######## design 1 ########
<file path="src/rtl/odd_bit_pkg.sv">
// Shared odd-bit code definitions, used by both the classifier and the decoder.
package odd_bit_pkg;

  localparam int unsigned CODE_W = 2;
  localparam int unsigned WORD_W = 3;

  typedef logic [CODE_W-1:0] code_t;
  typedef logic [WORD_W-1:0] word_t;

  localparam code_t CODE_B0   = 2'b00;
  localparam code_t CODE_B1   = 2'b01;
  localparam code_t CODE_B2   = 2'b10;
  localparam code_t CODE_NONE = 2'b11;

  // Bit that differs from the majority; all-equal maps to no flip.
  function automatic word_t onehot3(input code_t code);
    word_t oh;
    case (code)
      CODE_B0: oh = 3'b001;
      CODE_B1: oh = 3'b010;
      CODE_B2: oh = 3'b100;
      default: oh = 3'b000;
    endcase
    return oh;
  endfunction

endpackage

</file>
<file path="src/rtl/odd_bit_decoder_if.sv">
// Code-in / word-out stream bundle with valid/ready on both sides.
interface odd_bit_decoder_if;
  import odd_bit_pkg::*;

  logic  in_valid;
  logic  in_ready;
  code_t in_code;
  logic  in_maj;
  logic  out_valid;
  logic  out_ready;
  word_t out;

  modport master (
    output in_valid, in_code, in_maj, out_ready,
    input  in_ready, out_valid, out
  );

  modport slave (
    input  in_valid, in_code, in_maj, out_ready,
    output in_ready, out_valid, out
  );
endinterface

</file>
<file path="src/rtl/odd_bit_fifo2.sv">
// Two-entry elastic buffer of decoded words; 1-bit pointers plus occupancy.
module odd_bit_fifo2
  import odd_bit_pkg::*;
(
  input  logic  clk,
  input  logic  rst_n,
  input  logic  push_i,
  input  word_t wdata_i,
  input  logic  pop_i,
  output word_t rdata_o,
  output logic  not_full_o,
  output logic  not_empty_o
);

  localparam int unsigned OCC_W = 2;

  word_t [1:0]      mem_q, mem_d;
  logic             wr_ptr_q, wr_ptr_d;
  logic             rd_ptr_q, rd_ptr_d;
  logic [OCC_W-1:0] occ_q, occ_d;

  always_comb begin
    mem_d    = mem_q;
    wr_ptr_d = wr_ptr_q;
    rd_ptr_d = rd_ptr_q;
    occ_d    = occ_q;
    if (push_i) begin
      mem_d[wr_ptr_q] = wdata_i;
      wr_ptr_d        = ~wr_ptr_q;
    end
    if (pop_i) begin
      rd_ptr_d = ~rd_ptr_q;
    end
    // Push and pop together leave the occupancy unchanged.
    case ({push_i, pop_i})
      2'b10:   occ_d = occ_q + OCC_W'(1);
      2'b01:   occ_d = occ_q - OCC_W'(1);
      default: occ_d = occ_q;
    endcase
  end

  always_ff @(posedge clk) begin
    if (!rst_n) begin
      mem_q    <= '0;
      wr_ptr_q <= 1'b0;
      rd_ptr_q <= 1'b0;
      occ_q    <= '0;
    end else begin
      mem_q    <= mem_d;
      wr_ptr_q <= wr_ptr_d;
      rd_ptr_q <= rd_ptr_d;
      occ_q    <= occ_d;
    end
  end

  assign rdata_o     = mem_q[rd_ptr_q];
  assign not_full_o  = (occ_q != OCC_W'(2));
  assign not_empty_o = (occ_q != OCC_W'(0));

endmodule

</file>
<file path="src/rtl/odd_bit_decoder.sv">
// Rebuilds a 3-bit word from {odd-bit code, majority}, buffers it, and counts mismatch codes.
module odd_bit_decoder
  import odd_bit_pkg::*;
#(
  parameter int unsigned CNT_W = 8
) (
  input  logic             clk,
  input  logic             rst_n,
  input  logic             clr,
  odd_bit_decoder_if.slave bus,
  output logic [CNT_W-1:0] err_cnt,
  output logic             err_seen
);

  localparam logic [CNT_W-1:0] CNT_MAX = '1;

  logic             push, pop;
  logic             not_full, not_empty;
  word_t            word_dec;
  logic [CNT_W-1:0] err_cnt_q, err_cnt_d;
  logic             err_seen_q, err_seen_d;

  // Ready is held low throughout reset regardless of buffer state.
  assign bus.in_ready  = rst_n && not_full;
  assign bus.out_valid = not_empty;
  assign push          = bus.in_valid && bus.in_ready;
  assign pop           = bus.out_valid && bus.out_ready;
  assign word_dec      = {WORD_W{bus.in_maj}} ^ onehot3(bus.in_code);

  odd_bit_fifo2 u_fifo (
    .clk         (clk),
    .rst_n       (rst_n),
    .push_i      (push),
    .wdata_i     (word_dec),
    .pop_i       (pop),
    .rdata_o     (bus.out),
    .not_full_o  (not_full),
    .not_empty_o (not_empty)
  );

  // Clear wins over a same-cycle mismatch push.
  always_comb begin
    err_cnt_d  = err_cnt_q;
    err_seen_d = err_seen_q;
    if (clr) begin
      err_cnt_d  = '0;
      err_seen_d = 1'b0;
    end else if (push && (bus.in_code != CODE_NONE)) begin
      err_seen_d = 1'b1;
      if (err_cnt_q != CNT_MAX) begin
        err_cnt_d = err_cnt_q + CNT_W'(1);
      end
    end
  end

  always_ff @(posedge clk) begin
    if (!rst_n) begin
      err_cnt_q  <= '0;
      err_seen_q <= 1'b0;
    end else begin
      err_cnt_q  <= err_cnt_d;
      err_seen_q <= err_seen_d;
    end
  end

  assign err_cnt  = err_cnt_q;
  assign err_seen = err_seen_q;

endmodule

</file>
<file path="src/flat_wrapper.sv">
// flat-port wrapper written by rule: the top's interface ports become plain ports
module odd_bit_decoder_flat import odd_bit_pkg::*;
#(
  parameter int unsigned CNT_W = 8
)
  (clk, rst_n, clr, err_cnt, err_seen, bus_in_valid, bus_in_code, bus_in_maj, bus_out_ready, bus_in_ready, bus_out_valid, bus_out);
  odd_bit_decoder_if bus_i ();
  input  logic clk;
  input  logic rst_n;
  input  logic clr;
  output logic [CNT_W-1:0] err_cnt;
  output logic err_seen;
  input wire logic [$bits(bus_i.in_valid)-1:0] bus_in_valid;
  input wire logic [$bits(bus_i.in_code)-1:0] bus_in_code;
  input wire logic [$bits(bus_i.in_maj)-1:0] bus_in_maj;
  input wire logic [$bits(bus_i.out_ready)-1:0] bus_out_ready;
  output wire logic [$bits(bus_i.in_ready)-1:0] bus_in_ready;
  output wire logic [$bits(bus_i.out_valid)-1:0] bus_out_valid;
  output wire logic [$bits(bus_i.out)-1:0] bus_out;
  assign bus_i.in_valid = bus_in_valid;
  assign bus_i.in_code = bus_in_code;
  assign bus_i.in_maj = bus_in_maj;
  assign bus_i.out_ready = bus_out_ready;
  assign bus_in_ready = bus_i.in_ready;
  assign bus_out_valid = bus_i.out_valid;
  assign bus_out = bus_i.out;
  odd_bit_decoder #(.CNT_W(CNT_W)) u_core (.clk(clk), .rst_n(rst_n), .clr(clr), .bus(bus_i), .err_cnt(err_cnt), .err_seen(err_seen));
endmodule
</file>
<file path="config.mk">
export PLATFORM = sky130hd
export DESIGN_NAME = odd_bit_decoder_flat
export DESIGN_NICKNAME = d
export VERILOG_FILES = /design/src/rtl/odd_bit_pkg.sv /design/src/rtl/odd_bit_decoder_if.sv /design/src/rtl/odd_bit_fifo2.sv /design/src/rtl/odd_bit_decoder.sv /design/src/flat_wrapper.sv
export SDC_FILE = /design/constraint.sdc
export NUM_CORES = 1
export LEC_CHECK = 0
export CORE_MARGIN = 2
export CORE_UTILIZATION = 30
export CTS_CLUSTER_DIAMETER = 200
export CTS_CLUSTER_SIZE = 12
export DETAILED_ROUTE_END_ITERATION = 10
export PLACE_DENSITY = 0.53
export SETUP_SLACK_MARGIN = 0.3
export SYNTH_ARGS = -nofsm -noshare
export SYNTH_HDL_FRONTEND = slang
export SYNTH_SLANG_ARGS = --single-unit
</file>
<file path="constraint.sdc">
create_clock -name clk -period 1.89 [get_ports clk]
set_input_delay 0.189 -clock clk [delete_from_list [all_inputs] [get_ports clk]]
set_output_delay 0.189 -clock clk [all_outputs]
set_load 0.005 [all_outputs]
</file>
Fig. 1: design 1, M1 wires
The bar under the picture is 20 µm long. Supply wires on this layer in gray.
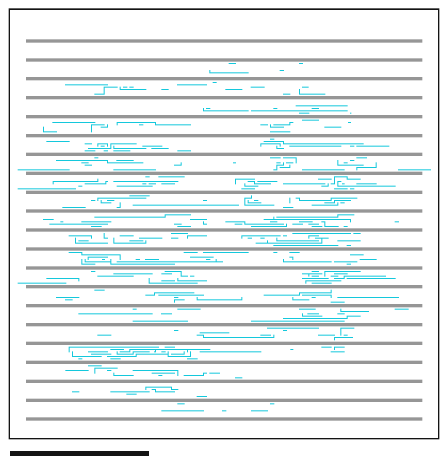
longest straight run	15.2 µm
main direction	horizontal
share of all routed wire	44%
final wirelength: 2240 µm
via count: 927
M1 GR Usage: 15.6%

==> results_slide.txt <==
Physical Implementation Snapshot

Outcome
  – Status: finished, final reports clean

Worst setup path
  – CP peak stage delay: 0.33 ns
  – CP Capture Point: bus_out_valid

Final timing
  – Slew HR: 77.4%

Pwr
  – Cell Int Power: 0.575 mW
  – Sw frac: 25.6%
  – Top pwr grp: registers

Layout
  – Max-area cell class: combinational gates

Detailed routing
  – Routed Antenna Nets: 0
  – Drt wl/cell: 12.1 µm

Placed design
  – Pre-CTS setup slack: 0.0779 ns

Global route
  – Most used routing layer in global routing: met2
  – Initial antenna violation count: 0

Yosys
  – Syn Area/Cell: 9.30 µm²
  – Seq share, synth: 38.2%
  – Leading area contributor after synthesis: dfxtp_1
  – Top non-seq family: simple AND/OR/NAND/NOR gates
## state kept, by name (all words and copies together) (netlist names)
signal and count:
u_core.err_seen 1, u_core.u_fifo.mem_q 6, u_core.u_fifo.occ_q 2, u_core.err_cnt 8
u_core.u_fifo.rd_ptr_q 1, u_core.u_fifo.wr_ptr_q 1
## timing repair
item / 4_1_cts / 5_1_grt
gates cloned: 0 / 1
resized: 11 / 6
endpoints found under the hold margin: 0 / 0
setup buffers: 5 / 3
setup endpoints to repair: 5 / 9
pin swaps: 0 / 1

######## design 2 ########
Fig. 2: design 2, M1 wires
The bar under the picture is 20 µm long. Supply wires on this layer in gray.
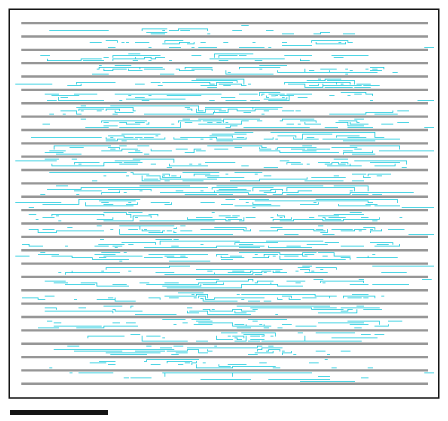
Fig. 3: design 2, the metal 2 layer
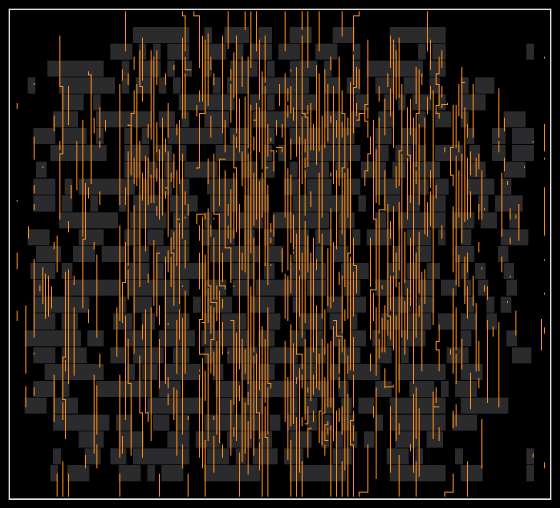
===== src/rtl/addr_seq_unit_pkg.sv =====
// addr_pkg: shared FSM states, lane indices, SFR addresses and opcodes for addr_seq_unit (ADDRU_ERR_TRAP_EN adds the TRAP state)
package addr_pkg;
  typedef enum logic [2:0] {
    ST_IDLE, ST_DEC, ST_IND, ST_SRC, ST_DST, ST_DONE
`ifdef ADDRU_ERR_TRAP_EN
    , ST_TRAP
`endif
  } state_t;
  localparam int SRC_CODE = 0, SRC_DATA = 1, SRC_XCODE = 2, SRC_XDATA = 3, SRC_ALU = 4, SRC_VT2 = 5, SRC_VT1 = 6;
  localparam int DST_DATA = 0, DST_XDATA = 1, DST_VT2 = 2, DST_VT1 = 3, DST_IR = 4, DST_REL = 5;
  localparam int SFR_P0 = 0, SFR_P1 = 1, SFR_P2 = 2, SFR_P3 = 3, SFR_PSW = 4, SFR_A = 5, SFR_B = 6;
  localparam logic [7:0] ADDR_P0 = 8'h80, ADDR_P1 = 8'h90, ADDR_P2 = 8'hA0, ADDR_P3 = 8'hB0;
  localparam logic [7:0] ADDR_PSW = 8'hD0, ADDR_A = 8'hE0, ADDR_B = 8'hF0;
  localparam logic [7:0] SFR_ADDR [7] = '{ADDR_P0, ADDR_P1, ADDR_P2, ADDR_P3, ADDR_PSW, ADDR_A, ADDR_B};
  localparam logic [7:0] OP_MOV_A_DIR = 8'hE5, OP_MOV_DIR_A = 8'hF5, OP_MOV_C_BIT = 8'hA2, OP_MOV_BIT_C = 8'h92;
endpackage


===== src/rtl/addr_seq_unit_if.sv =====
// addr_seq_unit_if: IR/operand request in (start, IR, direct, psw_rs, ind_ptr), sequencing status and lane enables out; master = CU fetch side, slave = sequencer
interface addr_seq_unit_if #(parameter int SFR_NUM = 7, SRC_BASE = 7, DST_BASE = 6);
  logic start, busy, done, Bb, Rn_ext, err;
  logic [7:0] IR, direct, ind_ptr, position, rn_addr;
  logic [1:0] psw_rs;
  logic [SRC_BASE+SFR_NUM-1:0] Addr_src;
  logic [DST_BASE+SFR_NUM-1:0] Addr_dst;
  modport master (output start, IR, direct, psw_rs, ind_ptr,
                  input busy, done, Bb, position, Rn_ext, rn_addr, Addr_src, Addr_dst, err);
  modport slave (input start, IR, direct, psw_rs, ind_ptr,
                 output busy, done, Bb, position, Rn_ext, rn_addr, Addr_src, Addr_dst, err);
endinterface


===== src/rtl/addr_seq_unit_sfr_lane_dec.sv =====
// sfr_lane_dec: 8-bit address (addr) to one-hot SFR lanes (lanes, P0 at MSB) plus any-lane hit flag (hit)
module sfr_lane_dec import addr_pkg::*; #(parameter int SFR_NUM = 7) (
  input  logic [7:0]         addr,
  output logic [SFR_NUM-1:0] lanes,
  output logic               hit
);
  for (genvar i = 0; i < SFR_NUM; i++) begin : g_lane
    assign lanes[SFR_NUM-1-i] = addr == SFR_ADDR[i];
  end
  assign hit = |lanes;
endmodule


===== src/rtl/addr_seq_unit.sv =====
// addr_seq_unit: multi-cycle operand-address sequencer; ports clk, rst_n (async low) and bus (slave: start/IR/direct/psw_rs/ind_ptr in, busy/done/Bb/position/Rn_ext/rn_addr/Addr_src/Addr_dst/err out); ADDRU_ERR_TRAP_EN makes errors sticky in TRAP
module addr_seq_unit import addr_pkg::*; #(
  parameter int RN_BANKS = 4, SFR_NUM = 7, SRC_BASE = 7, DST_BASE = 6
) (
  input logic clk,
  input logic rst_n,
  addr_seq_unit_if.slave bus
);
  localparam int SW = SRC_BASE + SFR_NUM, DW = DST_BASE + SFR_NUM;
  state_t state, state_nx;
  logic [7:0] ir_q, dir_q, ptr_q, byte_addr, bit_mask, mem_addr, reg_a, src_a, dst_a;
  logic [1:0] bank_q;
  logic [SFR_NUM-1:0] src_lanes, dst_lanes;
  logic [SW-1:0] src_vec;
  logic [DW-1:0] dst_vec;
  logic accept, rn, ri, is_bit, valid, mem_is_src, data_mem, src_hit, dst_hit, err_c, ok, mem_ph, oth_ph, seq, trap;
  assign accept = bus.start & (state == ST_IDLE | state == ST_DONE);
  always_ff @(posedge clk or negedge rst_n)
    if (!rst_n) state <= ST_IDLE;
    else state <= state_nx;
  always_ff @(posedge clk or negedge rst_n)
    if (!rst_n) begin
      ir_q <= '0;
      dir_q <= '0;
      bank_q <= '0;
      ptr_q <= '0;
    end else begin
      if (accept) begin
        ir_q <= bus.IR;
        dir_q <= bus.direct;
        bank_q <= bus.psw_rs & 2'(RN_BANKS - 1);
      end
      if (state == ST_IND) ptr_q <= bus.ind_ptr;
    end
  assign rn = ir_q[7:5] == 3'b111 & ir_q[3];
  assign ri = ir_q[7:5] == 3'b111 & ir_q[3:1] == 3'b011;
  assign is_bit = ir_q == OP_MOV_C_BIT | ir_q == OP_MOV_BIT_C;
  assign valid = rn | ri | is_bit | ir_q == OP_MOV_A_DIR | ir_q == OP_MOV_DIR_A;
  // every supported move with IR[4]=0 reads memory and writes A or C; IR[4]=1 is the reverse
  assign mem_is_src = ~ir_q[4];
  assign byte_addr = !is_bit ? dir_q : dir_q[7] ? {dir_q[7:3], 3'b000} : 8'h20 + {4'h0, dir_q[6:3]};
  assign bit_mask = 8'h01 << dir_q[2:0];
  assign data_mem = rn | ri | ~byte_addr[7];
  assign mem_addr = ri ? ptr_q : rn ? {3'b000, bank_q, ir_q[2:0]} : byte_addr;
  // the register side is the accumulator, or PSW (carry) for bit moves; decoding it through the SFR map keeps one-hot lanes uniform
  assign reg_a = is_bit ? ADDR_PSW : ADDR_A;
  assign src_a = mem_is_src ? byte_addr : reg_a;
  assign dst_a = mem_is_src ? reg_a : byte_addr;
  sfr_lane_dec #(.SFR_NUM(SFR_NUM)) u_src_dec (.addr(src_a), .lanes(src_lanes), .hit(src_hit));
  sfr_lane_dec #(.SFR_NUM(SFR_NUM)) u_dst_dec (.addr(dst_a), .lanes(dst_lanes), .hit(dst_hit));
  assign src_vec = mem_is_src & data_mem ? SW'(1) << SRC_DATA : {src_lanes, {SRC_BASE{1'b0}}};
  assign dst_vec = !mem_is_src & data_mem ? DW'(1) << DST_DATA : {dst_lanes, {DST_BASE{1'b0}}};
  assign err_c = ~valid | ~(data_mem | (mem_is_src ? src_hit : dst_hit)) | ~(mem_is_src ? dst_hit : src_hit);
  assign ok = ~err_c;
  assign mem_ph = (state == ST_SRC & mem_is_src) | (state == ST_DST & ~mem_is_src);
  assign oth_ph = (state == ST_SRC & ~mem_is_src) | (state == ST_DST & mem_is_src);
  assign seq = state inside {ST_DEC, ST_IND, ST_SRC, ST_DST};
`ifdef ADDRU_ERR_TRAP_EN
  assign trap = state == ST_TRAP;
`else
  assign trap = 1'b0;
`endif
  always_comb begin
    state_nx = state;
    case (state)
      ST_IDLE: state_nx = accept ? ST_DEC : ST_IDLE;
      ST_DEC:  state_nx = ri ? ST_IND : ST_SRC;
      ST_IND:  state_nx = ST_SRC;
      ST_SRC:  state_nx = ST_DST;
`ifdef ADDRU_ERR_TRAP_EN
      ST_DST:  state_nx = err_c ? ST_TRAP : ST_DONE;
`else
      ST_DST:  state_nx = ST_DONE;
`endif
      ST_DONE: state_nx = accept ? ST_DEC : ST_IDLE;
      default: state_nx = state;
    endcase
  end
  always_comb begin
    bus.busy = seq | trap;
    bus.done = state == ST_DONE;
    bus.err = (state == ST_DONE & err_c) | trap;
    bus.Bb = seq & ~is_bit;
    bus.Addr_src = state == ST_IND ? SW'(1) << SRC_DATA : state == ST_SRC & ok ? src_vec : '0;
    bus.Addr_dst = state == ST_DST & ok ? dst_vec : '0;
    bus.Rn_ext = state == ST_IND | (mem_ph & ok & (rn | ri));
    bus.rn_addr = state == ST_IND ? {3'b000, bank_q, 2'b00, ir_q[0]} : mem_ph & ok & data_mem ? mem_addr : 8'h00;
    bus.position = !(ok & is_bit) ? 8'h00 : mem_ph ? bit_mask : oth_ph ? 8'h80 : 8'h00;
  end
endmodule


===== src/flat_wrapper.sv =====
// flat-port wrapper written by rule: the top's interface ports become plain ports
module addr_seq_unit_flat import addr_pkg::*;
#(
  parameter int RN_BANKS = 4, SFR_NUM = 7, SRC_BASE = 7, DST_BASE = 6
)
  (clk, rst_n, bus_start, bus_IR, bus_direct, bus_psw_rs, bus_ind_ptr, bus_busy, bus_done, bus_Bb, bus_position, bus_Rn_ext, bus_rn_addr, bus_Addr_src, bus_Addr_dst, bus_err);
  addr_seq_unit_if #(.SFR_NUM(SFR_NUM), .SRC_BASE(SRC_BASE), .DST_BASE(DST_BASE)) bus_i ();
  input logic clk;
  input logic rst_n;
  input wire logic [$bits(bus_i.start)-1:0] bus_start;
  input wire logic [$bits(bus_i.IR)-1:0] bus_IR;
  input wire logic [$bits(bus_i.direct)-1:0] bus_direct;
  input wire logic [$bits(bus_i.psw_rs)-1:0] bus_psw_rs;
  input wire logic [$bits(bus_i.ind_ptr)-1:0] bus_ind_ptr;
  output wire logic [$bits(bus_i.busy)-1:0] bus_busy;
  output wire logic [$bits(bus_i.done)-1:0] bus_done;
  output wire logic [$bits(bus_i.Bb)-1:0] bus_Bb;
  output wire logic [$bits(bus_i.position)-1:0] bus_position;
  output wire logic [$bits(bus_i.Rn_ext)-1:0] bus_Rn_ext;
  output wire logic [$bits(bus_i.rn_addr)-1:0] bus_rn_addr;
  output wire logic [$bits(bus_i.Addr_src)-1:0] bus_Addr_src;
  output wire logic [$bits(bus_i.Addr_dst)-1:0] bus_Addr_dst;
  output wire logic [$bits(bus_i.err)-1:0] bus_err;
  assign bus_i.start = bus_start;
  assign bus_i.IR = bus_IR;
  assign bus_i.direct = bus_direct;
  assign bus_i.psw_rs = bus_psw_rs;
  assign bus_i.ind_ptr = bus_ind_ptr;
  assign bus_busy = bus_i.busy;
  assign bus_done = bus_i.done;
  assign bus_Bb = bus_i.Bb;
  assign bus_position = bus_i.position;
  assign bus_Rn_ext = bus_i.Rn_ext;
  assign bus_rn_addr = bus_i.rn_addr;
  assign bus_Addr_src = bus_i.Addr_src;
  assign bus_Addr_dst = bus_i.Addr_dst;
  assign bus_err = bus_i.err;
  addr_seq_unit #(.RN_BANKS(RN_BANKS), .SFR_NUM(SFR_NUM), .SRC_BASE(SRC_BASE), .DST_BASE(DST_BASE)) u_core (.clk(clk), .rst_n(rst_n), .bus(bus_i));
endmodule

===== config.mk =====
export PLATFORM = sky130hd
export DESIGN_NAME = addr_seq_unit_flat
export DESIGN_NICKNAME = d
export VERILOG_FILES = /design/src/rtl/addr_seq_unit_pkg.sv /design/src/rtl/addr_seq_unit_if.sv /design/src/rtl/addr_seq_unit_sfr_lane_dec.sv /design/src/rtl/addr_seq_unit.sv /design/src/flat_wrapper.sv
export SDC_FILE = /design/constraint.sdc
export NUM_CORES = 1
export LEC_CHECK = 0
export CAP_MARGIN = 20
export CELL_PAD_IN_SITES_DETAIL_PLACEMENT = 1
export CELL_PAD_IN_SITES_GLOBAL_PLACEMENT = 1
export CORE_ASPECT_RATIO = 0.9
export CORE_MARGIN = 2
export CORE_UTILIZATION = 32
export CTS_CLUSTER_SIZE = 28
export DETAILED_ROUTE_END_ITERATION = 16
export GPL_ROUTABILITY_DRIVEN = 0
export PLACE_DENSITY_LB_ADDON = 0.1
export SYNTH_ARGS = -nofsm -noshare
export SYNTH_HDL_FRONTEND = slang
export SYNTH_SLANG_ARGS = --single-unit

===== constraint.sdc =====
create_clock -name clk -period 2.8 [get_ports clk]
set_input_delay 0.7 -clock clk [delete_from_list [all_inputs] [get_ports clk]]
set_output_delay 0.7 -clock clk [all_outputs]
set_load 0.005 [all_outputs]

==> results_slide.txt <==
Physical Implementation Snapshot

Detailed routing
  – Routed Antenna Nets: 0

Final timing
  – Endpoints failing setup: 16
  – F_max: 0.341 GHz
  – Final WS setup: -0.129 ns

Yosys
  – Netlist Area Pre-Place: 0.00199 mm²
  – Simple share: 30.1%
  – Synth top cells by count: nand2_1 (43), dfrtp_1 (29), nor2_1 (28), mux2_2 (18), buf_4 (13)
  – Synth warn: 0
  – Cell area leaders: dfrtp_1 (36%), mux2_2 (10%), nand2_1 (8.1%), nor2_1 (5.3%), buf_4 (4.9%)
  – Yosys stat chip area: 0.00199 mm²
  – Adders+Majority by Area: 0%

Clocking
  – Clock Tree Root: clkbuf_8
  – Clock-pin transition on the worst setup and hold timing paths: 0.07 ns
  – CTS tree: built

Worst setup path
  – Required time worst endpoint: 2.10 ns
  – Crit path buf inv count: 4
  – Critical path, cell by cell: xor2_2 > buf_4 > buf_6 > and4b_1 > buf_4 > mux2_4 > a2bb2oi_2 > o21ai_1 > buf_2
  – WP depth: 9

Outcome
  – Status: complete, but fails checks
  – Failing checks: setup timing

Global route
  – Most used routing layer in global routing: met2

Layout
  – Share of layout cells above drive strength 1: 47.3%
About Fig. 2:
main direction	horizontal
wire length on this layer	3340 µm
nets with wire on the layer	353
via count: 2290
final wirelength: 7990 µm
M1 GR Usage: 28.3%

About Fig. 3:
longest straight run	42.8 µm
main direction	vertical
nets with wire on the layer	368
met2 usage: 39.2%

## sequential cells by signal, summed over array words and instances, names as in the netlist
name           flops
u_core.state       3
u_core.dir_q       8
u_core.ir_q        8
u_core.ptr_q       8
u_core.bank_q      2
## final cells by class
type	instances	area, µm²	area share, %
multi-input combinational	190	1440	40.8
timing repair buffer	140	1180	33.3
sequential	29	729	20.6
tap	72	90.1	2.55
clock buffer	6	72.6	2.05
inverter	3	11.3	0.319
clock inverter	2	10.0	0.283

######## design 3 ########
**src/rtl/dbuf_write_sched_if.sv**
```systemverilog
// Bus bundle for the display-buffer write scheduler: pixel push port,
// clear-engine control and the memory write port.
// master = requester/memory side, slave = the scheduler itself.
interface dbuf_write_sched_if #(
    parameter int ADDR_W = 16,
    parameter int DATA_W = 32
);
    logic              pix_we;
    logic [ADDR_W-1:0] pix_addr;
    logic [DATA_W-1:0] pix_data;
    logic              pix_full;
    logic              pix_ovf;

    logic              clr_req;
    logic [DATA_W-1:0] clr_color;
    logic              clr_busy;
    logic              clr_done;

    logic              mem_we;
    logic [ADDR_W-1:0] mem_addr;
    logic [DATA_W-1:0] mem_data;
    logic              mem_ready;

    modport master (
        output pix_we, pix_addr, pix_data, clr_req, clr_color, mem_ready,
        input  pix_full, pix_ovf, clr_busy, clr_done, mem_we, mem_addr, mem_data
    );

    modport slave (
        input  pix_we, pix_addr, pix_data, clr_req, clr_color, mem_ready,
        output pix_full, pix_ovf, clr_busy, clr_done, mem_we, mem_addr, mem_data
    );
endinterface

```
**src/rtl/dbuf_write_sched.sv**
```systemverilog
// Display-buffer write scheduler: arbitrates the single memory write port
// between a buffered pixel stream (priority) and a frame-clear engine.
// Build option: define DBUF_CLEAR_EN to compile in the clear engine and its
// starvation guard; without it the block is just pixel FIFO + output register.
//
// state  | meaning
// -------+-----------------------------------------------------------------
// IDLE   | no clear running; only pixel writes are issued
// CLEAR  | filling the buffer; pixels win unless STARVE_MAX in a row granted
module dbuf_write_sched #(
    parameter int ADDR_W       = 16,
    parameter int DATA_W       = 32,
    parameter int FIFO_DEPTH   = 4,
    parameter int SCREEN_WORDS = 61440,
    parameter int STARVE_MAX   = 8
) (
    input logic               Fphi0,
    input logic               rst,
    dbuf_write_sched_if.slave bus
);
    localparam int PTR_W = (FIFO_DEPTH > 1) ? $clog2(FIFO_DEPTH) : 1;
    localparam int CNT_W = PTR_W + 1;

    logic [ADDR_W-1:0] r_fifo_addr [FIFO_DEPTH];
    logic [DATA_W-1:0] r_fifo_data [FIFO_DEPTH];
    logic [PTR_W-1:0]  r_wr_ptr;
    logic [PTR_W-1:0]  r_rd_ptr;
    logic [CNT_W-1:0]  r_count;
    logic              r_ovf;
    logic              r_mem_we;
    logic              r_mem_is_clr;
    logic [ADDR_W-1:0] r_mem_addr;
    logic [DATA_W-1:0] r_mem_data;

    logic              w_full;
    logic              w_empty;
    logic              w_push;
    logic              w_pop;
    logic              w_slot_free;
    logic              w_grant_clr;
    logic [ADDR_W-1:0] w_clr_addr;
    logic [DATA_W-1:0] w_clr_color;

    // Full is a compare on the registered count, so a simultaneous pop
    // never makes room for a push in the same cycle.
    assign w_full      = (r_count == CNT_W'(FIFO_DEPTH));
    assign w_empty     = (r_count == '0);
    assign w_push      = bus.pix_we && !w_full;
    assign w_slot_free = !r_mem_we || bus.mem_ready;

`ifdef DBUF_CLEAR_EN
    typedef enum logic {S_IDLE, S_CLEAR} state_t;

    localparam int STV_W = (STARVE_MAX > 0) ? $clog2(STARVE_MAX + 1) : 1;
    localparam logic [ADDR_W-1:0] LAST_ADDR = ADDR_W'(SCREEN_WORDS - 1);

    state_t            r_state;
    state_t            w_state_nxt;
    logic [ADDR_W-1:0] r_clr_addr;
    logic [ADDR_W-1:0] w_clr_addr_nxt;
    logic [DATA_W-1:0] r_clr_color;
    logic [DATA_W-1:0] w_clr_color_nxt;
    logic [STV_W-1:0]  r_starve;
    logic [STV_W-1:0]  w_starve_nxt;
    logic              r_clr_done;
    logic              w_clr_done_nxt;
    logic              w_clr_acc;
    logic              w_last_acc;

    // r_clr_addr counts accepted clear words; the word to issue next has to
    // look past a clear word being accepted at this very edge.
    assign w_clr_acc   = r_mem_we && r_mem_is_clr && bus.mem_ready;
    assign w_last_acc  = w_clr_acc && (r_mem_addr == LAST_ADDR);
    assign w_clr_addr  = w_clr_acc ? (r_clr_addr + 1'b1) : r_clr_addr;
    assign w_clr_color = r_clr_color;

    assign w_pop       = w_slot_free && !w_empty &&
                         ((r_state == S_IDLE) || (r_starve < STV_W'(STARVE_MAX)));
    assign w_grant_clr = w_slot_free && (r_state == S_CLEAR) && !w_pop && !w_last_acc;

    // Clear FSM state and its counters.
    always_ff @(posedge Fphi0 or posedge rst) begin
        if (rst) begin
            r_state     <= S_IDLE;
            r_clr_addr  <= '0;
            r_clr_color <= '0;
            r_starve    <= '0;
            r_clr_done  <= 1'b0;
        end else begin
            r_state     <= w_state_nxt;
            r_clr_addr  <= w_clr_addr_nxt;
            r_clr_color <= w_clr_color_nxt;
            r_starve    <= w_starve_nxt;
            r_clr_done  <= w_clr_done_nxt;
        end
    end

    // Next-state, clear address advance and starvation bookkeeping.
    always_comb begin
        w_state_nxt     = r_state;
        w_clr_addr_nxt  = r_clr_addr;
        w_clr_color_nxt = r_clr_color;
        w_starve_nxt    = r_starve;
        w_clr_done_nxt  = 1'b0;
        case (r_state)
            S_IDLE: begin
                if (bus.clr_req) begin
                    w_state_nxt     = S_CLEAR;
                    w_clr_addr_nxt  = '0;
                    w_clr_color_nxt = bus.clr_color;
                end
            end
            S_CLEAR: begin
                if (w_clr_acc && !w_last_acc) begin
                    w_clr_addr_nxt = r_clr_addr + 1'b1;
                end
                if (w_pop) begin
                    if (r_starve != STV_W'(STARVE_MAX)) begin
                        w_starve_nxt = r_starve + 1'b1;
                    end
                end else if (w_grant_clr) begin
                    w_starve_nxt = '0;
                end
                if (w_last_acc) begin
                    w_state_nxt    = S_IDLE;
                    w_clr_done_nxt = 1'b1;
                end
            end
            default: w_state_nxt = S_IDLE;
        endcase
    end

    assign bus.clr_busy = (r_state == S_CLEAR);
    assign bus.clr_done = r_clr_done;
`else
    logic w_unused_clr;

    assign w_pop        = w_slot_free && !w_empty;
    assign w_grant_clr  = 1'b0;
    assign w_clr_addr   = '0;
    assign w_clr_color  = '0;
    assign bus.clr_busy = 1'b0;
    assign bus.clr_done = 1'b0;
    assign w_unused_clr = ^{bus.clr_req, bus.clr_color, r_mem_is_clr,
                            SCREEN_WORDS[0], STARVE_MAX[0]};
`endif

    // FIFO storage; contents are don't-care until written, so no reset.
    always_ff @(posedge Fphi0) begin
        if (w_push) begin
            r_fifo_addr[r_wr_ptr] <= bus.pix_addr;
            r_fifo_data[r_wr_ptr] <= bus.pix_data;
        end
    end

    // FIFO pointers and occupancy count.
    always_ff @(posedge Fphi0 or posedge rst) begin
        if (rst) begin
            r_wr_ptr <= '0;
            r_rd_ptr <= '0;
            r_count  <= '0;
        end else begin
            if (w_push) r_wr_ptr <= r_wr_ptr + 1'b1;
            if (w_pop)  r_rd_ptr <= r_rd_ptr + 1'b1;
            case ({w_push, w_pop})
                2'b10:   r_count <= r_count + 1'b1;
                2'b01:   r_count <= r_count - 1'b1;
                default: r_count <= r_count;
            endcase
        end
    end

    // Output slot: load a granted word when free, otherwise hold it stable.
    always_ff @(posedge Fphi0 or posedge rst) begin
        if (rst) begin
            r_mem_we     <= 1'b0;
            r_mem_is_clr <= 1'b0;
            r_mem_addr   <= '0;
            r_mem_data   <= '0;
            r_ovf        <= 1'b0;
        end else begin
            if (bus.pix_we && w_full) r_ovf <= 1'b1;
            if (w_slot_free) begin
                if (w_pop) begin
                    r_mem_we     <= 1'b1;
                    r_mem_is_clr <= 1'b0;
                    r_mem_addr   <= r_fifo_addr[r_rd_ptr];
                    r_mem_data   <= r_fifo_data[r_rd_ptr];
                end else if (w_grant_clr) begin
                    r_mem_we     <= 1'b1;
                    r_mem_is_clr <= 1'b1;
                    r_mem_addr   <= w_clr_addr;
                    r_mem_data   <= w_clr_color;
                end else begin
                    r_mem_we     <= 1'b0;
                    r_mem_is_clr <= 1'b0;
                end
            end
        end
    end

    assign bus.pix_full = w_full;
    assign bus.pix_ovf  = r_ovf;
    assign bus.mem_we   = r_mem_we;
    assign bus.mem_addr = r_mem_addr;
    assign bus.mem_data = r_mem_data;
endmodule

```
**src/flat_wrapper.sv**
```systemverilog
// flat-port wrapper written by rule: the top's interface ports become plain ports
module dbuf_write_sched_flat 
#(
    parameter int ADDR_W       = 16,
    parameter int DATA_W       = 32,
    parameter int FIFO_DEPTH   = 4,
    parameter int SCREEN_WORDS = 61440,
    parameter int STARVE_MAX   = 8
)
  (Fphi0, rst, bus_pix_we, bus_pix_addr, bus_pix_data, bus_clr_req, bus_clr_color, bus_mem_ready, bus_pix_full, bus_pix_ovf, bus_clr_busy, bus_clr_done, bus_mem_we, bus_mem_addr, bus_mem_data);
  dbuf_write_sched_if #(.ADDR_W(ADDR_W), .DATA_W(DATA_W)) bus_i ();
  input logic Fphi0;
  input logic rst;
  input wire logic [$bits(bus_i.pix_we)-1:0] bus_pix_we;
  input wire logic [$bits(bus_i.pix_addr)-1:0] bus_pix_addr;
  input wire logic [$bits(bus_i.pix_data)-1:0] bus_pix_data;
  input wire logic [$bits(bus_i.clr_req)-1:0] bus_clr_req;
  input wire logic [$bits(bus_i.clr_color)-1:0] bus_clr_color;
  input wire logic [$bits(bus_i.mem_ready)-1:0] bus_mem_ready;
  output wire logic [$bits(bus_i.pix_full)-1:0] bus_pix_full;
  output wire logic [$bits(bus_i.pix_ovf)-1:0] bus_pix_ovf;
  output wire logic [$bits(bus_i.clr_busy)-1:0] bus_clr_busy;
  output wire logic [$bits(bus_i.clr_done)-1:0] bus_clr_done;
  output wire logic [$bits(bus_i.mem_we)-1:0] bus_mem_we;
  output wire logic [$bits(bus_i.mem_addr)-1:0] bus_mem_addr;
  output wire logic [$bits(bus_i.mem_data)-1:0] bus_mem_data;
  assign bus_i.pix_we = bus_pix_we;
  assign bus_i.pix_addr = bus_pix_addr;
  assign bus_i.pix_data = bus_pix_data;
  assign bus_i.clr_req = bus_clr_req;
  assign bus_i.clr_color = bus_clr_color;
  assign bus_i.mem_ready = bus_mem_ready;
  assign bus_pix_full = bus_i.pix_full;
  assign bus_pix_ovf = bus_i.pix_ovf;
  assign bus_clr_busy = bus_i.clr_busy;
  assign bus_clr_done = bus_i.clr_done;
  assign bus_mem_we = bus_i.mem_we;
  assign bus_mem_addr = bus_i.mem_addr;
  assign bus_mem_data = bus_i.mem_data;
  dbuf_write_sched #(.ADDR_W(ADDR_W), .DATA_W(DATA_W), .FIFO_DEPTH(FIFO_DEPTH), .SCREEN_WORDS(SCREEN_WORDS), .STARVE_MAX(STARVE_MAX)) u_core (.Fphi0(Fphi0), .rst(rst), .bus(bus_i));
endmodule
```
**config.mk**
```make
export PLATFORM = sky130hd
export DESIGN_NAME = dbuf_write_sched_flat
export DESIGN_NICKNAME = d
export VERILOG_FILES = /design/src/rtl/dbuf_write_sched_if.sv /design/src/rtl/dbuf_write_sched.sv /design/src/flat_wrapper.sv
export SDC_FILE = /design/constraint.sdc
export NUM_CORES = 1
export LEC_CHECK = 0
export ABC_CLOCK_PERIOD_IN_PS = 2200
export CAP_MARGIN = 15
export CORE_MARGIN = 4
export CORE_UTILIZATION = 40
export DETAILED_ROUTE_END_ITERATION = 12
export SYNTH_ARGS = -nofsm -noshare
export SYNTH_HDL_FRONTEND = slang
export SYNTH_SLANG_ARGS = --single-unit
```
**constraint.sdc**
```tcl
create_clock -name Fphi0 -period 2.2 [get_ports Fphi0]
set_input_delay 0.22 -clock Fphi0 [delete_from_list [all_inputs] [get_ports Fphi0]]
set_output_delay 0.22 -clock Fphi0 [all_outputs]
set_load 0.005 [all_outputs]
```
Fig. 4: design 3, met4 routing
Supply wires on this layer in gray.
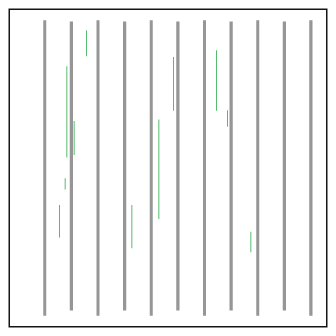
nets with wire on the layer	5
longest straight run	50.3 µm
final wirelength: 17000 µm
via count: 4186

[report_power, final]
part	switching, mW	internal (mW)
Combinational	2.00	3.15
Sequential	0.497	6.43
Clock	1.61	2.17
[state kept, by name (all words and copies together) (netlist names)]
signal               flops
u_core.bus.mem_data     32
u_core.r_fifo_data     128
u_core.r_count           3
u_core.bus.mem_addr     16
u_core.r_wr_ptr          2
u_core.r_fifo_addr      64
u_core.r_rd_ptr          2
u_core.bus.pix_ovf       1
u_core.bus.mem_we        1
==> results_slide.txt <==
Physical Implementation Snapshot

Clocking
  – Hold-fix buffers at CTS: 0

Run
  – Max-cap violation count: 0
  – Total tool warning count: 62

Placed design
  – Pre-CTS setup slack: 0.0720 ns
  – Placed Instance Area: 0.0110 mm²

Yosys
  – Simple share: 0.721%
  – Top non-seq family: multiplexers

Final timing
  – Hold WS: 0.0766 ns
  – Slew HR: 63.1%
  – Final hold violation count: 0
  – Final Skew: 0.0210 ns
  – Final Critical Period: 2.06 ns

Global route
  – Grt met3 use: 3.37%

Layout
  – Seq. cell area: 0.00720 mm²
  – Ant diodes: 0
  – Flip-flops: 249
  – Post-layout util: 51.3%

Worst setup path
  – Critical path, cell by cell: nor3b_1 > buf_4 > clkdlybuf4s50_1
  – CP peak stage delay: 0.49 ns
  – Worst Setup End Kind: primary output

Floorplanning
  – Well tap count: 313

Outcome
  – Status: finished, final reports clean

Detailed routing
  – Drt pass-1 iters: 4

######## design 4 ########
Fig. 5: design 4, M1 wires
The bar under the picture is 20 µm long. Supply wires on this layer in gray.
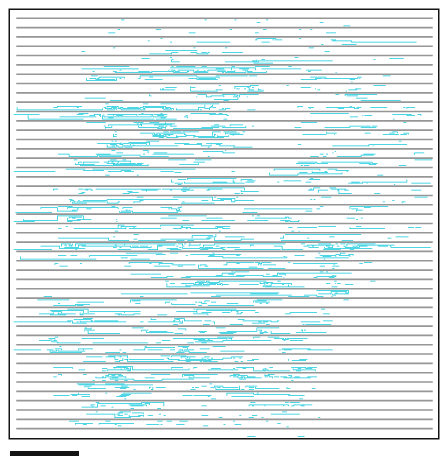
Fig. 6: design 4, the metal 2 layer
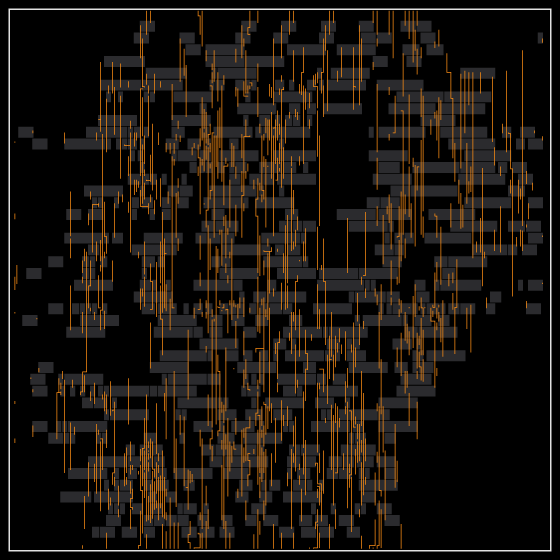
`src/rtl/ap_pkg.sv`:
```
// ---------------------------------------------------------------------------
// ap_pkg
// Definitions shared by the associative-processor blocks that sit around the
// result CAM array:
//   - read/operation mode codes driven onto the array's mode input
//   - park offset: an address of (size + PARK_OFFSET) disables array output
//   - writeback sequencer state encoding
// ---------------------------------------------------------------------------
package ap_pkg;

    localparam logic [2:0] RowxRow = 3'd1;
    localparam logic [2:0] ColxCol = 3'd2;
    localparam logic [2:0] COPY_B  = 3'd3;
    localparam logic [2:0] COPY_R  = 3'd4;
    localparam logic [2:0] COPY_A  = 3'd5;
    localparam logic [2:0] RST0    = 3'd6;

    localparam int PARK_OFFSET = 3;

    typedef enum logic [1:0] {
        IDLE,
        READ,
        DRAIN,
        DONE
    } state_t;

endpackage

```
`src/rtl/sync_fifo.sv`:
```
// ---------------------------------------------------------------------------
// sync_fifo
// Single-clock show-ahead FIFO: head always presents the oldest entry while
// the FIFO is not empty. Push and pop on the same edge are both performed.
//
// Ports:
//   clk        rising-edge clock
//   rst        asynchronous active-low reset (pointers and count)
//   push       write push_data this edge
//   push_data  entry to store
//   pop        discard the head entry this edge (ignored when empty)
//   head       oldest entry (show-ahead)
//   empty      no entries stored
//   count      number of stored entries, 0..DEPTH
// ---------------------------------------------------------------------------
module sync_fifo #(
    parameter int WIDTH = 4,
    parameter int DEPTH = 4
) (
    input  logic                     clk,
    input  logic                     rst,
    input  logic                     push,
    input  logic [WIDTH-1:0]         push_data,
    input  logic                     pop,
    output logic [WIDTH-1:0]         head,
    output logic                     empty,
    output logic [$clog2(DEPTH):0]   count
);

    localparam int PW = $clog2(DEPTH);

    logic [WIDTH-1:0] storage [DEPTH];
    logic [PW-1:0]    wr_ptr;
    logic [PW-1:0]    rd_ptr;
    logic             full;
    logic             do_push;
    logic             do_pop;

    assign empty   = (count == '0);
    assign full    = (count == (PW+1)'(DEPTH));
    assign do_pop  = pop && !empty;
    // A push into a full FIFO is only harmless when the head leaves on the
    // same edge; otherwise it is dropped and flagged by the assertion below.
    assign do_push = push && (!full || do_pop);
    assign head    = storage[rd_ptr];

    // Storage carries data only, so it is left out of reset.
    always_ff @(posedge clk) begin
        if (do_push) begin
            storage[wr_ptr] <= push_data;
        end
    end

    always_ff @(posedge clk or negedge rst) begin
        if (!rst) begin
            wr_ptr <= '0;
            rd_ptr <= '0;
            count  <= '0;
        end else begin
            if (do_push) begin
                wr_ptr <= wr_ptr + PW'(1);
            end
            if (do_pop) begin
                rd_ptr <= rd_ptr + PW'(1);
            end
            case ({do_push, do_pop})
                2'b10:   count <= count + (PW+1)'(1);
                2'b01:   count <= count - (PW+1)'(1);
                default: count <= count;
            endcase
        end
    end

    a_no_overflow: assert property (@(posedge clk) disable iff (!rst) !(push && full));

endmodule

```
`src/rtl/cam_result_writeback.sv`:
```
// ---------------------------------------------------------------------------
// cam_result_writeback
// Streams every row (or column) out of the result CAM array after an
// associative operation and writes each word to data memory at
// base_addr + index through a valid/ready handshake.
//
// Ports:
//   clk, rst                  clock; asynchronous active-low reset
//   start, col_sel, base_addr request (sampled in IDLE only): readout
//                             direction and first memory address
//   busy, done                operation in progress / one-cycle completion
//   mode_out                  array read mode (RowxRow / ColxCol, 0 idle)
//   addr_output_Row/_Col      array read addresses (parked when unused)
//   Q_out_row, Q_out_col      registered array read data
//   mem_wr_en, mem_addr,      memory write request; held stable until
//   mem_wdata, mem_ready      mem_ready accepts it
// ---------------------------------------------------------------------------
module cam_result_writeback
    import ap_pkg::*;
#(
    parameter int DATA_WIDTH     = 4,
    parameter int DATA_DEPTH     = 4,
    parameter int ADDR_WIDTH_CAM = 8,
    parameter int ADDR_WIDTH_MEM = 16,
    parameter int MEM_WIDTH      = 4,
    parameter int FIFO_DEPTH     = 4
) (
    input  logic                      clk,
    input  logic                      rst,
    input  logic                      start,
    input  logic                      col_sel,
    input  logic [ADDR_WIDTH_MEM-1:0] base_addr,
    output logic                      busy,
    output logic                      done,
    output logic [2:0]                mode_out,
    output logic [ADDR_WIDTH_CAM-1:0] addr_output_Row,
    output logic [ADDR_WIDTH_CAM-1:0] addr_output_Col,
    input  logic [DATA_WIDTH-1:0]     Q_out_row,
    input  logic [DATA_DEPTH-1:0]     Q_out_col,
    output logic                      mem_wr_en,
    output logic [ADDR_WIDTH_MEM-1:0] mem_addr,
    output logic [MEM_WIDTH-1:0]      mem_wdata,
    input  logic                      mem_ready
);

    localparam int CW = $clog2(FIFO_DEPTH) + 1;
    localparam int OW = CW + 2;

    localparam logic [ADDR_WIDTH_CAM-1:0] ROW_PARK = ADDR_WIDTH_CAM'(DATA_DEPTH + PARK_OFFSET);
    localparam logic [ADDR_WIDTH_CAM-1:0] COL_PARK = ADDR_WIDTH_CAM'(DATA_WIDTH + PARK_OFFSET);
    localparam logic [ADDR_WIDTH_CAM-1:0] ROW_LAST = ADDR_WIDTH_CAM'(DATA_DEPTH - 1);
    localparam logic [ADDR_WIDTH_CAM-1:0] COL_LAST = ADDR_WIDTH_CAM'(DATA_WIDTH - 1);

    state_t                    state;
    logic                      col_sel_q;
    logic [ADDR_WIDTH_MEM-1:0] base_q;
    logic [ADDR_WIDTH_CAM-1:0] last_idx;
    logic [ADDR_WIDTH_CAM-1:0] rd_idx;
    logic [ADDR_WIDTH_CAM-1:0] wr_idx;

    // One flag per outstanding array read: p0 = address just registered,
    // p2 = data present on Q_out_* and captured on the coming edge.
    logic vld_p0;
    logic vld_p1;
    logic vld_p2;

    logic [CW-1:0]             fifo_count;
    logic                      fifo_empty;
    logic [MEM_WIDTH-1:0]      fifo_head;
    logic [MEM_WIDTH-1:0]      capture_data;
    logic [1:0]                inflight;
    logic [OW-1:0]             occupancy;
    logic [ADDR_WIDTH_CAM-1:0] cur_idx;
    logic [ADDR_WIDTH_CAM-1:0] cur_last;
    logic                      cur_col;
    logic                      issue;
    logic                      fire;

    assign mem_wr_en = !fifo_empty;
    assign mem_addr  = base_q + ADDR_WIDTH_MEM'(wr_idx);
    assign mem_wdata = fifo_empty ? '0 : fifo_head;

    always_comb begin
        inflight  = {1'b0, vld_p0} + {1'b0, vld_p1} + {1'b0, vld_p2};
        occupancy = OW'(fifo_count) + OW'(inflight);
        // The first index goes out on the same edge that accepts start, so
        // in IDLE the request inputs stand in for the not-yet-latched copies.
        cur_idx   = (state == IDLE) ? '0 : rd_idx;
        cur_col   = (state == IDLE) ? col_sel : col_sel_q;
        cur_last  = (state == IDLE) ? (col_sel ? COL_LAST : ROW_LAST) : last_idx;
        // Credit: every issued read already owns a FIFO slot, so a capture
        // can never find the FIFO full.
        issue     = (((state == IDLE) && start) || (state == READ))
                    && (occupancy < OW'(FIFO_DEPTH));
        fire      = mem_wr_en && mem_ready;
        capture_data = col_sel_q ? MEM_WIDTH'(Q_out_col) : MEM_WIDTH'(Q_out_row);
    end

    sync_fifo #(
        .WIDTH (MEM_WIDTH),
        .DEPTH (FIFO_DEPTH)
    ) u_capture_fifo (
        .clk       (clk),
        .rst       (rst),
        .push      (vld_p2),
        .push_data (capture_data),
        .pop       (fire),
        .head      (fifo_head),
        .empty     (fifo_empty),
        .count     (fifo_count)
    );

    always_ff @(posedge clk or negedge rst) begin
        if (!rst) begin
            state           <= IDLE;
            busy            <= 1'b0;
            done            <= 1'b0;
            mode_out        <= 3'd0;
            addr_output_Row <= ROW_PARK;
            addr_output_Col <= COL_PARK;
            col_sel_q       <= 1'b0;
            base_q          <= '0;
            last_idx        <= '0;
            rd_idx          <= '0;
            wr_idx          <= '0;
            vld_p0          <= 1'b0;
            vld_p1          <= 1'b0;
            vld_p2          <= 1'b0;
        end else begin
            // ---- stage p0: address issue; p1/p2: array read latency ----
            vld_p0 <= issue;
            vld_p1 <= vld_p0;
            vld_p2 <= vld_p1;

            addr_output_Row <= ROW_PARK;
            addr_output_Col <= COL_PARK;
            if (issue) begin
                if (cur_col) begin
                    addr_output_Col <= cur_idx;
                end else begin
                    addr_output_Row <= cur_idx;
                end
            end

            if (fire) begin
                wr_idx <= wr_idx + ADDR_WIDTH_CAM'(1);
            end

            done <= 1'b0;

            case (state)
                IDLE: begin
                    if (start) begin
                        col_sel_q <= col_sel;
                        base_q    <= base_addr;
                        last_idx  <= cur_last;
                        wr_idx    <= '0;
                        busy      <= 1'b1;
                        mode_out  <= col_sel ? ColxCol : RowxRow;
                        rd_idx    <= issue ? ADDR_WIDTH_CAM'(1) : '0;
                        state     <= (issue && (cur_last == '0)) ? DRAIN : READ;
                    end
                end
                READ: begin
                    if (issue) begin
                        rd_idx <= rd_idx + ADDR_WIDTH_CAM'(1);
                        if (rd_idx == last_idx) begin
                            state <= DRAIN;
                        end
                    end
                end
                DRAIN: begin
                    if (fire && (wr_idx == last_idx)) begin
                        state    <= DONE;
                        done     <= 1'b1;
                        busy     <= 1'b0;
                        mode_out <= 3'd0;
                    end
                end
                DONE: begin
                    state <= IDLE;
                end
                default: begin
                    state <= IDLE;
                end
            endcase
        end
    end

endmodule
```
`config.mk`:
```
export PLATFORM = sky130hd
export DESIGN_NAME = cam_result_writeback
export DESIGN_NICKNAME = d
export VERILOG_FILES = /design/src/rtl/ap_pkg.sv /design/src/rtl/sync_fifo.sv /design/src/rtl/cam_result_writeback.sv
export SDC_FILE = /design/constraint.sdc
export NUM_CORES = 1
export LEC_CHECK = 0
export CAP_MARGIN = 25
export CORE_MARGIN = 1.5
export CORE_UTILIZATION = 30
export CTS_CLUSTER_SIZE = 14
export DETAILED_ROUTE_END_ITERATION = 10
export MAX_ROUTING_LAYER = met4
export PLACE_DENSITY = 0.5
export SETUP_SLACK_MARGIN = 0.15
export SYNTH_ARGS = -nofsm -noshare
export SYNTH_HDL_FRONTEND = slang
export SYNTH_HIERARCHICAL = 1
export SYNTH_SLANG_ARGS = --single-unit
```
`constraint.sdc`:
```
create_clock -name clk -period 3.05 [get_ports clk]
set_clock_uncertainty 0.2 [all_clocks]
set_input_delay 0.4575 -clock clk [delete_from_list [all_inputs] [get_ports clk]]
set_output_delay 0.4575 -clock clk [all_outputs]
set_load 0.03 [all_outputs]
```
==> results_slide.txt <==
Physical Implementation Snapshot

Detailed routing
  – Drt wl/cell: 13.8 µm
  – Initial DRC Count: 175
  – Routed vias/inst: 4.61
  – DRC Markers: 0

Clocking
  – Clock Tree Root: clkbuf_16
  – Hold-fix buffers at CTS: 1
  – Clk buf depth: 2
  – TritonCTS buffer count: 9

Global route
  – First-pass GRT wire length: 16200 µm

Worst setup path
  – Worst Setup End Kind: primary output
  – Critical path, cell by cell: ha_4 > fa_2 > a21o_1 > a21oi_2 > buf_4 > o21ai_4 > nand4_1 > xnor2_1 > buf_4
  – WP depth: 9
  – WP data arrival: 2.26 ns
  – Slowest stage cell on the critical path: dfrtp_1
  – Crit start category: flop
  – R2r endpoint: u_capture_fifo/count[2]

Yosys
  – Post-synthesis async set-or-reset flop share: 82.0%
  – Top non-seq family: simple AND/OR/NAND/NOR gates
  – Top area contributor share: 37.7%
  – Post-synthesis cell count: 423

Final timing
  – RSZ-0062 raised after global routing: yes
  – Final WS setup: 0.131 ns
  – Final hold violation count: 0

Pwr
  – Total power: 5.70 mW
  – P_clk: 1.27 mW

Min path
  – WHS Path Cells: 0
  – Source of the worst hold timing path: vld_p0

Outcome
  – Status: finished, final reports clean

Run
  – Total tool warning count: 33
Notes on Fig. 5 above:
wire length on this layer	4470 µm
nets with wire on the layer	501
longest straight run	29.9 µm
main direction	horizontal
share of all routed wire	46%
via count: 3224
final wirelength: 9640 µm
M1 GR Usage: 15.9%

Notes on Fig. 6 above:
nets with wire on the layer	458
wire length on this layer	4770 µm
met2 usage: 21.9%

area by class of cell:
type	instances	area (µm²)
Timing Repair Buffer	88	818
Sequential cell	89	2320
Multi-Input combinational cell	298	2060
Clock buffer	11	243
Inverter	24	90.1
Clock inverter	5	104
Tap cell	184	230
Fill cell	1458	8670
routing by layer:
metal  up-vias  routed length, µm
li1       1605                  -
met1      1559               4470
met2        51               4770
met3         9                252
met4         0                141
met5         -                  0
logic make-up after synthesis:
logic type,Yosys count
AND-OR/OR-AND,51
adder cells (fa/ha/maj),22
buffers and inverters,36
AND/OR/NAND/NOR,169
XOR/XNOR,45
multiplexers,10
flip-flops,89
other,1

######## design 5 ########
Fig. 7: design 5, M1 wires
The bar under the picture is 100 µm long. Supply wires on this layer in gray.
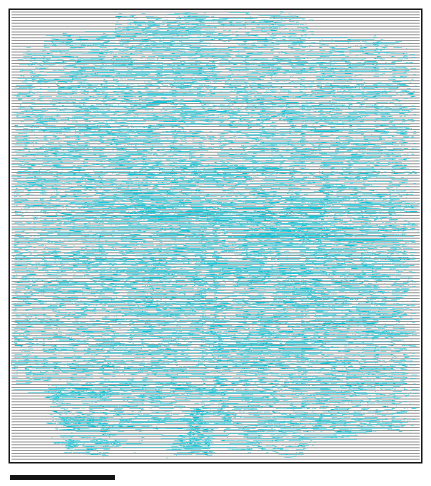
Fig. 8: design 5, the metal 2 layer
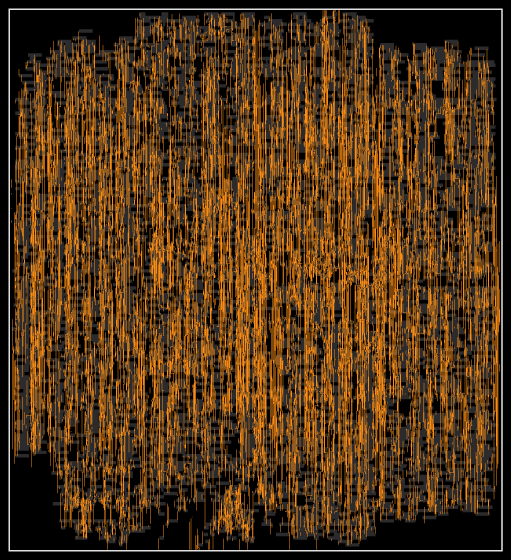
Fig. 9: design 5, metal 3
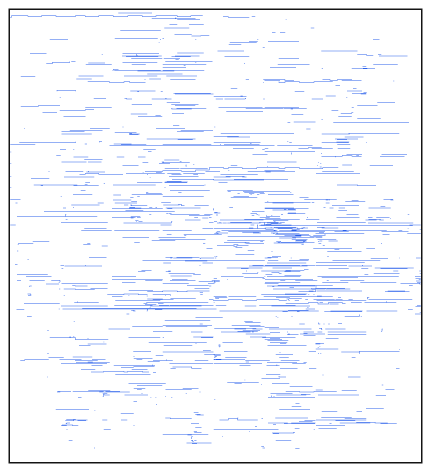
`src/rtl/serial_frame_fifo_pkg.sv`:
```
// Shared constants, frame type and sizing helper for the serial frame FIFO.
// Latency: n/a (declarations only).
// Backpressure: n/a.
package i2s_quest_pkg;

    localparam int DEF_WIDTH      = 16;
    localparam int DEF_CHANNELS   = 2;
    localparam int DEF_DEPTH      = 64;
    localparam int DEF_LOW_WATER  = 16;
    localparam int DEF_HIGH_WATER = 48;

    // One frame at the default geometry; channel 0 occupies the LSBs.
    typedef logic [DEF_CHANNELS*DEF_WIDTH-1:0] frame_t;

    // A level counter must represent 0..depth inclusive.
    function automatic int level_width(input int depth);
        return $clog2(depth) + 1;
    endfunction

endpackage

```
`src/rtl/serial_frame_fifo_if.sv`:
```
// Frame delivery bus between the FIFO and the I2S transmitter.
// Latency: n/a (signal bundle only).
// Backpressure: none; the consumer pulls one frame per ready pulse.
//   ready      consumer -> FIFO  one-cycle request for the next frame
//   data       FIFO -> consumer  current frame, channel 0 in the LSBs
//   data_valid FIFO -> consumer  one-cycle pulse when data was refreshed
interface serial_frame_fifo_if #(
    parameter int WIDTH    = 16,
    parameter int CHANNELS = 2
);
    logic                      ready;
    logic [CHANNELS*WIDTH-1:0] data;
    logic                      data_valid;

    modport master (input ready, output data, output data_valid);
    modport slave  (output ready, input data, input data_valid);
endinterface

```
`src/rtl/serial_frame_fifo_serial_deser.sv`:
```
// Oversampling deserialiser: syncs the Pi's bit clock/data, assembles LSB-first frames.
// Latency: 3 clk from the last bit's rpi_clk rise to frame_vld_o (2 sync + edge).
// Backpressure: none; frame_vld_o is a one-cycle strobe the parent must take or drop.
//   clk, rst        system clock, synchronous active-high reset
//   rpi_clk_i       async bit clock (high/low phases >= 3 clk)
//   serial_i        async serial data, sampled on rpi_clk rising edges
//   rpi_sync_i      async realign; high discards the partial word and frame
//   frame_o         assembled frame, channel 0 in the LSBs
//   frame_vld_o     one-cycle strobe when frame_o holds a complete frame
module serial_deser #(
    parameter int WIDTH    = 16,
    parameter int CHANNELS = 2
) (
    input  logic                      clk,
    input  logic                      rst,
    input  logic                      rpi_clk_i,
    input  logic                      serial_i,
    input  logic                      rpi_sync_i,
    output logic [CHANNELS*WIDTH-1:0] frame_o,
    output logic                      frame_vld_o
);

    localparam int BW = (WIDTH > 1)    ? $clog2(WIDTH)    : 1;
    localparam int CW = (CHANNELS > 1) ? $clog2(CHANNELS) : 1;

    logic [1:0]                clk_sync_q;
    logic [1:0]                dat_sync_q;
    logic [1:0]                rsy_sync_q;
    // Fills with ones as real samples reach the end of the synchronisers, so
    // the reset-forced zeros are never taken as a genuine low phase.
    logic [1:0]                fill_q;
    logic                      armed_q;
    logic                      prev_q;
    logic [BW-1:0]             bitcnt_q;
    logic [CW-1:0]             chan_q;
    logic [WIDTH-1:0]          word_q;
    logic [CHANNELS*WIDTH-1:0] frame_q;
    logic                      frame_vld_q;

    logic s_clk;
    logic s_dat;
    logic s_sync;
    logic rise;

    assign s_clk  = clk_sync_q[1];
    assign s_dat  = dat_sync_q[1];
    assign s_sync = rsy_sync_q[1];
    assign rise   = armed_q & s_clk & ~prev_q;

    always_ff @(posedge clk) begin
        if (rst) begin
            clk_sync_q <= '0;
            dat_sync_q <= '0;
            rsy_sync_q <= '0;
            fill_q     <= '0;
        end else begin
            clk_sync_q <= {clk_sync_q[0], rpi_clk_i};
            dat_sync_q <= {dat_sync_q[0], serial_i};
            rsy_sync_q <= {rsy_sync_q[0], rpi_sync_i};
            fill_q     <= {fill_q[0], 1'b1};
        end
    end

    always_ff @(posedge clk) begin
        if (rst) begin
            armed_q     <= 1'b0;
            prev_q      <= 1'b0;
            bitcnt_q    <= '0;
            chan_q      <= '0;
            word_q      <= '0;
            frame_q     <= '0;
            frame_vld_q <= 1'b0;
        end else begin
            prev_q      <= s_clk;
            frame_vld_q <= 1'b0;
            if (fill_q[1] && !s_clk) begin
                armed_q <= 1'b1;
            end
            // Realign takes priority over a coincident bit edge.
            if (s_sync) begin
                bitcnt_q <= '0;
                chan_q   <= '0;
                word_q   <= '0;
            end else if (rise) begin
                if (bitcnt_q == BW'(WIDTH - 1)) begin
                    // The last bit goes straight into the slot, bypassing word_q.
                    frame_q[int'(chan_q)*WIDTH +: WIDTH] <= {s_dat, word_q[WIDTH-2:0]};
                    word_q   <= '0;
                    bitcnt_q <= '0;
                    if (chan_q == CW'(CHANNELS - 1)) begin
                        chan_q      <= '0;
                        frame_vld_q <= 1'b1;
                    end else begin
                        chan_q <= chan_q + 1'b1;
                    end
                end else begin
                    word_q[bitcnt_q] <= s_dat;
                    bitcnt_q         <= bitcnt_q + 1'b1;
                end
            end
        end
    end

    assign frame_o     = frame_q;
    assign frame_vld_o = frame_vld_q;

endmodule

```
`src/rtl/serial_frame_fifo.sv`:
```
// Serial-input frame FIFO: buffers frames from the Pi and hands one out per ready pulse.
// Latency: last bit's rpi_clk rise -> level increment 4 clk; ready -> data/data_valid 1 clk.
// Backpressure: rpi_interrupt throttles the Pi with LOW/HIGH hysteresis; full FIFO drops and flags overflow.
//   clk, rst                   system clock, synchronous active-high reset
//   rpi_clk, serial, rpi_sync  async inputs from the Pi
//   clear_flags                one-cycle pulse clearing overflow/underrun
//   bus (master)               ready in, data/data_valid out
//   rpi_interrupt              high asks the Pi for more frames
//   level                      frames currently stored, 0..DEPTH
//   overflow, underrun         sticky error flags
// Build option: define UNDERRUN_HOLD_EN to keep the previous frame on data when
// a ready arrives with the FIFO empty; otherwise data goes to zero.
module serial_frame_fifo
    import i2s_quest_pkg::*;
#(
    parameter int WIDTH      = DEF_WIDTH,
    parameter int CHANNELS   = DEF_CHANNELS,
    parameter int DEPTH      = DEF_DEPTH,
    parameter int LOW_WATER  = DEF_LOW_WATER,
    parameter int HIGH_WATER = DEF_HIGH_WATER
) (
    input  logic                          clk,
    input  logic                          rst,
    input  logic                          rpi_clk,
    input  logic                          serial,
    input  logic                          rpi_sync,
    input  logic                          clear_flags,
    serial_frame_fifo_if.master           bus,
    output logic                          rpi_interrupt,
    output logic [level_width(DEPTH)-1:0] level,
    output logic                          overflow,
    output logic                          underrun
);

    localparam int FW = CHANNELS * WIDTH;
    localparam int AW = $clog2(DEPTH);
    localparam int LW = level_width(DEPTH);

    logic [FW-1:0] frame;
    logic          frame_vld;

    serial_deser #(
        .WIDTH    (WIDTH),
        .CHANNELS (CHANNELS)
    ) u_deser (
        .clk         (clk),
        .rst         (rst),
        .rpi_clk_i   (rpi_clk),
        .serial_i    (serial),
        .rpi_sync_i  (rpi_sync),
        .frame_o     (frame),
        .frame_vld_o (frame_vld)
    );

    logic [FW-1:0] mem_q [DEPTH];
    logic [AW-1:0] wr_ptr_q;
    logic [AW-1:0] rd_ptr_q;
    logic [LW-1:0] level_q;
    logic [LW-1:0] level_d;
    logic [FW-1:0] data_q;
    logic          data_vld_q;
    logic          irq_q;
    logic          ovf_q;
    logic          und_q;

    logic do_rd;
    logic do_wr;
    logic ovf_set;
    logic und_set;

    // A full FIFO still accepts a frame when the same cycle frees a slot.
    assign do_rd   = bus.ready && (level_q != '0);
    assign do_wr   = frame_vld && ((level_q != LW'(DEPTH)) || do_rd);
    assign ovf_set = frame_vld && !do_wr;
    assign und_set = bus.ready && (level_q == '0);

    always_comb begin
        level_d = level_q;
        if (do_wr && !do_rd) begin
            level_d = level_q + 1'b1;
        end else if (!do_wr && do_rd) begin
            level_d = level_q - 1'b1;
        end
    end

    // Storage is not reset; an empty level makes stale entries unreachable.
    always_ff @(posedge clk) begin
        if (do_wr) begin
            mem_q[wr_ptr_q] <= frame;
        end
    end

    always_ff @(posedge clk) begin
        if (rst) begin
            wr_ptr_q   <= '0;
            rd_ptr_q   <= '0;
            level_q    <= '0;
            data_q     <= '0;
            data_vld_q <= 1'b0;
            irq_q      <= 1'b1;
            ovf_q      <= 1'b0;
            und_q      <= 1'b0;
        end else begin
            if (do_wr) begin
                wr_ptr_q <= wr_ptr_q + 1'b1;
            end
            if (do_rd) begin
                data_q   <= mem_q[rd_ptr_q];
                rd_ptr_q <= rd_ptr_q + 1'b1;
            end else if (und_set) begin
`ifdef UNDERRUN_HOLD_EN
                data_q <= data_q;
`else
                data_q <= '0;
`endif
            end
            data_vld_q <= do_rd;
            level_q    <= level_d;
            // Hysteresis acts on the post-update level; between the marks it holds.
            if (level_d <= LW'(LOW_WATER)) begin
                irq_q <= 1'b1;
            end else if (level_d >= LW'(HIGH_WATER)) begin
                irq_q <= 1'b0;
            end
            // A set event in the same cycle beats clear_flags.
            ovf_q <= ovf_set | (ovf_q & ~clear_flags);
            und_q <= und_set | (und_q & ~clear_flags);
        end
    end

    assign bus.data       = data_q;
    assign bus.data_valid = data_vld_q;
    assign rpi_interrupt  = irq_q;
    assign level          = level_q;
    assign overflow       = ovf_q;
    assign underrun       = und_q;

endmodule

```
`src/flat_wrapper.sv`:
```
// flat-port wrapper written by rule: the top's interface ports become plain ports
module serial_frame_fifo_flat import i2s_quest_pkg::*;
#(
    parameter int WIDTH      = DEF_WIDTH,
    parameter int CHANNELS   = DEF_CHANNELS,
    parameter int DEPTH      = DEF_DEPTH,
    parameter int LOW_WATER  = DEF_LOW_WATER,
    parameter int HIGH_WATER = DEF_HIGH_WATER
)
  (clk, rst, rpi_clk, serial, rpi_sync, clear_flags, rpi_interrupt, level, overflow, underrun, bus_ready, bus_data, bus_data_valid);
  serial_frame_fifo_if #(.WIDTH(WIDTH), .CHANNELS(CHANNELS)) bus_i ();
  input  logic clk;
  input  logic rst;
  input  logic rpi_clk;
  input  logic serial;
  input  logic rpi_sync;
  input  logic clear_flags;
  output logic rpi_interrupt;
  output logic [level_width(DEPTH)-1:0] level;
  output logic overflow;
  output logic underrun;
  input wire logic [$bits(bus_i.ready)-1:0] bus_ready;
  output wire logic [$bits(bus_i.data)-1:0] bus_data;
  output wire logic [$bits(bus_i.data_valid)-1:0] bus_data_valid;
  assign bus_i.ready = bus_ready;
  assign bus_data = bus_i.data;
  assign bus_data_valid = bus_i.data_valid;
  serial_frame_fifo #(.WIDTH(WIDTH), .CHANNELS(CHANNELS), .DEPTH(DEPTH), .LOW_WATER(LOW_WATER), .HIGH_WATER(HIGH_WATER)) u_core (.clk(clk), .rst(rst), .rpi_clk(rpi_clk), .serial(serial), .rpi_sync(rpi_sync), .clear_flags(clear_flags), .bus(bus_i), .rpi_interrupt(rpi_interrupt), .level(level), .overflow(overflow), .underrun(underrun));
endmodule
```
`config.mk`:
```
export PLATFORM = sky130hd
export DESIGN_NAME = serial_frame_fifo_flat
export DESIGN_NICKNAME = d
export VERILOG_FILES = /design/src/rtl/serial_frame_fifo_pkg.sv /design/src/rtl/serial_frame_fifo_if.sv /design/src/rtl/serial_frame_fifo_serial_deser.sv /design/src/rtl/serial_frame_fifo.sv /design/src/flat_wrapper.sv
export SDC_FILE = /design/constraint.sdc
export NUM_CORES = 2
export LEC_CHECK = 0
export CELL_PAD_IN_SITES_DETAIL_PLACEMENT = 0
export CELL_PAD_IN_SITES_GLOBAL_PLACEMENT = 1
export CORE_ASPECT_RATIO = 1.1
export CORE_MARGIN = 1
export CORE_UTILIZATION = 50
export CTS_BUF_LIST = sky130_fd_sc_hd__clkbuf_8
export CTS_CLUSTER_DIAMETER = 100
export DETAILED_ROUTE_END_ITERATION = 7
export PLACE_DENSITY_LB_ADDON = 0.1
export SYNTH_ARGS = -nofsm -noshare
export SYNTH_HDL_FRONTEND = slang
export SYNTH_SLANG_ARGS = --single-unit
```
`constraint.sdc`:
```
create_clock -name clk -period 9 [get_ports clk]
set_input_delay 1.8 -clock clk [delete_from_list [all_inputs] [get_ports clk]]
set_output_delay 1.8 -clock clk [all_outputs]
set_load 0.02 [all_outputs]
```
==> results_slide.txt <==
Physical Implementation Snapshot

Layout
  – Most common logic cells in the final layout: edfxtp_1 (2048), mux4_2 (555), clkbuf_8 (356), mux2i_1 (139), inv_1 (108)
  – Post-Layout Cell Count: 6428
  – Largest reg by FF count: u_core.mem_q
  – Logic area: 0.0181 mm²

Pwr
  – Psw: 6.64 mW
  – Power share of the sequential group: 47.2%

Yosys
  – Synth top cell by count: edfxtp_1
  – Post-synthesis async set-or-reset flop share: 0%
  – Cell area leaders: edfxtp_1 (74%), mux4_2 (15%), dfxtp_1 (3.0%), mux2i_1 (1.7%), nor2_1 (0.59%)

Clocking
  – Late-Pin Clk Latency: 1.05 ns

Detailed routing
  – WL met1: 84700 µm
  – Highest routed layer: met5
  – Routed Antenna Nets: 0

Floorplanning
  – Core footprint: 0.164 mm²

Worst setup path
  – Crit-path max FO: 33

Placed design
  – Post-detail-place hpwl: 133000 µm
  – Pre-CTS setup slack: 2.36 ns

Outcome
  – Status: finished, final reports clean
## Picture notes: Fig. 7
share of all routed wire	37%
longest straight run	114 µm
main direction	horizontal
wire length on this layer	84.7 mm
final wirelength: 228000 µm
M1 GR Usage: 35.8%
via count: 39700

## Picture notes: Fig. 8
nets with wire on the layer	3642
main direction	vertical
longest straight run	187 µm
met2 usage: 46.4%

## Picture notes: Fig. 9
main direction	horizontal
nets with wire on the layer	453
grt met3 use: 4.72%

[power by group through the flow]
| stage | logic [mW] | registers, mW | clock network, mW |
|---|---|---|---|
| floorplan | 3.32 | 11.3 | 0 |
| global placement | 4.86 | 11.4 | 0 |
| detailed placement | 4.87 | 11.4 | 0 |
| CTS | 4.88 | 11.2 | 7.85 |
| global route | 4.99 | 11.2 | 8.26 |
| finish | 4.80 | 11.2 | 7.72 |

######## design 6 ########
Fig. 10: design 6, M1 wires
The bar under the picture is 10 µm long. Supply wires on this layer in gray.
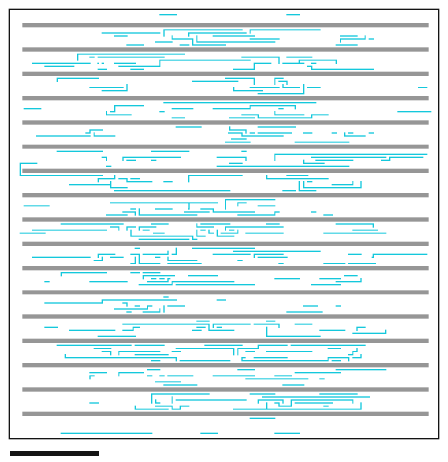
Fig. 11: design 6, the metal 2 layer
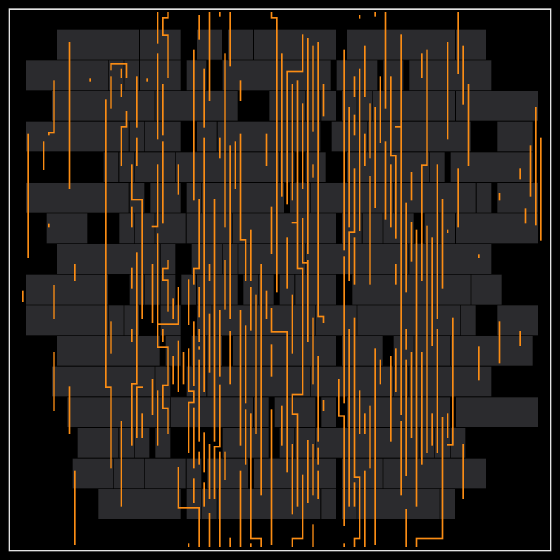
Fig. 12: design 6, metal 3
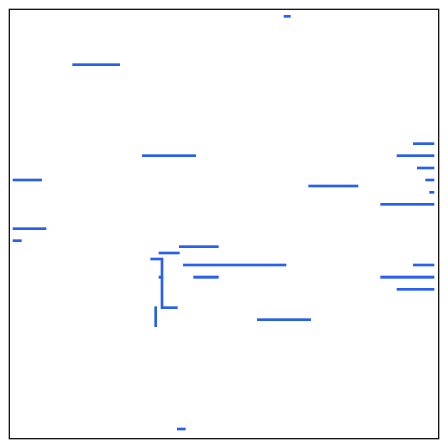
File: config.mk
export PLATFORM = sky130hd
export DESIGN_NAME = alu_result_stage
export DESIGN_NICKNAME = d
export VERILOG_FILES = /design/src/rtl/alu_pkg.sv /design/src/rtl/alu_flag_calc.sv /design/src/rtl/alu_result_stage.sv
export SDC_FILE = /design/constraint.sdc
export NUM_CORES = 1
export LEC_CHECK = 0
export ABC_AREA = 1
export ABC_CLOCK_PERIOD_IN_PS = 1390
export CORE_UTILIZATION = 41
export CTS_BUF_LIST = sky130_fd_sc_hd__clkbuf_16
export DETAILED_ROUTE_END_ITERATION = 16
export PLACE_DENSITY = 0.77
export SLEW_MARGIN = 15
export SYNTH_ARGS = -nofsm -noshare
export SYNTH_HDL_FRONTEND = slang
export SYNTH_SLANG_ARGS = --single-unit
File: constraint.sdc
create_clock -name clk -period 1.39 [get_ports clk]
set_clock_uncertainty 0.2 [all_clocks]
set_input_delay 0.2085 -clock clk [delete_from_list [all_inputs] [get_ports clk]]
set_output_delay 0.2085 -clock clk [all_outputs]
set_load 0.1 [all_outputs]
File: src/rtl/alu_pkg.sv
// Shared definitions for the 8-bit ALU result stage: op encodings, flag indices and FSM states.
package alu_pkg;

    localparam logic [1:0] ALU_ADD = 2'b00;
    localparam logic [1:0] ALU_ADC = 2'b01;
    localparam logic [1:0] ALU_SUB = 2'b10;
    localparam logic [1:0] ALU_SBB = 2'b11;

    localparam int unsigned FLG_C = 0;
    localparam int unsigned FLG_Z = 1;
    localparam int unsigned FLG_N = 2;
    localparam int unsigned FLG_V = 3;

    typedef logic [3:0] alu_flags_t;

    typedef enum logic {
        StIdle,
        StChain
    } stage_state_t;

    function automatic logic is_sub(input logic [1:0] op);
        return (op == ALU_SUB) || (op == ALU_SBB);
    endfunction

endpackage

File: src/rtl/alu_flag_calc.sv
// Combinational per-byte flag derivation: N, V, byte-zero and carry/borrow conversion.
module alu_flag_calc
    import alu_pkg::*;
(
    input  logic [7:0] sum,
    input  logic       cout,
    input  logic [1:0] S,
    input  logic       a_msb,
    input  logic       b_msb,
    output alu_flags_t flags
);

    always_comb begin
        flags        = '0;
        // Subtracts store a borrow, i.e. the inverse of the adder carry-out.
        flags[FLG_C] = is_sub(S) ? ~cout : cout;
        flags[FLG_Z] = (sum == 8'h00);
        flags[FLG_N] = sum[7];
        flags[FLG_V] = (a_msb == b_msb) && (sum[7] != a_msb);
    end

endmodule

File: src/rtl/alu_result_stage.sv
// ALU back end: result register, carry feedback, multi-byte chain tracking and chain flags.
// Define ALU_ZERO_CHAIN_EN to make flag_z cover the whole chain instead of the last byte only.
module alu_result_stage
    import alu_pkg::*;
#(
    parameter int unsigned MAX_BYTES = 4,
    localparam int unsigned W = (MAX_BYTES > 1) ? $clog2(MAX_BYTES) : 1
) (
    input  logic         clk,
    input  logic         rst_n,
    input  logic         in_valid,
    output logic         in_ready,
    input  logic         in_last,
    input  logic [1:0]   S,
    input  logic [7:0]   sum,
    input  logic         cout,
    input  logic         a_msb,
    input  logic         b_msb,
    output logic         cin_q,
    output logic [7:0]   res_data,
    output logic         res_valid,
    input  logic         res_ready,
    output logic [W-1:0] byte_idx,
    output logic         flags_valid,
    output logic         flag_c,
    output logic         flag_z,
    output logic         flag_n,
    output logic         flag_v,
    output logic         chain_err
);

    stage_state_t state;
    logic [W-1:0] cnt;
    alu_flags_t   flags;
    alu_flags_t   byte_flags;
    alu_flags_t   chain_flags;
    logic [W-1:0] cur_idx;
    logic         at_max;
    logic         is_last;
    logic         forced;
    logic         accept;
`ifdef ALU_ZERO_CHAIN_EN
    logic         z_acc;
`endif

    alu_flag_calc u_flag_calc (
        .sum   (sum),
        .cout  (cout),
        .S     (S),
        .a_msb (a_msb),
        .b_msb (b_msb),
        .flags (byte_flags)
    );

    assign in_ready = !res_valid || res_ready;
    assign accept   = in_valid && in_ready;

    // cnt holds the index of the most recently accepted byte, so it doubles as byte_idx.
    assign cur_idx  = (state == StChain) ? cnt + W'(1) : '0;
    assign at_max   = (cur_idx == W'(MAX_BYTES - 1));
    assign is_last  = in_last || at_max;
    assign forced   = at_max && !in_last;

    always_comb begin
        chain_flags = byte_flags;
`ifdef ALU_ZERO_CHAIN_EN
        chain_flags[FLG_Z] = z_acc && byte_flags[FLG_Z];
`endif
    end

    always_ff @(posedge clk or negedge rst_n) begin
        if (!rst_n) begin
            state       <= StIdle;
            cnt         <= '0;
            res_data    <= 8'h00;
            res_valid   <= 1'b0;
            flags_valid <= 1'b0;
            flags       <= '0;
            chain_err   <= 1'b0;
            cin_q       <= 1'b0;
`ifdef ALU_ZERO_CHAIN_EN
            z_acc       <= 1'b1;
`endif
        end else if (accept) begin
            res_data    <= sum;
            res_valid   <= 1'b1;
            cin_q       <= byte_flags[FLG_C];
            cnt         <= cur_idx;
            flags_valid <= is_last;
            chain_err   <= forced;
            if (is_last) begin
                state <= StIdle;
                flags <= chain_flags;
`ifdef ALU_ZERO_CHAIN_EN
                z_acc <= 1'b1;
`endif
            end else begin
                state <= StChain;
`ifdef ALU_ZERO_CHAIN_EN
                z_acc <= z_acc && byte_flags[FLG_Z];
`endif
            end
        end else if (res_ready) begin
            res_valid   <= 1'b0;
            flags_valid <= 1'b0;
            chain_err   <= 1'b0;
        end
    end

    assign byte_idx = cnt;
    assign flag_c   = flags[FLG_C];
    assign flag_z   = flags[FLG_Z];
    assign flag_n   = flags[FLG_N];
    assign flag_v   = flags[FLG_V];

endmodule

==> results_slide.txt <==
Physical Implementation Snapshot

Layout
  – Flip-flops: 19
  – Number of fill cells: 93

Yosys
  – Top area contributor share: 54.9%
  – Netlist cell types: 17

Placed design
  – Inst Count DP: 163

Clocking
  – TritonCTS buffer count: 3
  – Clk buf depth: 2

Outcome
  – Failing checks: setup timing
  – Status: complete, but fails checks

Worst setup path
  – Most used cell, CP: buf_12
  – Crit start category: flop
  – Critical path, cell by cell: nand2_8 > buf_12 > buf_12

Global route
  – Total GRT Usage: 21.6%

Final timing
  – Final WS setup: -0.103 ns
  – Endpoints failing setup: 14

Floorplanning
  – Die ar.: 0.00230 mm²
  – IO Count: 37

Pwr
  – Psw: 1.26 mW
Notes on Fig. 10 above:
wire length on this layer	1040 µm
main direction	horizontal
M1 GR Usage: 25.8%
via count: 848

Notes on Fig. 11 above:
nets with wire on the layer	143
share of all routed wire	54%
wire length on this layer	1390 µm
met2 usage: 36.2%
final wirelength: 2590 µm

Notes on Fig. 12 above:
main direction	horizontal
wire length on this layer	86.4 µm
longest straight run	11.3 µm
nets with wire on the layer	20
grt met3 use: 3.77%

[state kept, by name (all words and copies together), names as in the netlist]
name / cells
state: 1
flags_valid: 1
cin_q: 1
res_valid: 1
chain_err: 1
res_data: 8
byte_idx: 2
flags: 4
[logic make-up (layout without fill, tap and decap cells)]
family / Yosys count / after routing / share of synthesized area [%]
AND/OR/NAND/NOR: 57 / 57 / 30.2
flip-flops: 19 / 19 / 54.9
buffers and inverters: 10 / 58 / 7.52
AND-OR/OR-AND: 7 / 7 / 5.35
XOR/XNOR: 2 / 2 / 2.02

######## design 7 ########
Fig. 13: design 7, metal 3
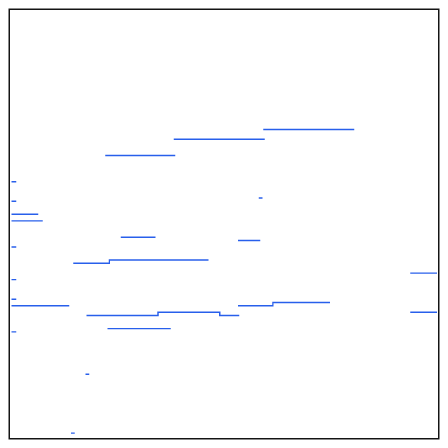
### src/rtl/r22_sdf_ctrl.sv
`default_nettype none
// ============================================================================
// Module : r22_sdf_ctrl
// Sequencer for a 16-point radix-2^2 SDF FFT: input handshake, stage selects,
// twiddle addresses, pipeline flush and output-bin flags.
// Rev    : 1.0  initial release
// ============================================================================
module r22_sdf_ctrl #(
  parameter int STAGE_LAT = 1,
  parameter int MULT_LAT  = 2,
  parameter int TW_AW     = 4
) (
  input  logic             clk,
  input  logic             rst,
  input  logic             in_valid,
  input  logic             in_sof,
  output logic             in_ready,
  output logic             dline_en,
  output logic             zero_in,
  output logic [3:0]       bf_sel,
  output logic [1:0]       rot_sel,
  output logic [TW_AW-1:0] tw_addr,
  output logic             tw_en,
  output logic             out_valid,
  output logic             out_sof,
  output logic             busy,
  output logic             err
);

  localparam int              C_LAT_TOT = 15 + 4*STAGE_LAT + MULT_LAT;
  localparam int              C_FW      = $clog2(C_LAT_TOT + 1);
  localparam logic [3:0]      C_D1      = 4'(STAGE_LAT % 16);
  localparam logic [3:0]      C_D2      = 4'((2*STAGE_LAT + MULT_LAT) % 16);
  localparam logic [3:0]      C_D3      = 4'((3*STAGE_LAT + MULT_LAT) % 16);
  localparam logic [3:0]      C_DTW     = 4'((2*STAGE_LAT) % 16);
  localparam logic [C_FW-1:0] C_FLAST   = C_FW'(C_LAT_TOT - 1);

  typedef enum logic [1:0] {
    S_IDLE  = 2'd0,
    S_RUN   = 2'd1,
    S_FLUSH = 2'd2
  } state_t;

  state_t                r_state, w_next;
  logic [3:0]            r_cnt, w_idx;
  logic [C_FW-1:0]       r_fcnt, w_fnext;
  logic [C_LAT_TOT-1:0]  r_vpipe, r_spipe;
  logic                  w_rdy, w_acc, w_act, w_zero, w_vflag, w_sflag, w_err, w_abort;
  logic [3:0]            w_m1, w_m2, w_m3, w_mt, w_tw4;

  // w_idx is the index of the sample (or zero fill) entering the pipeline this
  // cycle; every registered control below is derived from it one cycle ahead.
  always_comb begin
    w_rdy   = (r_state != S_FLUSH) || (r_cnt == 4'd0);
    w_acc   = in_valid && w_rdy;
    w_idx   = r_cnt;
    w_act   = 1'b0;
    w_zero  = 1'b0;
    w_vflag = 1'b0;
    w_sflag = 1'b0;
    w_err   = 1'b0;
    w_abort = 1'b0;
    w_next  = r_state;
    w_fnext = r_fcnt;
    case (r_state)
      S_IDLE: begin
        if (w_acc && in_sof) begin
          w_act = 1'b1; w_idx = 4'd0; w_vflag = 1'b1; w_sflag = 1'b1; w_next = S_RUN;
        end else if (w_acc) begin
          w_err = 1'b1;
        end
      end
      S_RUN: begin
        if (in_valid && (in_sof == (r_cnt == 4'd0))) begin
          w_act = 1'b1; w_vflag = 1'b1; w_sflag = in_sof;
        end else if (!in_valid && (r_cnt == 4'd0)) begin
          w_act = 1'b1; w_zero = 1'b1; w_next = S_FLUSH; w_fnext = C_FW'(1);
        end else begin
          w_err = 1'b1; w_abort = 1'b1; w_next = S_IDLE;
        end
      end
      S_FLUSH: begin
        if (w_acc && in_sof) begin
          w_act = 1'b1; w_vflag = 1'b1; w_sflag = 1'b1; w_next = S_RUN;
        end else begin
          w_act  = 1'b1;
          w_zero = 1'b1;
          w_err  = w_acc;
          if (r_fcnt == C_FLAST) w_next = S_IDLE;
          else                   w_fnext = r_fcnt + C_FW'(1);
        end
      end
      default: w_next = S_IDLE;
    endcase
  end

  assign w_m1  = w_idx - C_D1;
  assign w_m2  = w_idx - C_D2;
  assign w_m3  = w_idx - C_D3;
  assign w_mt  = w_idx - C_DTW;
  assign w_tw4 = {2'b00, w_mt[2], w_mt[3]} * {2'b00, w_mt[1:0]};

  always_ff @(posedge clk) begin
    if (rst) begin
      r_state  <= S_IDLE;
      r_cnt    <= 4'd0;
      r_fcnt   <= '0;
      r_vpipe  <= '0;
      r_spipe  <= '0;
      dline_en <= 1'b0;
      zero_in  <= 1'b0;
      bf_sel   <= 4'd0;
      rot_sel  <= 2'd0;
      tw_addr  <= '0;
      tw_en    <= 1'b0;
      err      <= 1'b0;
    end else begin
      r_state  <= w_next;
      r_fcnt   <= w_fnext;
      r_cnt    <= w_act ? w_idx + 4'd1 : 4'd0;
      dline_en <= w_act;
      tw_en    <= w_act;
      err      <= w_err;
      if (w_act) begin
        zero_in <= w_zero;
        bf_sel  <= {|(w_m3 & 4'b0001), |(w_m2 & 4'b0010), |(w_m1 & 4'b0100), w_idx[3]};
        rot_sel <= {(w_m3 & 4'b0011) == 4'b0011, (w_m1 & 4'b1100) == 4'b1100};
        tw_addr <= TW_AW'(w_tw4);
      end else begin
        tw_addr <= '0;
      end
      // An abort drops dline_en, which wipes every sample still in flight.
      if (w_abort) begin
        r_vpipe <= '0;
        r_spipe <= '0;
      end else begin
        r_vpipe <= {r_vpipe[C_LAT_TOT-2:0], w_vflag};
        r_spipe <= {r_spipe[C_LAT_TOT-2:0], w_sflag};
      end
    end
  end

  assign in_ready  = !rst && w_rdy;
  assign busy      = !rst && (r_state != S_IDLE);
  assign out_valid = r_vpipe[C_LAT_TOT-1];
  assign out_sof   = r_spipe[C_LAT_TOT-1];

endmodule
`default_nettype wire

### config.mk
export PLATFORM = sky130hd
export DESIGN_NAME = r22_sdf_ctrl
export DESIGN_NICKNAME = d
export VERILOG_FILES = /design/src/rtl/r22_sdf_ctrl.sv
export SDC_FILE = /design/constraint.sdc
export NUM_CORES = 1
export LEC_CHECK = 0
export ABC_AREA = 1
export ABC_CLOCK_PERIOD_IN_PS = 4070
export CORE_MARGIN = 5
export CORE_UTILIZATION = 40
export CTS_CLUSTER_DIAMETER = 50
export DETAILED_ROUTE_END_ITERATION = 7
export GPL_TIMING_DRIVEN = 0
export PLACE_DENSITY = 0.67
export SETUP_SLACK_MARGIN = 0.1
export SYNTH_ARGS = -nofsm -noshare
export SYNTH_HDL_FRONTEND = slang
export SYNTH_SLANG_ARGS = --single-unit
### constraint.sdc
create_clock -name clk -period 4.07 [get_ports clk]
set_input_delay 0.6105 -clock clk [delete_from_list [all_inputs] [get_ports clk]]
set_output_delay 0.6105 -clock clk [all_outputs]
set_load 0.01 [all_outputs]
==> results_slide.txt <==
Physical Implementation Snapshot

Worst setup path
  – Worst Setup End Kind: primary output
  – Crit start category: flop
  – Critical path, cell by cell: inv_1 > ha_1 > buf_4 > a21oi_1 > clkdlybuf4s50_1

Pwr
  – Cell Int Power: 1.26 mW
  – Combinational group share of total power: 31.2%
  – P_comb: 0.585 mW
  – Sw frac: 33.0%
  – Leakage: 1.28 nW

Detailed routing
  – WL met1: 1850 µm
  – Highest routed layer: met4
  – Drt wl/cell: 9.30 µm
  – Initial DRC Count: 70

Final timing
  – Setup TNS: 0 ns
  – Slew HR: 76.9%

Run
  – Max-cap violation count: 0

Floorplanning
  – IO Count: 22

Clocking
  – TritonCTS buffer count: 9
  – Sink Count: 66

Outcome
  – Status: finished, final reports clean

Yosys
  – Complex Gates by Area: 4.40%

Layout
  – Seq. cell area: 0.00132 mm²

Min path
  – Worst hold path type: reg2reg
## Picture notes: Fig. 13
nets with wire on the layer	15
share of all routed wire	4.9%
wire length on this layer	195 µm
final wirelength: 3960 µm
grt met3 use: 5.71%
via count: 1826

-- registers in the layout, indices dropped and copies added, names as in the netlist --
register,flops
r_spipe,21
r_vpipe,21
r_fcnt,5
bf_sel,4
r_cnt,4
tw_addr,4
r_state,2
rot_sel,2
err,1
tw_en,1
zero_in,1
-- cell type report --
cell class	instances	share of cell area, %
plain buffers	7	1.34
clock buffers	12	4.85
well taps	75	3.13
multi-input cells	172	29.4
repair buffers	20	6.68
flip-flops and latches	66	44.1
clock inverters	4	1.71
inverters	70	8.81

######## design 8 ########
File: config.mk
export PLATFORM = sky130hd
export DESIGN_NAME = control_unit
export DESIGN_NICKNAME = d
export VERILOG_FILES = /design/src/rtl/control_unit.sv
export SDC_FILE = /design/constraint.sdc
export NUM_CORES = 1
export LEC_CHECK = 0
export ABC_AREA = 1
export CORE_MARGIN = 1.5
export CORE_UTILIZATION = 42
export DETAILED_ROUTE_END_ITERATION = 8
export PLACE_DENSITY_LB_ADDON = 0.05
export SYNTH_ARGS = -nofsm -noshare
export SYNTH_HDL_FRONTEND = slang
export SYNTH_SLANG_ARGS = --single-unit
File: constraint.sdc
create_clock -name clk -period 1.6 [get_ports clk]
set_clock_uncertainty 0.15 [all_clocks]
set_input_delay 0.48 -clock clk [delete_from_list [all_inputs] [get_ports clk]]
set_output_delay 0.48 -clock clk [all_outputs]
set_load 0.005 [all_outputs]
File: src/rtl/control_unit.sv
// control_unit: four-state sequencer (IDLE -> DECODE -> EXEC -> WRITE) that
// accepts one 16-bit instruction at a time over a valid/ready handshake and
// drives the register-file/ALU selects of the datapath.
// Optional feature: define CTRL_INSTR_COUNT_EN to build the 16-bit counter of
// retired instructions; without it instr_count is tied to zero.
module control_unit (
    input  logic        clk,
    input  logic        reset,
    input  logic [15:0] instr,
    input  logic        instr_valid,
    output logic        instr_ready,
    output logic        writeEnable,
    output logic        muxSel,
    output logic [7:0]  inputData,
    output logic [3:0]  dstSel,
    output logic [3:0]  A_sel,
    output logic [3:0]  B_sel,
    output logic [3:0]  OP_Sel,
    output logic        busy,
    output logic        done,
    output logic        illegal,
    output logic [15:0] instr_count
);

    localparam logic [3:0] opZero = 4'b0000;
    localparam logic [3:0] opNop  = 4'b0001;
    localparam logic [3:0] opAdd  = 4'b0100;
    localparam logic [3:0] opNeg  = 4'b0101;
    localparam logic [3:0] opAnd  = 4'b0110;
    localparam logic [3:0] opOr   = 4'b0111;
    localparam logic [3:0] opEq   = 4'b1000;
    localparam logic [3:0] opGt   = 4'b1001;
    localparam logic [3:0] opLdi  = 4'b1111;

    typedef enum logic [1:0] {
        IDLE,
        DECODE,
        EXEC,
        WRITE
    } stateT;

    stateT       state;
    stateT       nextState;

    logic [3:0]  curOp;
    logic        opLegal;
    logic        acceptComb;
    logic        readyComb;
    logic        writeComb;
    logic        doneComb;
    logic        illegalComb;

    logic        muxSelReg;
    logic [7:0]  inputDataReg;
    logic [3:0]  dstReg;
    logic [3:0]  aReg;
    logic [3:0]  bReg;
    logic [3:0]  opSelReg;

    // State register; reset discards whatever instruction is in flight.
    always_ff @(posedge clk) begin
        if (reset) begin
            state <= IDLE;
        end else begin
            state <= nextState;
        end
    end

    // Classify the latched opcode as supported or not.
    always_comb begin
        opLegal = 1'b0;
        if (curOp inside {opZero, opNop, opAdd, opNeg, opAnd, opOr, opEq, opGt, opLdi}) begin
            opLegal = 1'b1;
        end
    end

    // Next-state logic and per-state strobes; a NOP walks every state but never writes.
    always_comb begin
        nextState   = state;
        acceptComb  = 1'b0;
        readyComb   = 1'b0;
        writeComb   = 1'b0;
        doneComb    = 1'b0;
        illegalComb = 1'b0;
        unique case (state)
            IDLE: begin
                readyComb = 1'b1;
                if (instr_valid) begin
                    acceptComb = 1'b1;
                    nextState  = DECODE;
                end
            end
            DECODE: begin
                if (opLegal) begin
                    nextState = EXEC;
                end else begin
                    illegalComb = 1'b1;
                    nextState   = IDLE;
                end
            end
            EXEC: begin
                nextState = WRITE;
            end
            WRITE: begin
                doneComb  = 1'b1;
                writeComb = (curOp != opNop);
                nextState = IDLE;
            end
            default: begin
                nextState = IDLE;
            end
        endcase
    end

    // Latch the instruction and its decoded selects on the accept edge only, so
    // the selects are valid from DECODE onward and frozen through WRITE.
    always_ff @(posedge clk) begin
        if (reset) begin
            curOp        <= 4'h0;
            muxSelReg    <= 1'b0;
            inputDataReg <= 8'h00;
            dstReg       <= 4'h0;
            aReg         <= 4'h0;
            bReg         <= 4'h0;
            opSelReg     <= 4'h0;
        end else if (acceptComb) begin
            curOp  <= instr[15:12];
            dstReg <= instr[11:8];
            aReg   <= instr[7:4];
            bReg   <= instr[3:0];
            if (instr[15:12] == opLdi) begin
                muxSelReg    <= 1'b1;
                inputDataReg <= instr[7:0];
                opSelReg     <= 4'h0;
            end else begin
                muxSelReg    <= 1'b0;
                inputDataReg <= 8'h00;
                opSelReg     <= instr[15:12];
            end
        end
    end

    // Outputs are forced low while reset is high, including instr_ready.
    assign instr_ready = readyComb & ~reset;
    assign writeEnable = writeComb & ~reset;
    assign done        = doneComb & ~reset;
    assign illegal     = illegalComb & ~reset;
    assign busy        = (state != IDLE) & ~reset;
    assign muxSel      = muxSelReg & ~reset;
    assign inputData   = reset ? 8'h00 : inputDataReg;
    assign dstSel      = reset ? 4'h0 : dstReg;
    assign A_sel       = reset ? 4'h0 : aReg;
    assign B_sel       = reset ? 4'h0 : bReg;
    assign OP_Sel      = reset ? 4'h0 : opSelReg;

`ifdef CTRL_INSTR_COUNT_EN
    logic [15:0] instrCount;

    // Retired-instruction counter, wraps naturally at 16 bits.
    always_ff @(posedge clk) begin
        if (reset) begin
            instrCount <= 16'h0000;
        end else if (doneComb) begin
            instrCount <= instrCount + 16'd1;
        end
    end

    assign instr_count = reset ? 16'h0000 : instrCount;
`else
    assign instr_count = 16'h0000;
`endif

endmodule

Fig. 14: design 8, M1 wires
The bar under the picture is 20 µm long. Supply wires on this layer in gray.
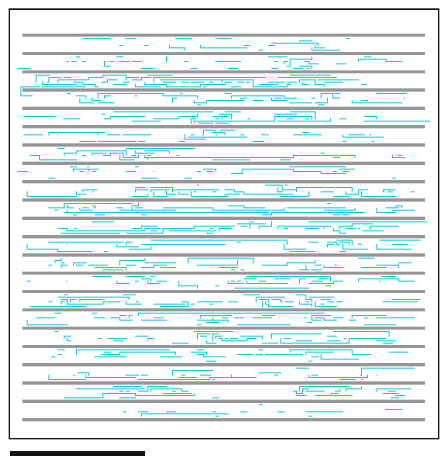
longest straight run	30.4 µm
main direction	horizontal
wire length on this layer	1800 µm
M1 GR Usage: 23.3%
via count: 1669
final wirelength: 4490 µm

Fig. 15: design 8, the metal 2 layer
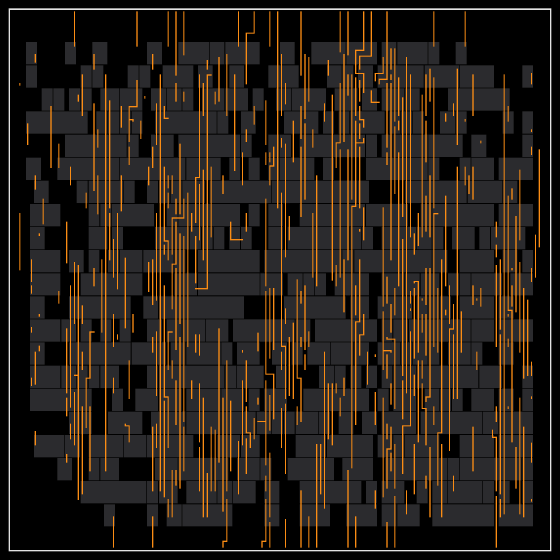
nets with wire on the layer	282
share of all routed wire	52%
main direction	vertical
wire length on this layer	2350 µm
met2 usage: 38.2%

-- flip-flops by register name (all words and copies together), names as in the netlist, named ones only --
register and flops:
bReg 4, inputDataReg 8, opSelReg 4, curOp 4, aReg 4, dstReg 4, muxSelReg 1, state 1
-- routing by layer --
layer  up-vias  GRT usage, %
li1        857             -
met1       750          23.3
met2        56          38.2
met3         6          8.57
met4         0          10.3
met5         -             0
-- cells by family (layout without fill, tap and decap cells) --
family,after synthesis,count (layout)
buffers and inverters,67,153
and+or+nand+nor,109,109
AOI/OAI and AO/OA,23,23
other,1,16
DFF,31,31
==> results_slide.txt <==
Physical Implementation Snapshot

Layout
  – Area delta synth->final: 73.2%
  – Most common logic cells in the final layout: nand2_1 (40), inv_1 (36), buf_4 (33), buf_2 (28), dfxtp_1 (25)
  – Number of fill cells: 256
  – Final std cell area, no fill: 0.00267 mm²
  – Ant diodes: 0
  – Share of layout cells above drive strength 1: 41.6%
  – Non-clock buffer count: 103
  – Post-layout util: 78.2%

Yosys
  – Adders+Majority by Area: 0%
  – Syn Area/Cell: 6.67 µm²
  – Netlist Area Pre-Place: 0.00154 mm²

Min path
  – Worst Hold End: curOp[3]

Global route
  – Initial antenna violation count: 0
  – Largest net degree at the start of global routing: 30

Final timing
  – Final hold violation count: 0
  – Endpoints failing setup: 23
  – Final WS setup: -0.257 ns

Floorplanning
  – Row count: 21
  – Fp_density: 45.1%

Clocking
  – CTS tree: built

Worst setup path
  – Crit-path leading delay family: flip-flops
  – Crit start category: flop

Outcome
  – Status: complete, but fails checks
  – Failing checks: setup timing

######## design 9 ########
### config.mk
export PLATFORM = sky130hd
export DESIGN_NAME = fir_coeff_seq_ctrl
export DESIGN_NICKNAME = d
export VERILOG_FILES = /design/src/rtl/fir_pkg.sv /design/src/rtl/fir_tag_tracker.sv /design/src/rtl/fir_coeff_seq_ctrl.sv
export SDC_FILE = /design/constraint.sdc
export NUM_CORES = 2
export LEC_CHECK = 0
export CAP_MARGIN = 20
export CORE_MARGIN = 2
export CORE_UTILIZATION = 56
export CTS_CLUSTER_DIAMETER = 150
export CTS_CLUSTER_SIZE = 24
export DETAILED_ROUTE_END_ITERATION = 7
export PLACE_DENSITY = 0.87
export SETUP_SLACK_MARGIN = 0.4
export SYNTH_ARGS = -nofsm -noshare
export SYNTH_HDL_FRONTEND = slang
export SYNTH_SLANG_ARGS = --single-unit
### constraint.sdc
create_clock -name clk -period 72.4 [get_ports clk]
set_clock_uncertainty 0.05 [all_clocks]
set_input_delay 14.48 -clock clk [delete_from_list [all_inputs] [get_ports clk]]
set_output_delay 14.48 -clock clk [all_outputs]
set_load 0.03 [all_outputs]
### src/rtl/fir_pkg.sv
// Shared constants and types for the FIR sequencer/coefficient controller.
//   N           filter tap count
//   DATA_WIDTH  sample width
//   COEFF_WIDTH coefficient width (Q16.14)
//   LATENCY     fir_ce pulses from a sample entering the filter to its result
//   ADDR_WIDTH  coefficient address width
package fir_pkg;

  localparam int unsigned N           = 37;
  localparam int unsigned DATA_WIDTH  = 16;
  localparam int unsigned COEFF_WIDTH = 16;
  localparam int unsigned LATENCY     = 9;
  localparam int unsigned ADDR_WIDTH  = 6;
  localparam int unsigned WARM_WIDTH  = $clog2(N);

  typedef enum logic [1:0] {
    RUN   = 2'd0,
    DRAIN = 2'd1,
    SWAP  = 2'd2
  } state_t;

  typedef logic signed [COEFF_WIDTH-1:0] coeff_t;

  // Writes beyond the last tap are dropped.
  function automatic logic addr_in_range(input logic [ADDR_WIDTH-1:0] addr);
    return addr < ADDR_WIDTH'(N);
  endfunction

endpackage

### src/rtl/fir_tag_tracker.sv
// Tags every fir_ce pulse as real (1) or flush (0) and follows it through the
// filter pipeline, producing out_valid/out_warm when a real result appears.
// tags[0] is the tag of the sample currently on fir_x; tags[LATENCY-1] is the
// stage whose result reaches the filter output on the next fir_ce pulse.
// Macro FIR_WARMUP_MASK_EN: warm-up results are suppressed instead of flagged.
// Ports:
//   clk, rst    clock, asynchronous active-high reset
//   clr         clears tags and restarts the warm-up count
//   ce          registered filter clock-enable (current cycle)
//   load        fir_ce for the next cycle
//   load_tag    tag for the sample loaded with load
//   pend_c      some real sample remains in flight after this edge (no new load)
//   out_valid   registered: filter output holds a real result
//   out_warm    registered: that result was produced with incomplete history
module fir_tag_tracker
  import fir_pkg::*;
(
  input  logic clk,
  input  logic rst,
  input  logic clr,
  input  logic ce,
  input  logic load,
  input  logic load_tag,
  output logic pend_c,
  output logic out_valid,
  output logic out_warm
);

  logic [LATENCY-1:0]    tags;
  logic [WARM_WIDTH-1:0] warm_cnt;
  logic                  result_c;
  logic                  warm_c;

  assign result_c = ce & tags[LATENCY-1];
  assign warm_c   = (warm_cnt != '0);

  // The last stage leaves on a ce pulse; otherwise nothing moves.
  assign pend_c = ce ? (|tags[LATENCY-2:0]) : (|tags);

  // Tag shift register, warm-up counter and result flags.
  always_ff @(posedge clk or posedge rst) begin
    if (rst) begin
      tags      <= '0;
      warm_cnt  <= WARM_WIDTH'(N - 1);
      out_valid <= 1'b0;
      out_warm  <= 1'b0;
    end else if (clr) begin
      tags      <= '0;
      warm_cnt  <= WARM_WIDTH'(N - 1);
      out_valid <= 1'b0;
      out_warm  <= 1'b0;
    end else begin
      tags[0] <= load & load_tag;
      if (ce) begin
        tags[LATENCY-1:1] <= tags[LATENCY-2:0];
      end
      if (result_c && warm_c) begin
        warm_cnt <= warm_cnt - WARM_WIDTH'(1);
      end
`ifdef FIR_WARMUP_MASK_EN
      out_valid <= result_c & ~warm_c;
      out_warm  <= 1'b0;
`else
      out_valid <= result_c;
      out_warm  <= result_c & warm_c;
`endif
    end
  end

endmodule

### src/rtl/fir_coeff_seq_ctrl.sv
// Sequencer and double-buffered coefficient controller for the ECG FIR.
// Accepts samples over valid/ready, drives the filter clock-enable and input,
// and swaps the shadow coefficient bank into the active bank only after the
// pipeline has been drained of real samples.
// Macro FIR_WARMUP_MASK_EN (in fir_tag_tracker): mask warm-up results.
// Ports:
//   clk, rst                 clock, asynchronous active-high reset
//   s_valid/s_ready/s_data   upstream sample handshake
//   fir_ce, fir_x, fir_clr   filter clock-enable, input sample, clear pulse
//   coeff_flat               active bank, tap i at [i*COEFF_WIDTH +: COEFF_WIDTH]
//   out_valid, out_warm      result qualifiers aligned to the filter output
//   cfg_wr_en/addr/data      shadow bank write port
//   cfg_commit, cfg_busy     swap request and pending/in-progress flag
module fir_coeff_seq_ctrl
  import fir_pkg::*;
(
  input  logic                         clk,
  input  logic                         rst,
  input  logic                         s_valid,
  output logic                         s_ready,
  input  logic [DATA_WIDTH-1:0]        s_data,
  output logic                         fir_ce,
  output logic [DATA_WIDTH-1:0]        fir_x,
  output logic                         fir_clr,
  output logic [N*COEFF_WIDTH-1:0]     coeff_flat,
  output logic                         out_valid,
  output logic                         out_warm,
  input  logic                         cfg_wr_en,
  input  logic [ADDR_WIDTH-1:0]        cfg_addr,
  input  logic [COEFF_WIDTH-1:0]       cfg_data,
  input  logic                         cfg_commit,
  output logic                         cfg_busy
);

  state_t                state_q;
  state_t                state_d;
  logic                  ce_d;
  logic                  tag_d;
  logic [DATA_WIDTH-1:0] x_d;
  logic                  pend_c;

  coeff_t shadow [N];
  coeff_t active [N];

  // Next state and next registered outputs.
  always_comb begin
    state_d = state_q;
    ce_d    = 1'b0;
    tag_d   = 1'b0;
    x_d     = '0;
    case (state_q)
      RUN: begin
        if (s_valid && s_ready) begin
          ce_d  = 1'b1;
          tag_d = 1'b1;
          x_d   = s_data;
        end
        if (cfg_commit) begin
          state_d = DRAIN;
        end
      end
      DRAIN: begin
        // Flush with zeros until the last real sample has left the filter.
        if (pend_c) begin
          ce_d = 1'b1;
        end else begin
          state_d = SWAP;
        end
      end
      SWAP: begin
        state_d = RUN;
      end
      default: begin
        state_d = RUN;
      end
    endcase
  end

  // State and handshake/filter control registers.
  always_ff @(posedge clk or posedge rst) begin
    if (rst) begin
      state_q  <= RUN;
      s_ready  <= 1'b1;
      fir_ce   <= 1'b0;
      fir_x    <= '0;
      fir_clr  <= 1'b0;
      cfg_busy <= 1'b0;
    end else begin
      state_q  <= state_d;
      s_ready  <= (state_d == RUN);
      fir_ce   <= ce_d;
      fir_x    <= x_d;
      fir_clr  <= (state_d == SWAP);
      cfg_busy <= (state_d != RUN);
    end
  end

  // Coefficient banks; a shadow write in the SWAP cycle lands after the copy.
  always_ff @(posedge clk or posedge rst) begin
    if (rst) begin
      for (int i = 0; i < N; i++) begin
        shadow[i] <= '0;
        active[i] <= '0;
      end
    end else begin
      if (cfg_wr_en && addr_in_range(cfg_addr)) begin
        shadow[cfg_addr] <= coeff_t'(cfg_data);
      end
      if (state_q == SWAP) begin
        for (int i = 0; i < N; i++) begin
          active[i] <= shadow[i];
        end
      end
    end
  end

  // Flatten the active bank for the filter.
  always_comb begin
    coeff_flat = '0;
    for (int i = 0; i < N; i++) begin
      coeff_flat[i*COEFF_WIDTH +: COEFF_WIDTH] = active[i];
    end
  end

  fir_tag_tracker u_tags (
    .clk       (clk),
    .rst       (rst),
    .clr       (state_q == SWAP),
    .ce        (fir_ce),
    .load      (ce_d),
    .load_tag  (tag_d),
    .pend_c    (pend_c),
    .out_valid (out_valid),
    .out_warm  (out_warm)
  );

endmodule

Fig. 16: design 9, M1 wires
The bar under the picture is 100 µm long. Supply wires on this layer in gray.
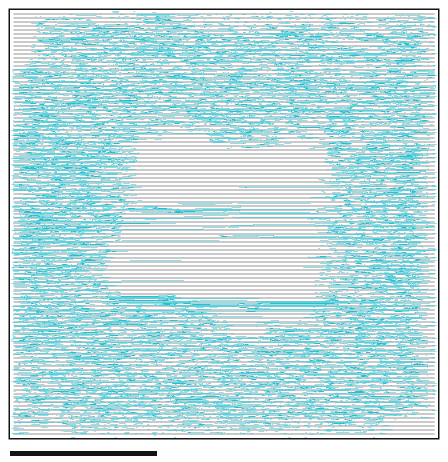
share of all routed wire	40%
main direction	horizontal
longest straight run	92.5 µm
nets with wire on the layer	4069
wire length on this layer	49.3 mm
via count: 31400
final wirelength: 124000 µm
M1 GR Usage: 39.1%

==> results_slide.txt <==
Physical Implementation Snapshot

Outcome
  – Status: finished, final reports clean

Floorplanning
  – Die ar.: 0.0847 mm²

Placed design
  – Pre-CTS setup slack: 53.69 ns

Layout
  – Final std cell area, no fill: 0.0548 mm²
  – Number of fill cells: 5728
  – Post-layout util: 66.9%

Min path
  – Worst hold path type: reg2reg
  – Worst Hold End: coeff_flat[294]

Yosys
  – Yosys stat chip area: 0.0461 mm²
  – Post-synth EDFFs: 0
  – Ys cells: 3975

Worst setup path
  – R2R cell count: 6
  – Worst Setup End Kind: asynchronous set/reset pin
  – Crit-path max FO: 190

Pwr
  – Sw frac: 36.4%

Detailed routing
  – Drt pass-1 iters: 6
  – Routed vias/inst: 5.64

Final timing
  – Setup TNS: 0 ns
  – Final hold violation count: 0

Clocking
  – Clk buf depth: 3
[area by class of cell]
cell class	count	area, µm²	share of cell area (%)
antenna	1	2.50	0.00457
clock buffer	68	1470	2.68
inverter	4	22.5	0.0411
multi-input combinational	2501	14400	26.2
sequential	1223	30600	55.9
tap	1070	1340	2.45
timing repair buffer	697	6940	12.7
[power by group through the flow]
stage	Combinational [mW]	Sequential, mW	Clock [mW]
global placement	0.557	0.905	0
finish	0.574	0.901	0.349
global route	0.611	0.911	0.376
CTS	0.576	0.898	0.352
detailed placement	0.573	0.909	0
floorplan	0.192	1.04	0

######## design 10 ########
Fig. 17: design 10, M1 wires
The bar under the picture is 20 µm long. Supply wires on this layer in gray.
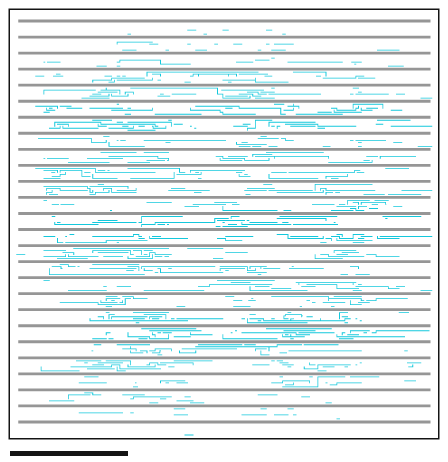
Fig. 18: design 10, the metal 2 layer
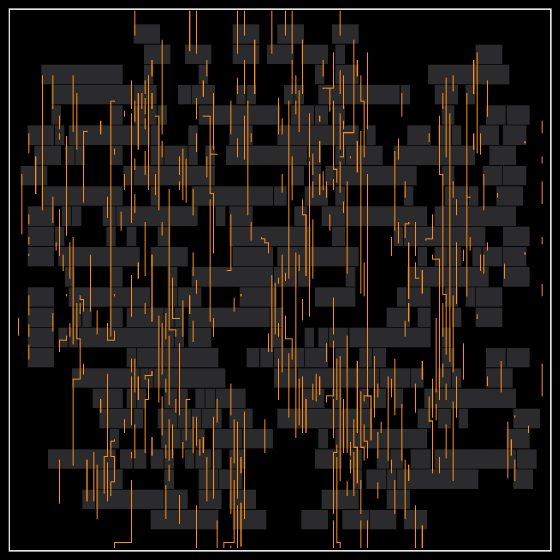
Fig. 19: design 10, metal 3
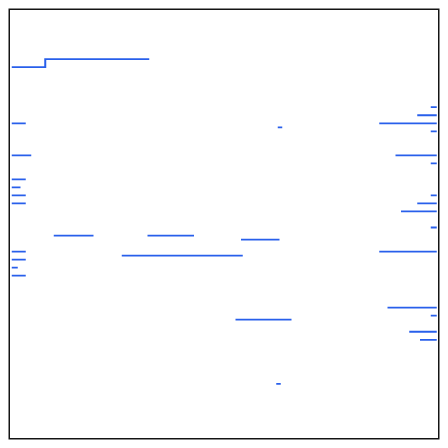
===== config.mk =====
export PLATFORM = sky130hd
export DESIGN_NAME = stv_stream_serializer
export DESIGN_NICKNAME = d
export VERILOG_FILES = /design/src/rtl/stv_stream_serializer.sv
export SDC_FILE = /design/constraint.sdc
export NUM_CORES = 1
export LEC_CHECK = 0
export ABC_AREA = 1
export CAP_MARGIN = 20
export CORE_UTILIZATION = 40
export DETAILED_ROUTE_END_ITERATION = 10
export GPL_TIMING_DRIVEN = 0
export PLACE_DENSITY_LB_ADDON = 0.12
export SLEW_MARGIN = 10
export SYNTH_ARGS = -nofsm -noshare
export SYNTH_HDL_FRONTEND = slang
export SYNTH_SLANG_ARGS = --single-unit

===== constraint.sdc =====
create_clock -name clk -period 1.4 [get_ports clk]
set_input_delay 0.21 -clock clk [delete_from_list [all_inputs] [get_ports clk]]
set_output_delay 0.21 -clock clk [all_outputs]
set_load 0.005 [all_outputs]

===== src/rtl/stv_stream_serializer.sv =====
// stv_stream_serializer: wide-to-narrow ready/valid serializer.
// Takes one BEATS*WIDTH word per input handshake and emits it as BEATS
// WIDTH-bit beats, least-significant beat first. valid_out, last_out and
// data_out come straight from flops; ready_out is combinational so that
// the next word can be taken in the same cycle as the last-beat handshake.
module stv_stream_serializer #(
   parameter int WIDTH = 8,
   parameter int BEATS = 4
) (
   input  logic                   clk,
   input  logic                   arst_n,
   input  logic                   valid_in,
   output logic                   ready_out,
   input  logic [WIDTH*BEATS-1:0] data_in,
   input  logic                   ready_in,
   output logic                   valid_out,
   output logic [WIDTH-1:0]       data_out,
   output logic                   last_out
);

   // A single-beat word has no meaning for a serializer; refuse to build.
   generate
      if (BEATS < 2) begin : g_bad_beats
         $error("stv_stream_serializer: BEATS must be >= 2");
      end
   endgenerate

   localparam int CNT_W = (BEATS > 1) ? $clog2(BEATS) : 1;
   localparam logic [CNT_W-1:0] CNT_LAST = CNT_W'(BEATS - 1);

   typedef enum logic {
      IDLE = 1'b0,
      SEND = 1'b1
   } state_t;

   state_t                 state_q, state_d;
   logic                   valid_q, valid_d;
   logic                   last_q, last_d;
   logic [CNT_W-1:0]       beat_cnt_q, beat_cnt_d;
   logic [WIDTH*BEATS-1:0] shreg_q, shreg_d;
   logic [CNT_W-1:0]       beat_cnt_inc;
   logic                   out_hs;

   assign valid_out = valid_q;
   assign last_out  = last_q;
   assign data_out  = shreg_q[WIDTH-1:0];

   // Next-state, beat bookkeeping, shift/load selection and ready_out.
   always_comb begin
      state_d      = state_q;
      valid_d      = valid_q;
      last_d       = last_q;
      beat_cnt_d   = beat_cnt_q;
      shreg_d      = shreg_q;
      beat_cnt_inc = beat_cnt_q + CNT_W'(1);
      out_hs       = valid_q && ready_in;
      // ready_in -> ready_out is deliberate: it lets a new word load on the
      // last-beat handshake so back-to-back words have no bubble.
      ready_out    = (state_q == IDLE) || (valid_q && last_q && ready_in);

      case (state_q)
         IDLE: begin
            if (valid_in) begin
               state_d    = SEND;
               valid_d    = 1'b1;
               last_d     = 1'b0;
               beat_cnt_d = '0;
               shreg_d    = data_in;
            end
         end
         SEND: begin
            if (out_hs) begin
               if (last_q) begin
                  beat_cnt_d = '0;
                  last_d     = 1'b0;
                  if (valid_in) begin
                     shreg_d = data_in;
                  end else begin
                     state_d = IDLE;
                     valid_d = 1'b0;
                  end
               end else begin
                  shreg_d    = shreg_q >> WIDTH;
                  beat_cnt_d = beat_cnt_inc;
                  last_d     = (beat_cnt_inc == CNT_LAST);
               end
            end
         end
         default: begin
            state_d = IDLE;
            valid_d = 1'b0;
            last_d  = 1'b0;
         end
      endcase
   end

   // Control state; reset discards any partially sent word.
   always_ff @(posedge clk or negedge arst_n) begin
      if (!arst_n) begin
         state_q    <= IDLE;
         valid_q    <= 1'b0;
         last_q     <= 1'b0;
         beat_cnt_q <= '0;
      end else begin
         state_q    <= state_d;
         valid_q    <= valid_d;
         last_q     <= last_d;
         beat_cnt_q <= beat_cnt_d;
      end
   end

   // Data shift register; contents are don't-care while valid_out is low.
   always_ff @(posedge clk) begin
      shreg_q <= shreg_d;
   end

endmodule


==> results_slide.txt <==
Physical Implementation Snapshot

Outcome
  – Status: finished, final reports clean

Yosys
  – Netlist cell types: 21
  – Synth top cell by count: nor2_1
  – Syn Nets: 245
  – Complex Gates by Area: 18.4%
  – Simple share: 16.8%

Final timing
  – Final Skew: 0.00612 ns
  – Final Critical Period: 1.35 ns

Layout
  – Max FFs per register: 32
  – Non-CTS inverters: 9
  – Max-area cell class: flip-flops and latches
  – Number of fill cells: 445
  – Layout non-clock buf frac: 23.6%
  – Seq area share: 40.6%

Clocking
  – Hold-fix buffers at CTS: 0
  – CTS-repair resized insts: 17
  – TritonCTS buffer count: 5

Worst setup path
  – Required time worst endpoint: 1.19 ns
  – Crit path buf inv count: 1
  – Critical path type: reg2out
  – Worst Setup End Kind: primary output

Placed design
  – Port Buffers: 46

Detailed routing
  – DR WL met2: 1810 µm

Pwr
  – P_clk: 0.918 mW

Global route
  – Largest net degree at the start of global routing: 33
  – Vias in the first global route: 1499
  – First-pass GRT wire length: 6860 µm

Min path
  – Worst hold path type: in2async
Notes on Fig. 17 above:
share of all routed wire	50%
wire length on this layer	2020 µm
main direction	horizontal
nets with wire on the layer	267
longest straight run	18.9 µm
M1 GR Usage: 22.6%
final wirelength: 4050 µm
via count: 1588

Notes on Fig. 18 above:
nets with wire on the layer	235
longest straight run	33.3 µm
wire length on this layer	1810 µm
share of all routed wire	45%
main direction	vertical
met2 usage: 27.6%

Notes on Fig. 19 above:
main direction	horizontal
nets with wire on the layer	29
grt met3 use: 3.31%

worst paths after layout:
check,cells past startpoint,endpoint
worst max-delay path,3,ready_out
worst min-delay path,1,last_out
worst max register to register,5,shreg_q[15]
worst min register to register,1,beat_cnt_q[0]
max in group asynchronous,1,state_q
min in group clk,3,beat_cnt_q[0]
per-stage QoR:
step                util (%)  std cells  hold slack (ns)  power [mW]
floorplan                  -        208          -0.0856        3.49
global placement        53.4        321            0.457        4.16
detailed placement      53.4        321            0.455        4.19
CTS                     56.2        332            0.140        5.08
global route            56.4        333            0.153        5.40
finish                  56.4        333            0.139        5.06

######## design 11 ########
Fig. 20: design 11, M1 wires
The bar under the picture is 100 µm long. Supply wires on this layer in gray.
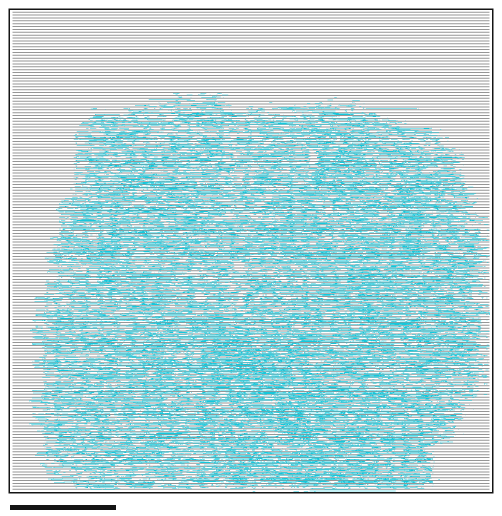
`config.mk`:
```
export PLATFORM = sky130hd
export DESIGN_NAME = ram_file_banked
export DESIGN_NICKNAME = d
export VERILOG_FILES = /design/src/rtl/ram_file_banked.sv
export SDC_FILE = /design/constraint.sdc
export NUM_CORES = 2
export LEC_CHECK = 0
export CORE_MARGIN = 2
export CORE_UTILIZATION = 52
export DETAILED_ROUTE_END_ITERATION = 12
export HOLD_SLACK_MARGIN = 0.05
export PLACE_DENSITY = 0.78
export SLEW_MARGIN = 20
export SYNTH_ARGS = -nofsm -noshare
export SYNTH_HDL_FRONTEND = slang
export SYNTH_SLANG_ARGS = --single-unit
```
`constraint.sdc`:
```
create_clock -name clk -period 12.85 [get_ports clk]
set_input_delay 1.9275 -clock clk [delete_from_list [all_inputs] [get_ports clk]]
set_output_delay 1.9275 -clock clk [all_outputs]
set_load 0.02 [all_outputs]
```
`src/rtl/ram_file_banked.sv`:
```
// Banked general-purpose register file for the PIC16F core.
//
// Forms the 9-bit effective address from either the direct operand {rp, addr7}
// or the indirect operand {irp, fsr} (addr7 == 0 selects INDF). It serves
// per-bank GPRs plus a shared window that is mirrored in every bank. Any other
// address is handed to the SFR/peripheral side. After reset, a sequencer
// zeroes every GPR byte while holding off the core with busy.
//
// Ports:
//   clk        core clock
//   rst        synchronous active-high reset
//   rp         STATUS RP1:RP0 (direct bank select)
//   irp        STATUS IRP (indirect bank select)
//   fsr        FSR value (indirect address)
//   addr7      instruction file address, 0 selects INDF
//   wr_en      write strobe
//   data_in    write data
//   data_out   registered read data
//   eff_addr   combinational effective address for the SFR decoder
//   ext_sel    eff_addr is neither GPR nor null-INDF
//   ext_wr_en  write strobe qualified for the SFR side
//   ext_rdata  SFR/peripheral read data for eff_addr
//   busy       post-reset clear sequence in progress
module ram_file_banked #(
  parameter int unsigned NUM_BANKS      = 4,
  parameter int unsigned GPR_START      = 'h20,
  parameter int unsigned GPR_LEN        = 80,
  parameter int unsigned SHARED_START   = 'h70,
  parameter int unsigned SHARED_LEN     = 16,
  parameter bit          CLEAR_ON_RESET = 1'b1
) (
  input  logic       clk,
  input  logic       rst,
  input  logic [1:0] rp,
  input  logic       irp,
  input  logic [7:0] fsr,
  input  logic [6:0] addr7,
  input  logic       wr_en,
  input  logic [7:0] data_in,
  output logic [7:0] data_out,
  output logic [8:0] eff_addr,
  output logic       ext_sel,
  output logic       ext_wr_en,
  input  logic [7:0] ext_rdata,
  output logic       busy
);

  localparam int unsigned BankDepth = NUM_BANKS * GPR_LEN;
  localparam int unsigned Total     = BankDepth + SHARED_LEN;
  localparam int unsigned CntW      = $clog2(Total);
  localparam int unsigned BIdxW     = $clog2(BankDepth);
  localparam int unsigned SIdxW     = (SHARED_LEN > 1) ? $clog2(SHARED_LEN) : 1;

  localparam logic [7:0] GprLo    = 8'(GPR_START);
  localparam logic [7:0] GprHi    = 8'(GPR_START + GPR_LEN);
  localparam logic [7:0] SharedLo = 8'(SHARED_START);
  localparam logic [7:0] SharedHi = 8'(SHARED_START + SHARED_LEN);

  localparam logic [CntW-1:0] CntLast = CntW'(Total - 1);
  localparam logic [CntW-1:0] CntBank = CntW'(BankDepth);

  typedef enum logic [0:0] {StIdle, StClear} state_e;

  state_e          state_q, state_d;
  logic [CntW-1:0] cnt_q, cnt_d;
  logic [7:0]      data_out_q, data_out_d;

  logic [7:0] banked_q [BankDepth];
  logic [7:0] shared_q [SHARED_LEN];

  logic [6:0]       off;
  logic [1:0]       bank;
  logic             null_indf;
  logic             hit_bank;
  logic             hit_shared;
  logic             gpr_we;
  logic             clr_bank_we;
  logic             clr_shared_we;
  logic [BIdxW-1:0] bank_idx;
  logic [SIdxW-1:0] shared_idx;
  logic [BIdxW-1:0] clr_bank_idx;
  logic [SIdxW-1:0] clr_shared_idx;
  logic [7:0]       rdata;

  // Effective address: address changes take effect in the same cycle.
  always_comb begin
    if (addr7 != 7'd0) begin
      eff_addr = {rp, addr7};
    end else begin
      eff_addr = {irp, fsr};
    end
    // Two-bank parts have no RP1/IRP decode.
    if (NUM_BANKS == 2) begin
      eff_addr[8] = 1'b0;
    end
  end

  assign off  = eff_addr[6:0];
  assign bank = eff_addr[8:7];

  // INDF pointing at INDF itself reads zero and swallows writes.
  assign null_indf  = (addr7 == 7'd0) && (fsr[6:0] == 7'd0);
  assign hit_bank   = !null_indf && ({1'b0, off} >= GprLo) && ({1'b0, off} < GprHi);
  assign hit_shared = !null_indf && ({1'b0, off} >= SharedLo) && ({1'b0, off} < SharedHi);

  assign busy      = (state_q == StClear);
  assign ext_sel   = !null_indf && !hit_bank && !hit_shared;
  assign ext_wr_en = wr_en & ext_sel & ~busy;

  assign bank_idx   = BIdxW'(32'(bank) * GPR_LEN + 32'(off) - GPR_START);
  assign shared_idx = SIdxW'(32'(off) - SHARED_START);

  // No array writes are allowed while rst is asserted.
  assign gpr_we        = wr_en && !busy && !rst;
  assign clr_bank_we   = busy && !rst && (cnt_q < CntBank);
  assign clr_shared_we = busy && !rst && !(cnt_q < CntBank);
  assign clr_bank_idx   = BIdxW'(cnt_q);
  assign clr_shared_idx = SIdxW'(cnt_q - CntBank);

  // Storage carries no reset; the clear sequencer is the initialiser. The
  // clear and core writes never collide because busy blocks core writes.
  always_ff @(posedge clk) begin
    if (clr_bank_we) begin
      banked_q[clr_bank_idx] <= 8'h00;
    end else if (gpr_we && hit_bank) begin
      banked_q[bank_idx] <= data_in;
    end
  end

  always_ff @(posedge clk) begin
    if (clr_shared_we) begin
      shared_q[clr_shared_idx] <= 8'h00;
    end else if (gpr_we && hit_shared) begin
      shared_q[shared_idx] <= data_in;
    end
  end

  // Read mux, write-first on a same-cycle GPR write.
  always_comb begin
    rdata = 8'h00;
    if (ext_sel) begin
      rdata = ext_rdata;
    end else if ((hit_bank || hit_shared) && gpr_we) begin
      rdata = data_in;
    end else if (hit_bank) begin
      rdata = banked_q[bank_idx];
    end else if (hit_shared) begin
      rdata = shared_q[shared_idx];
    end
  end

  assign data_out_d = busy ? 8'h00 : rdata;

  // Clear sequencer.
  always_comb begin
    state_d = state_q;
    cnt_d   = cnt_q;
    unique case (state_q)
      StClear: begin
        if (cnt_q == CntLast) begin
          state_d = StIdle;
          cnt_d   = '0;
        end else begin
          cnt_d = cnt_q + 1'b1;
        end
      end
      StIdle: begin
        state_d = StIdle;
      end
      default: begin
        state_d = StIdle;
      end
    endcase
  end

  always_ff @(posedge clk) begin
    if (rst) begin
      state_q    <= CLEAR_ON_RESET ? StClear : StIdle;
      cnt_q      <= '0;
      data_out_q <= 8'h00;
    end else begin
      state_q    <= state_d;
      cnt_q      <= cnt_d;
      data_out_q <= data_out_d;
    end
  end

  assign data_out = data_out_q;

endmodule

```
==> results_slide.txt <==
Physical Implementation Snapshot

Final timing
  – RSZ-0062 raised after global routing: no
  – Hold WS: 0.609 ns
  – Final hold violation count: 0

Yosys
  – Post-synth EDFFs: 2688
  – Leading area contributor after synthesis: edfxtp_1
  – Seq share, synth: 76.2%
  – Post-synthesis cell count: 6192
  – Netlist Area Pre-Place: 0.106 mm²
  – Mux frac, synth: 10.1%
  – Synth warn: 0
  – Top area contributor share: 75.9%
  – Synth top cells by count: edfxtp_1 (2688), nand2_1 (803), nor2_1 (383), mux2i_1 (323), mux4_2 (318)
  – Ys cells: 6192

Worst setup path
  – R2R cell count: 7
  – Crit path buf inv count: 4

Floorplanning
  – Core footprint: 0.204 mm²

Run
  – Total tool warning count: 60

Placed design
  – Inst Count DP: 8674

Detailed routing
  – Drt pass-1 iters: 7
  – Drt wl/cell: 31.9 µm

Global route
  – Gr ovfl total: 0

Clocking
  – TritonCTS buffer count: 239
  – Clk buf depth: 3

Outcome
  – Status: finished, final reports clean

Min path
  – Source of the worst hold timing path: clr_bank_idx[3]
  – WHS Path Cells: 2

Layout
  – Post-Layout Cell Count: 9123

Pwr
  – P_clk: 7.23 mW
  – Combinational group share of total power: 4.6%
  – Clock Power Share: 41.1%
About Fig. 20:
nets with wire on the layer	6069
wire length on this layer	101 mm
final wirelength: 291000 µm
M1 GR Usage: 38.1%

sequential cells by signal, summed over array words and instances (netlist names):
| name | count |
|---|---|
| data_out | 8 |
| banked_q | 2560 |
| shared_q | 128 |
| busy | 1 |
| clr_bank_idx | 9 |
worst min-delay path: stages, from the launching register on:
cell and delay (ns):
dfxtp_1 0.39, o21ai_0 0.10, o21ai_0 0.08
cell type report:
type                    count  area [µm²]
diodes                      8        20.0
clock buffers             294        6310
clock inverters           145        1500
fillers                 14300       86300
inverters                  20        97.6
multi-input cells        3074       23500
flip-flops and latches   2706       81100
well taps                2688        3360
repair buffers            188        1750


## Gallery

Metal 3.
(a)
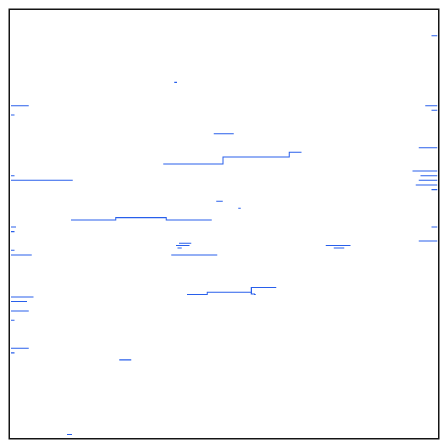
(b)
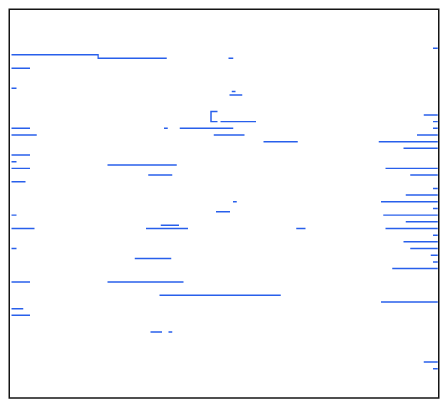
(c)
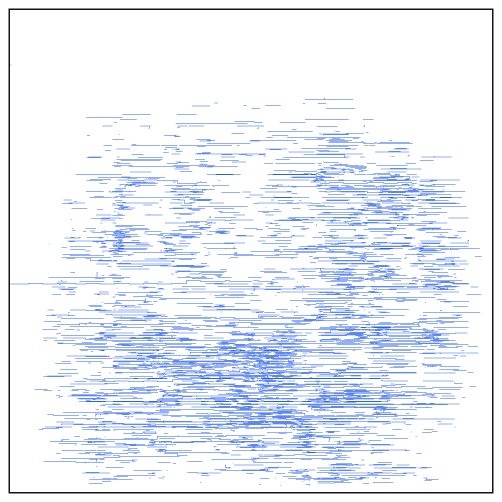
(d)
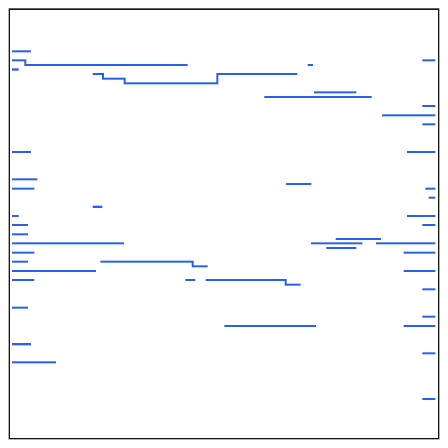
(e)
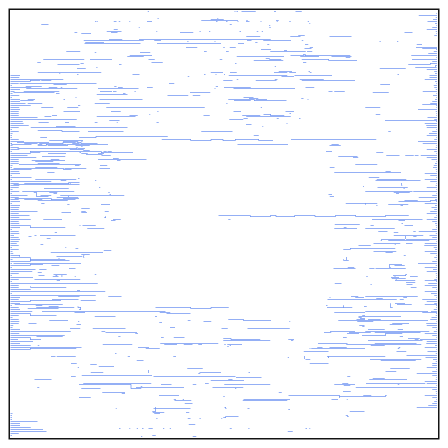
(f)
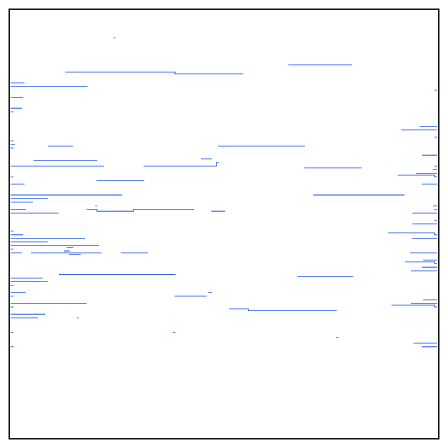
(b) is design 2.
(e) is design 9.
(a) is design 4.
(d) is design 8.
(c) is design 11.
(f) is design 3.


==> layout pictures side by side <==
Routing congestion map.
picture 1
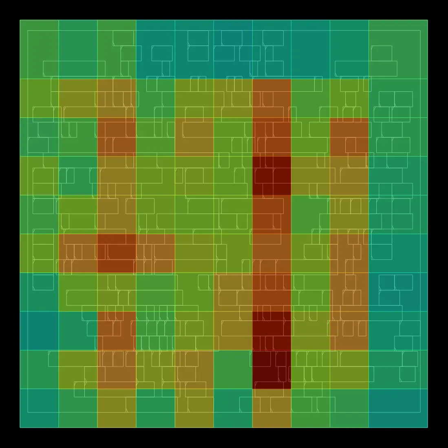
picture 2
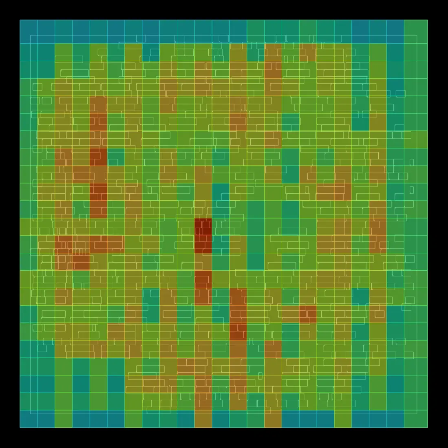
picture 3
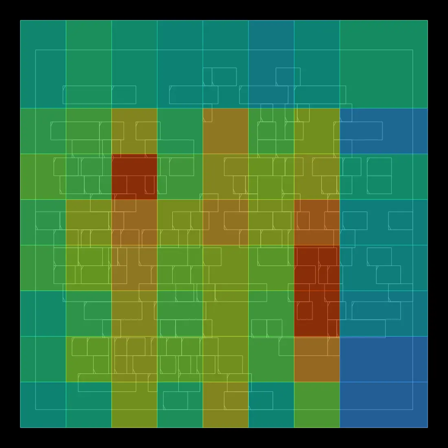
picture 4
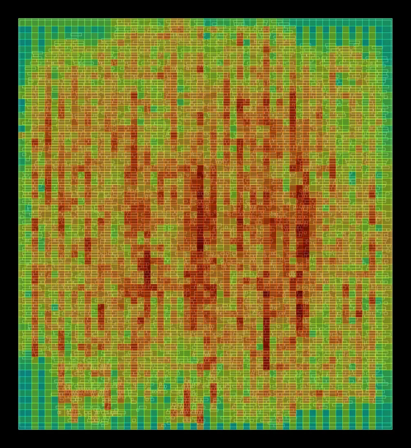
picture 5
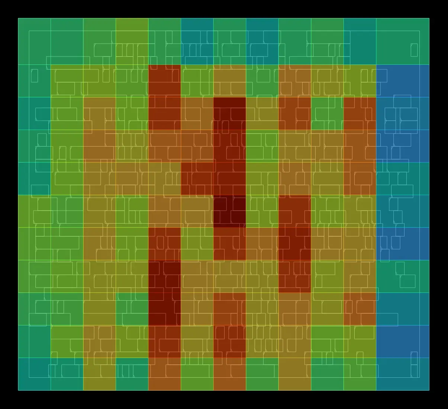
picture 6
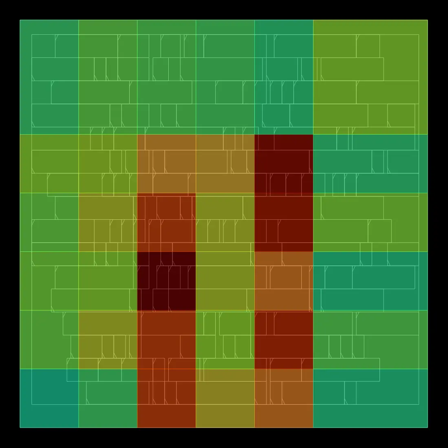
Design 1 is picture 3.
Design 3 is picture 2.
Design 2 is picture 5.
Design 6 is picture 6.
Design 5 is picture 4.
Design 10 is picture 1.
Of these, most wire per cell: picture 4
Of these, highest track usage: picture 4

Power is estimated from default activity; no workload was simulated.
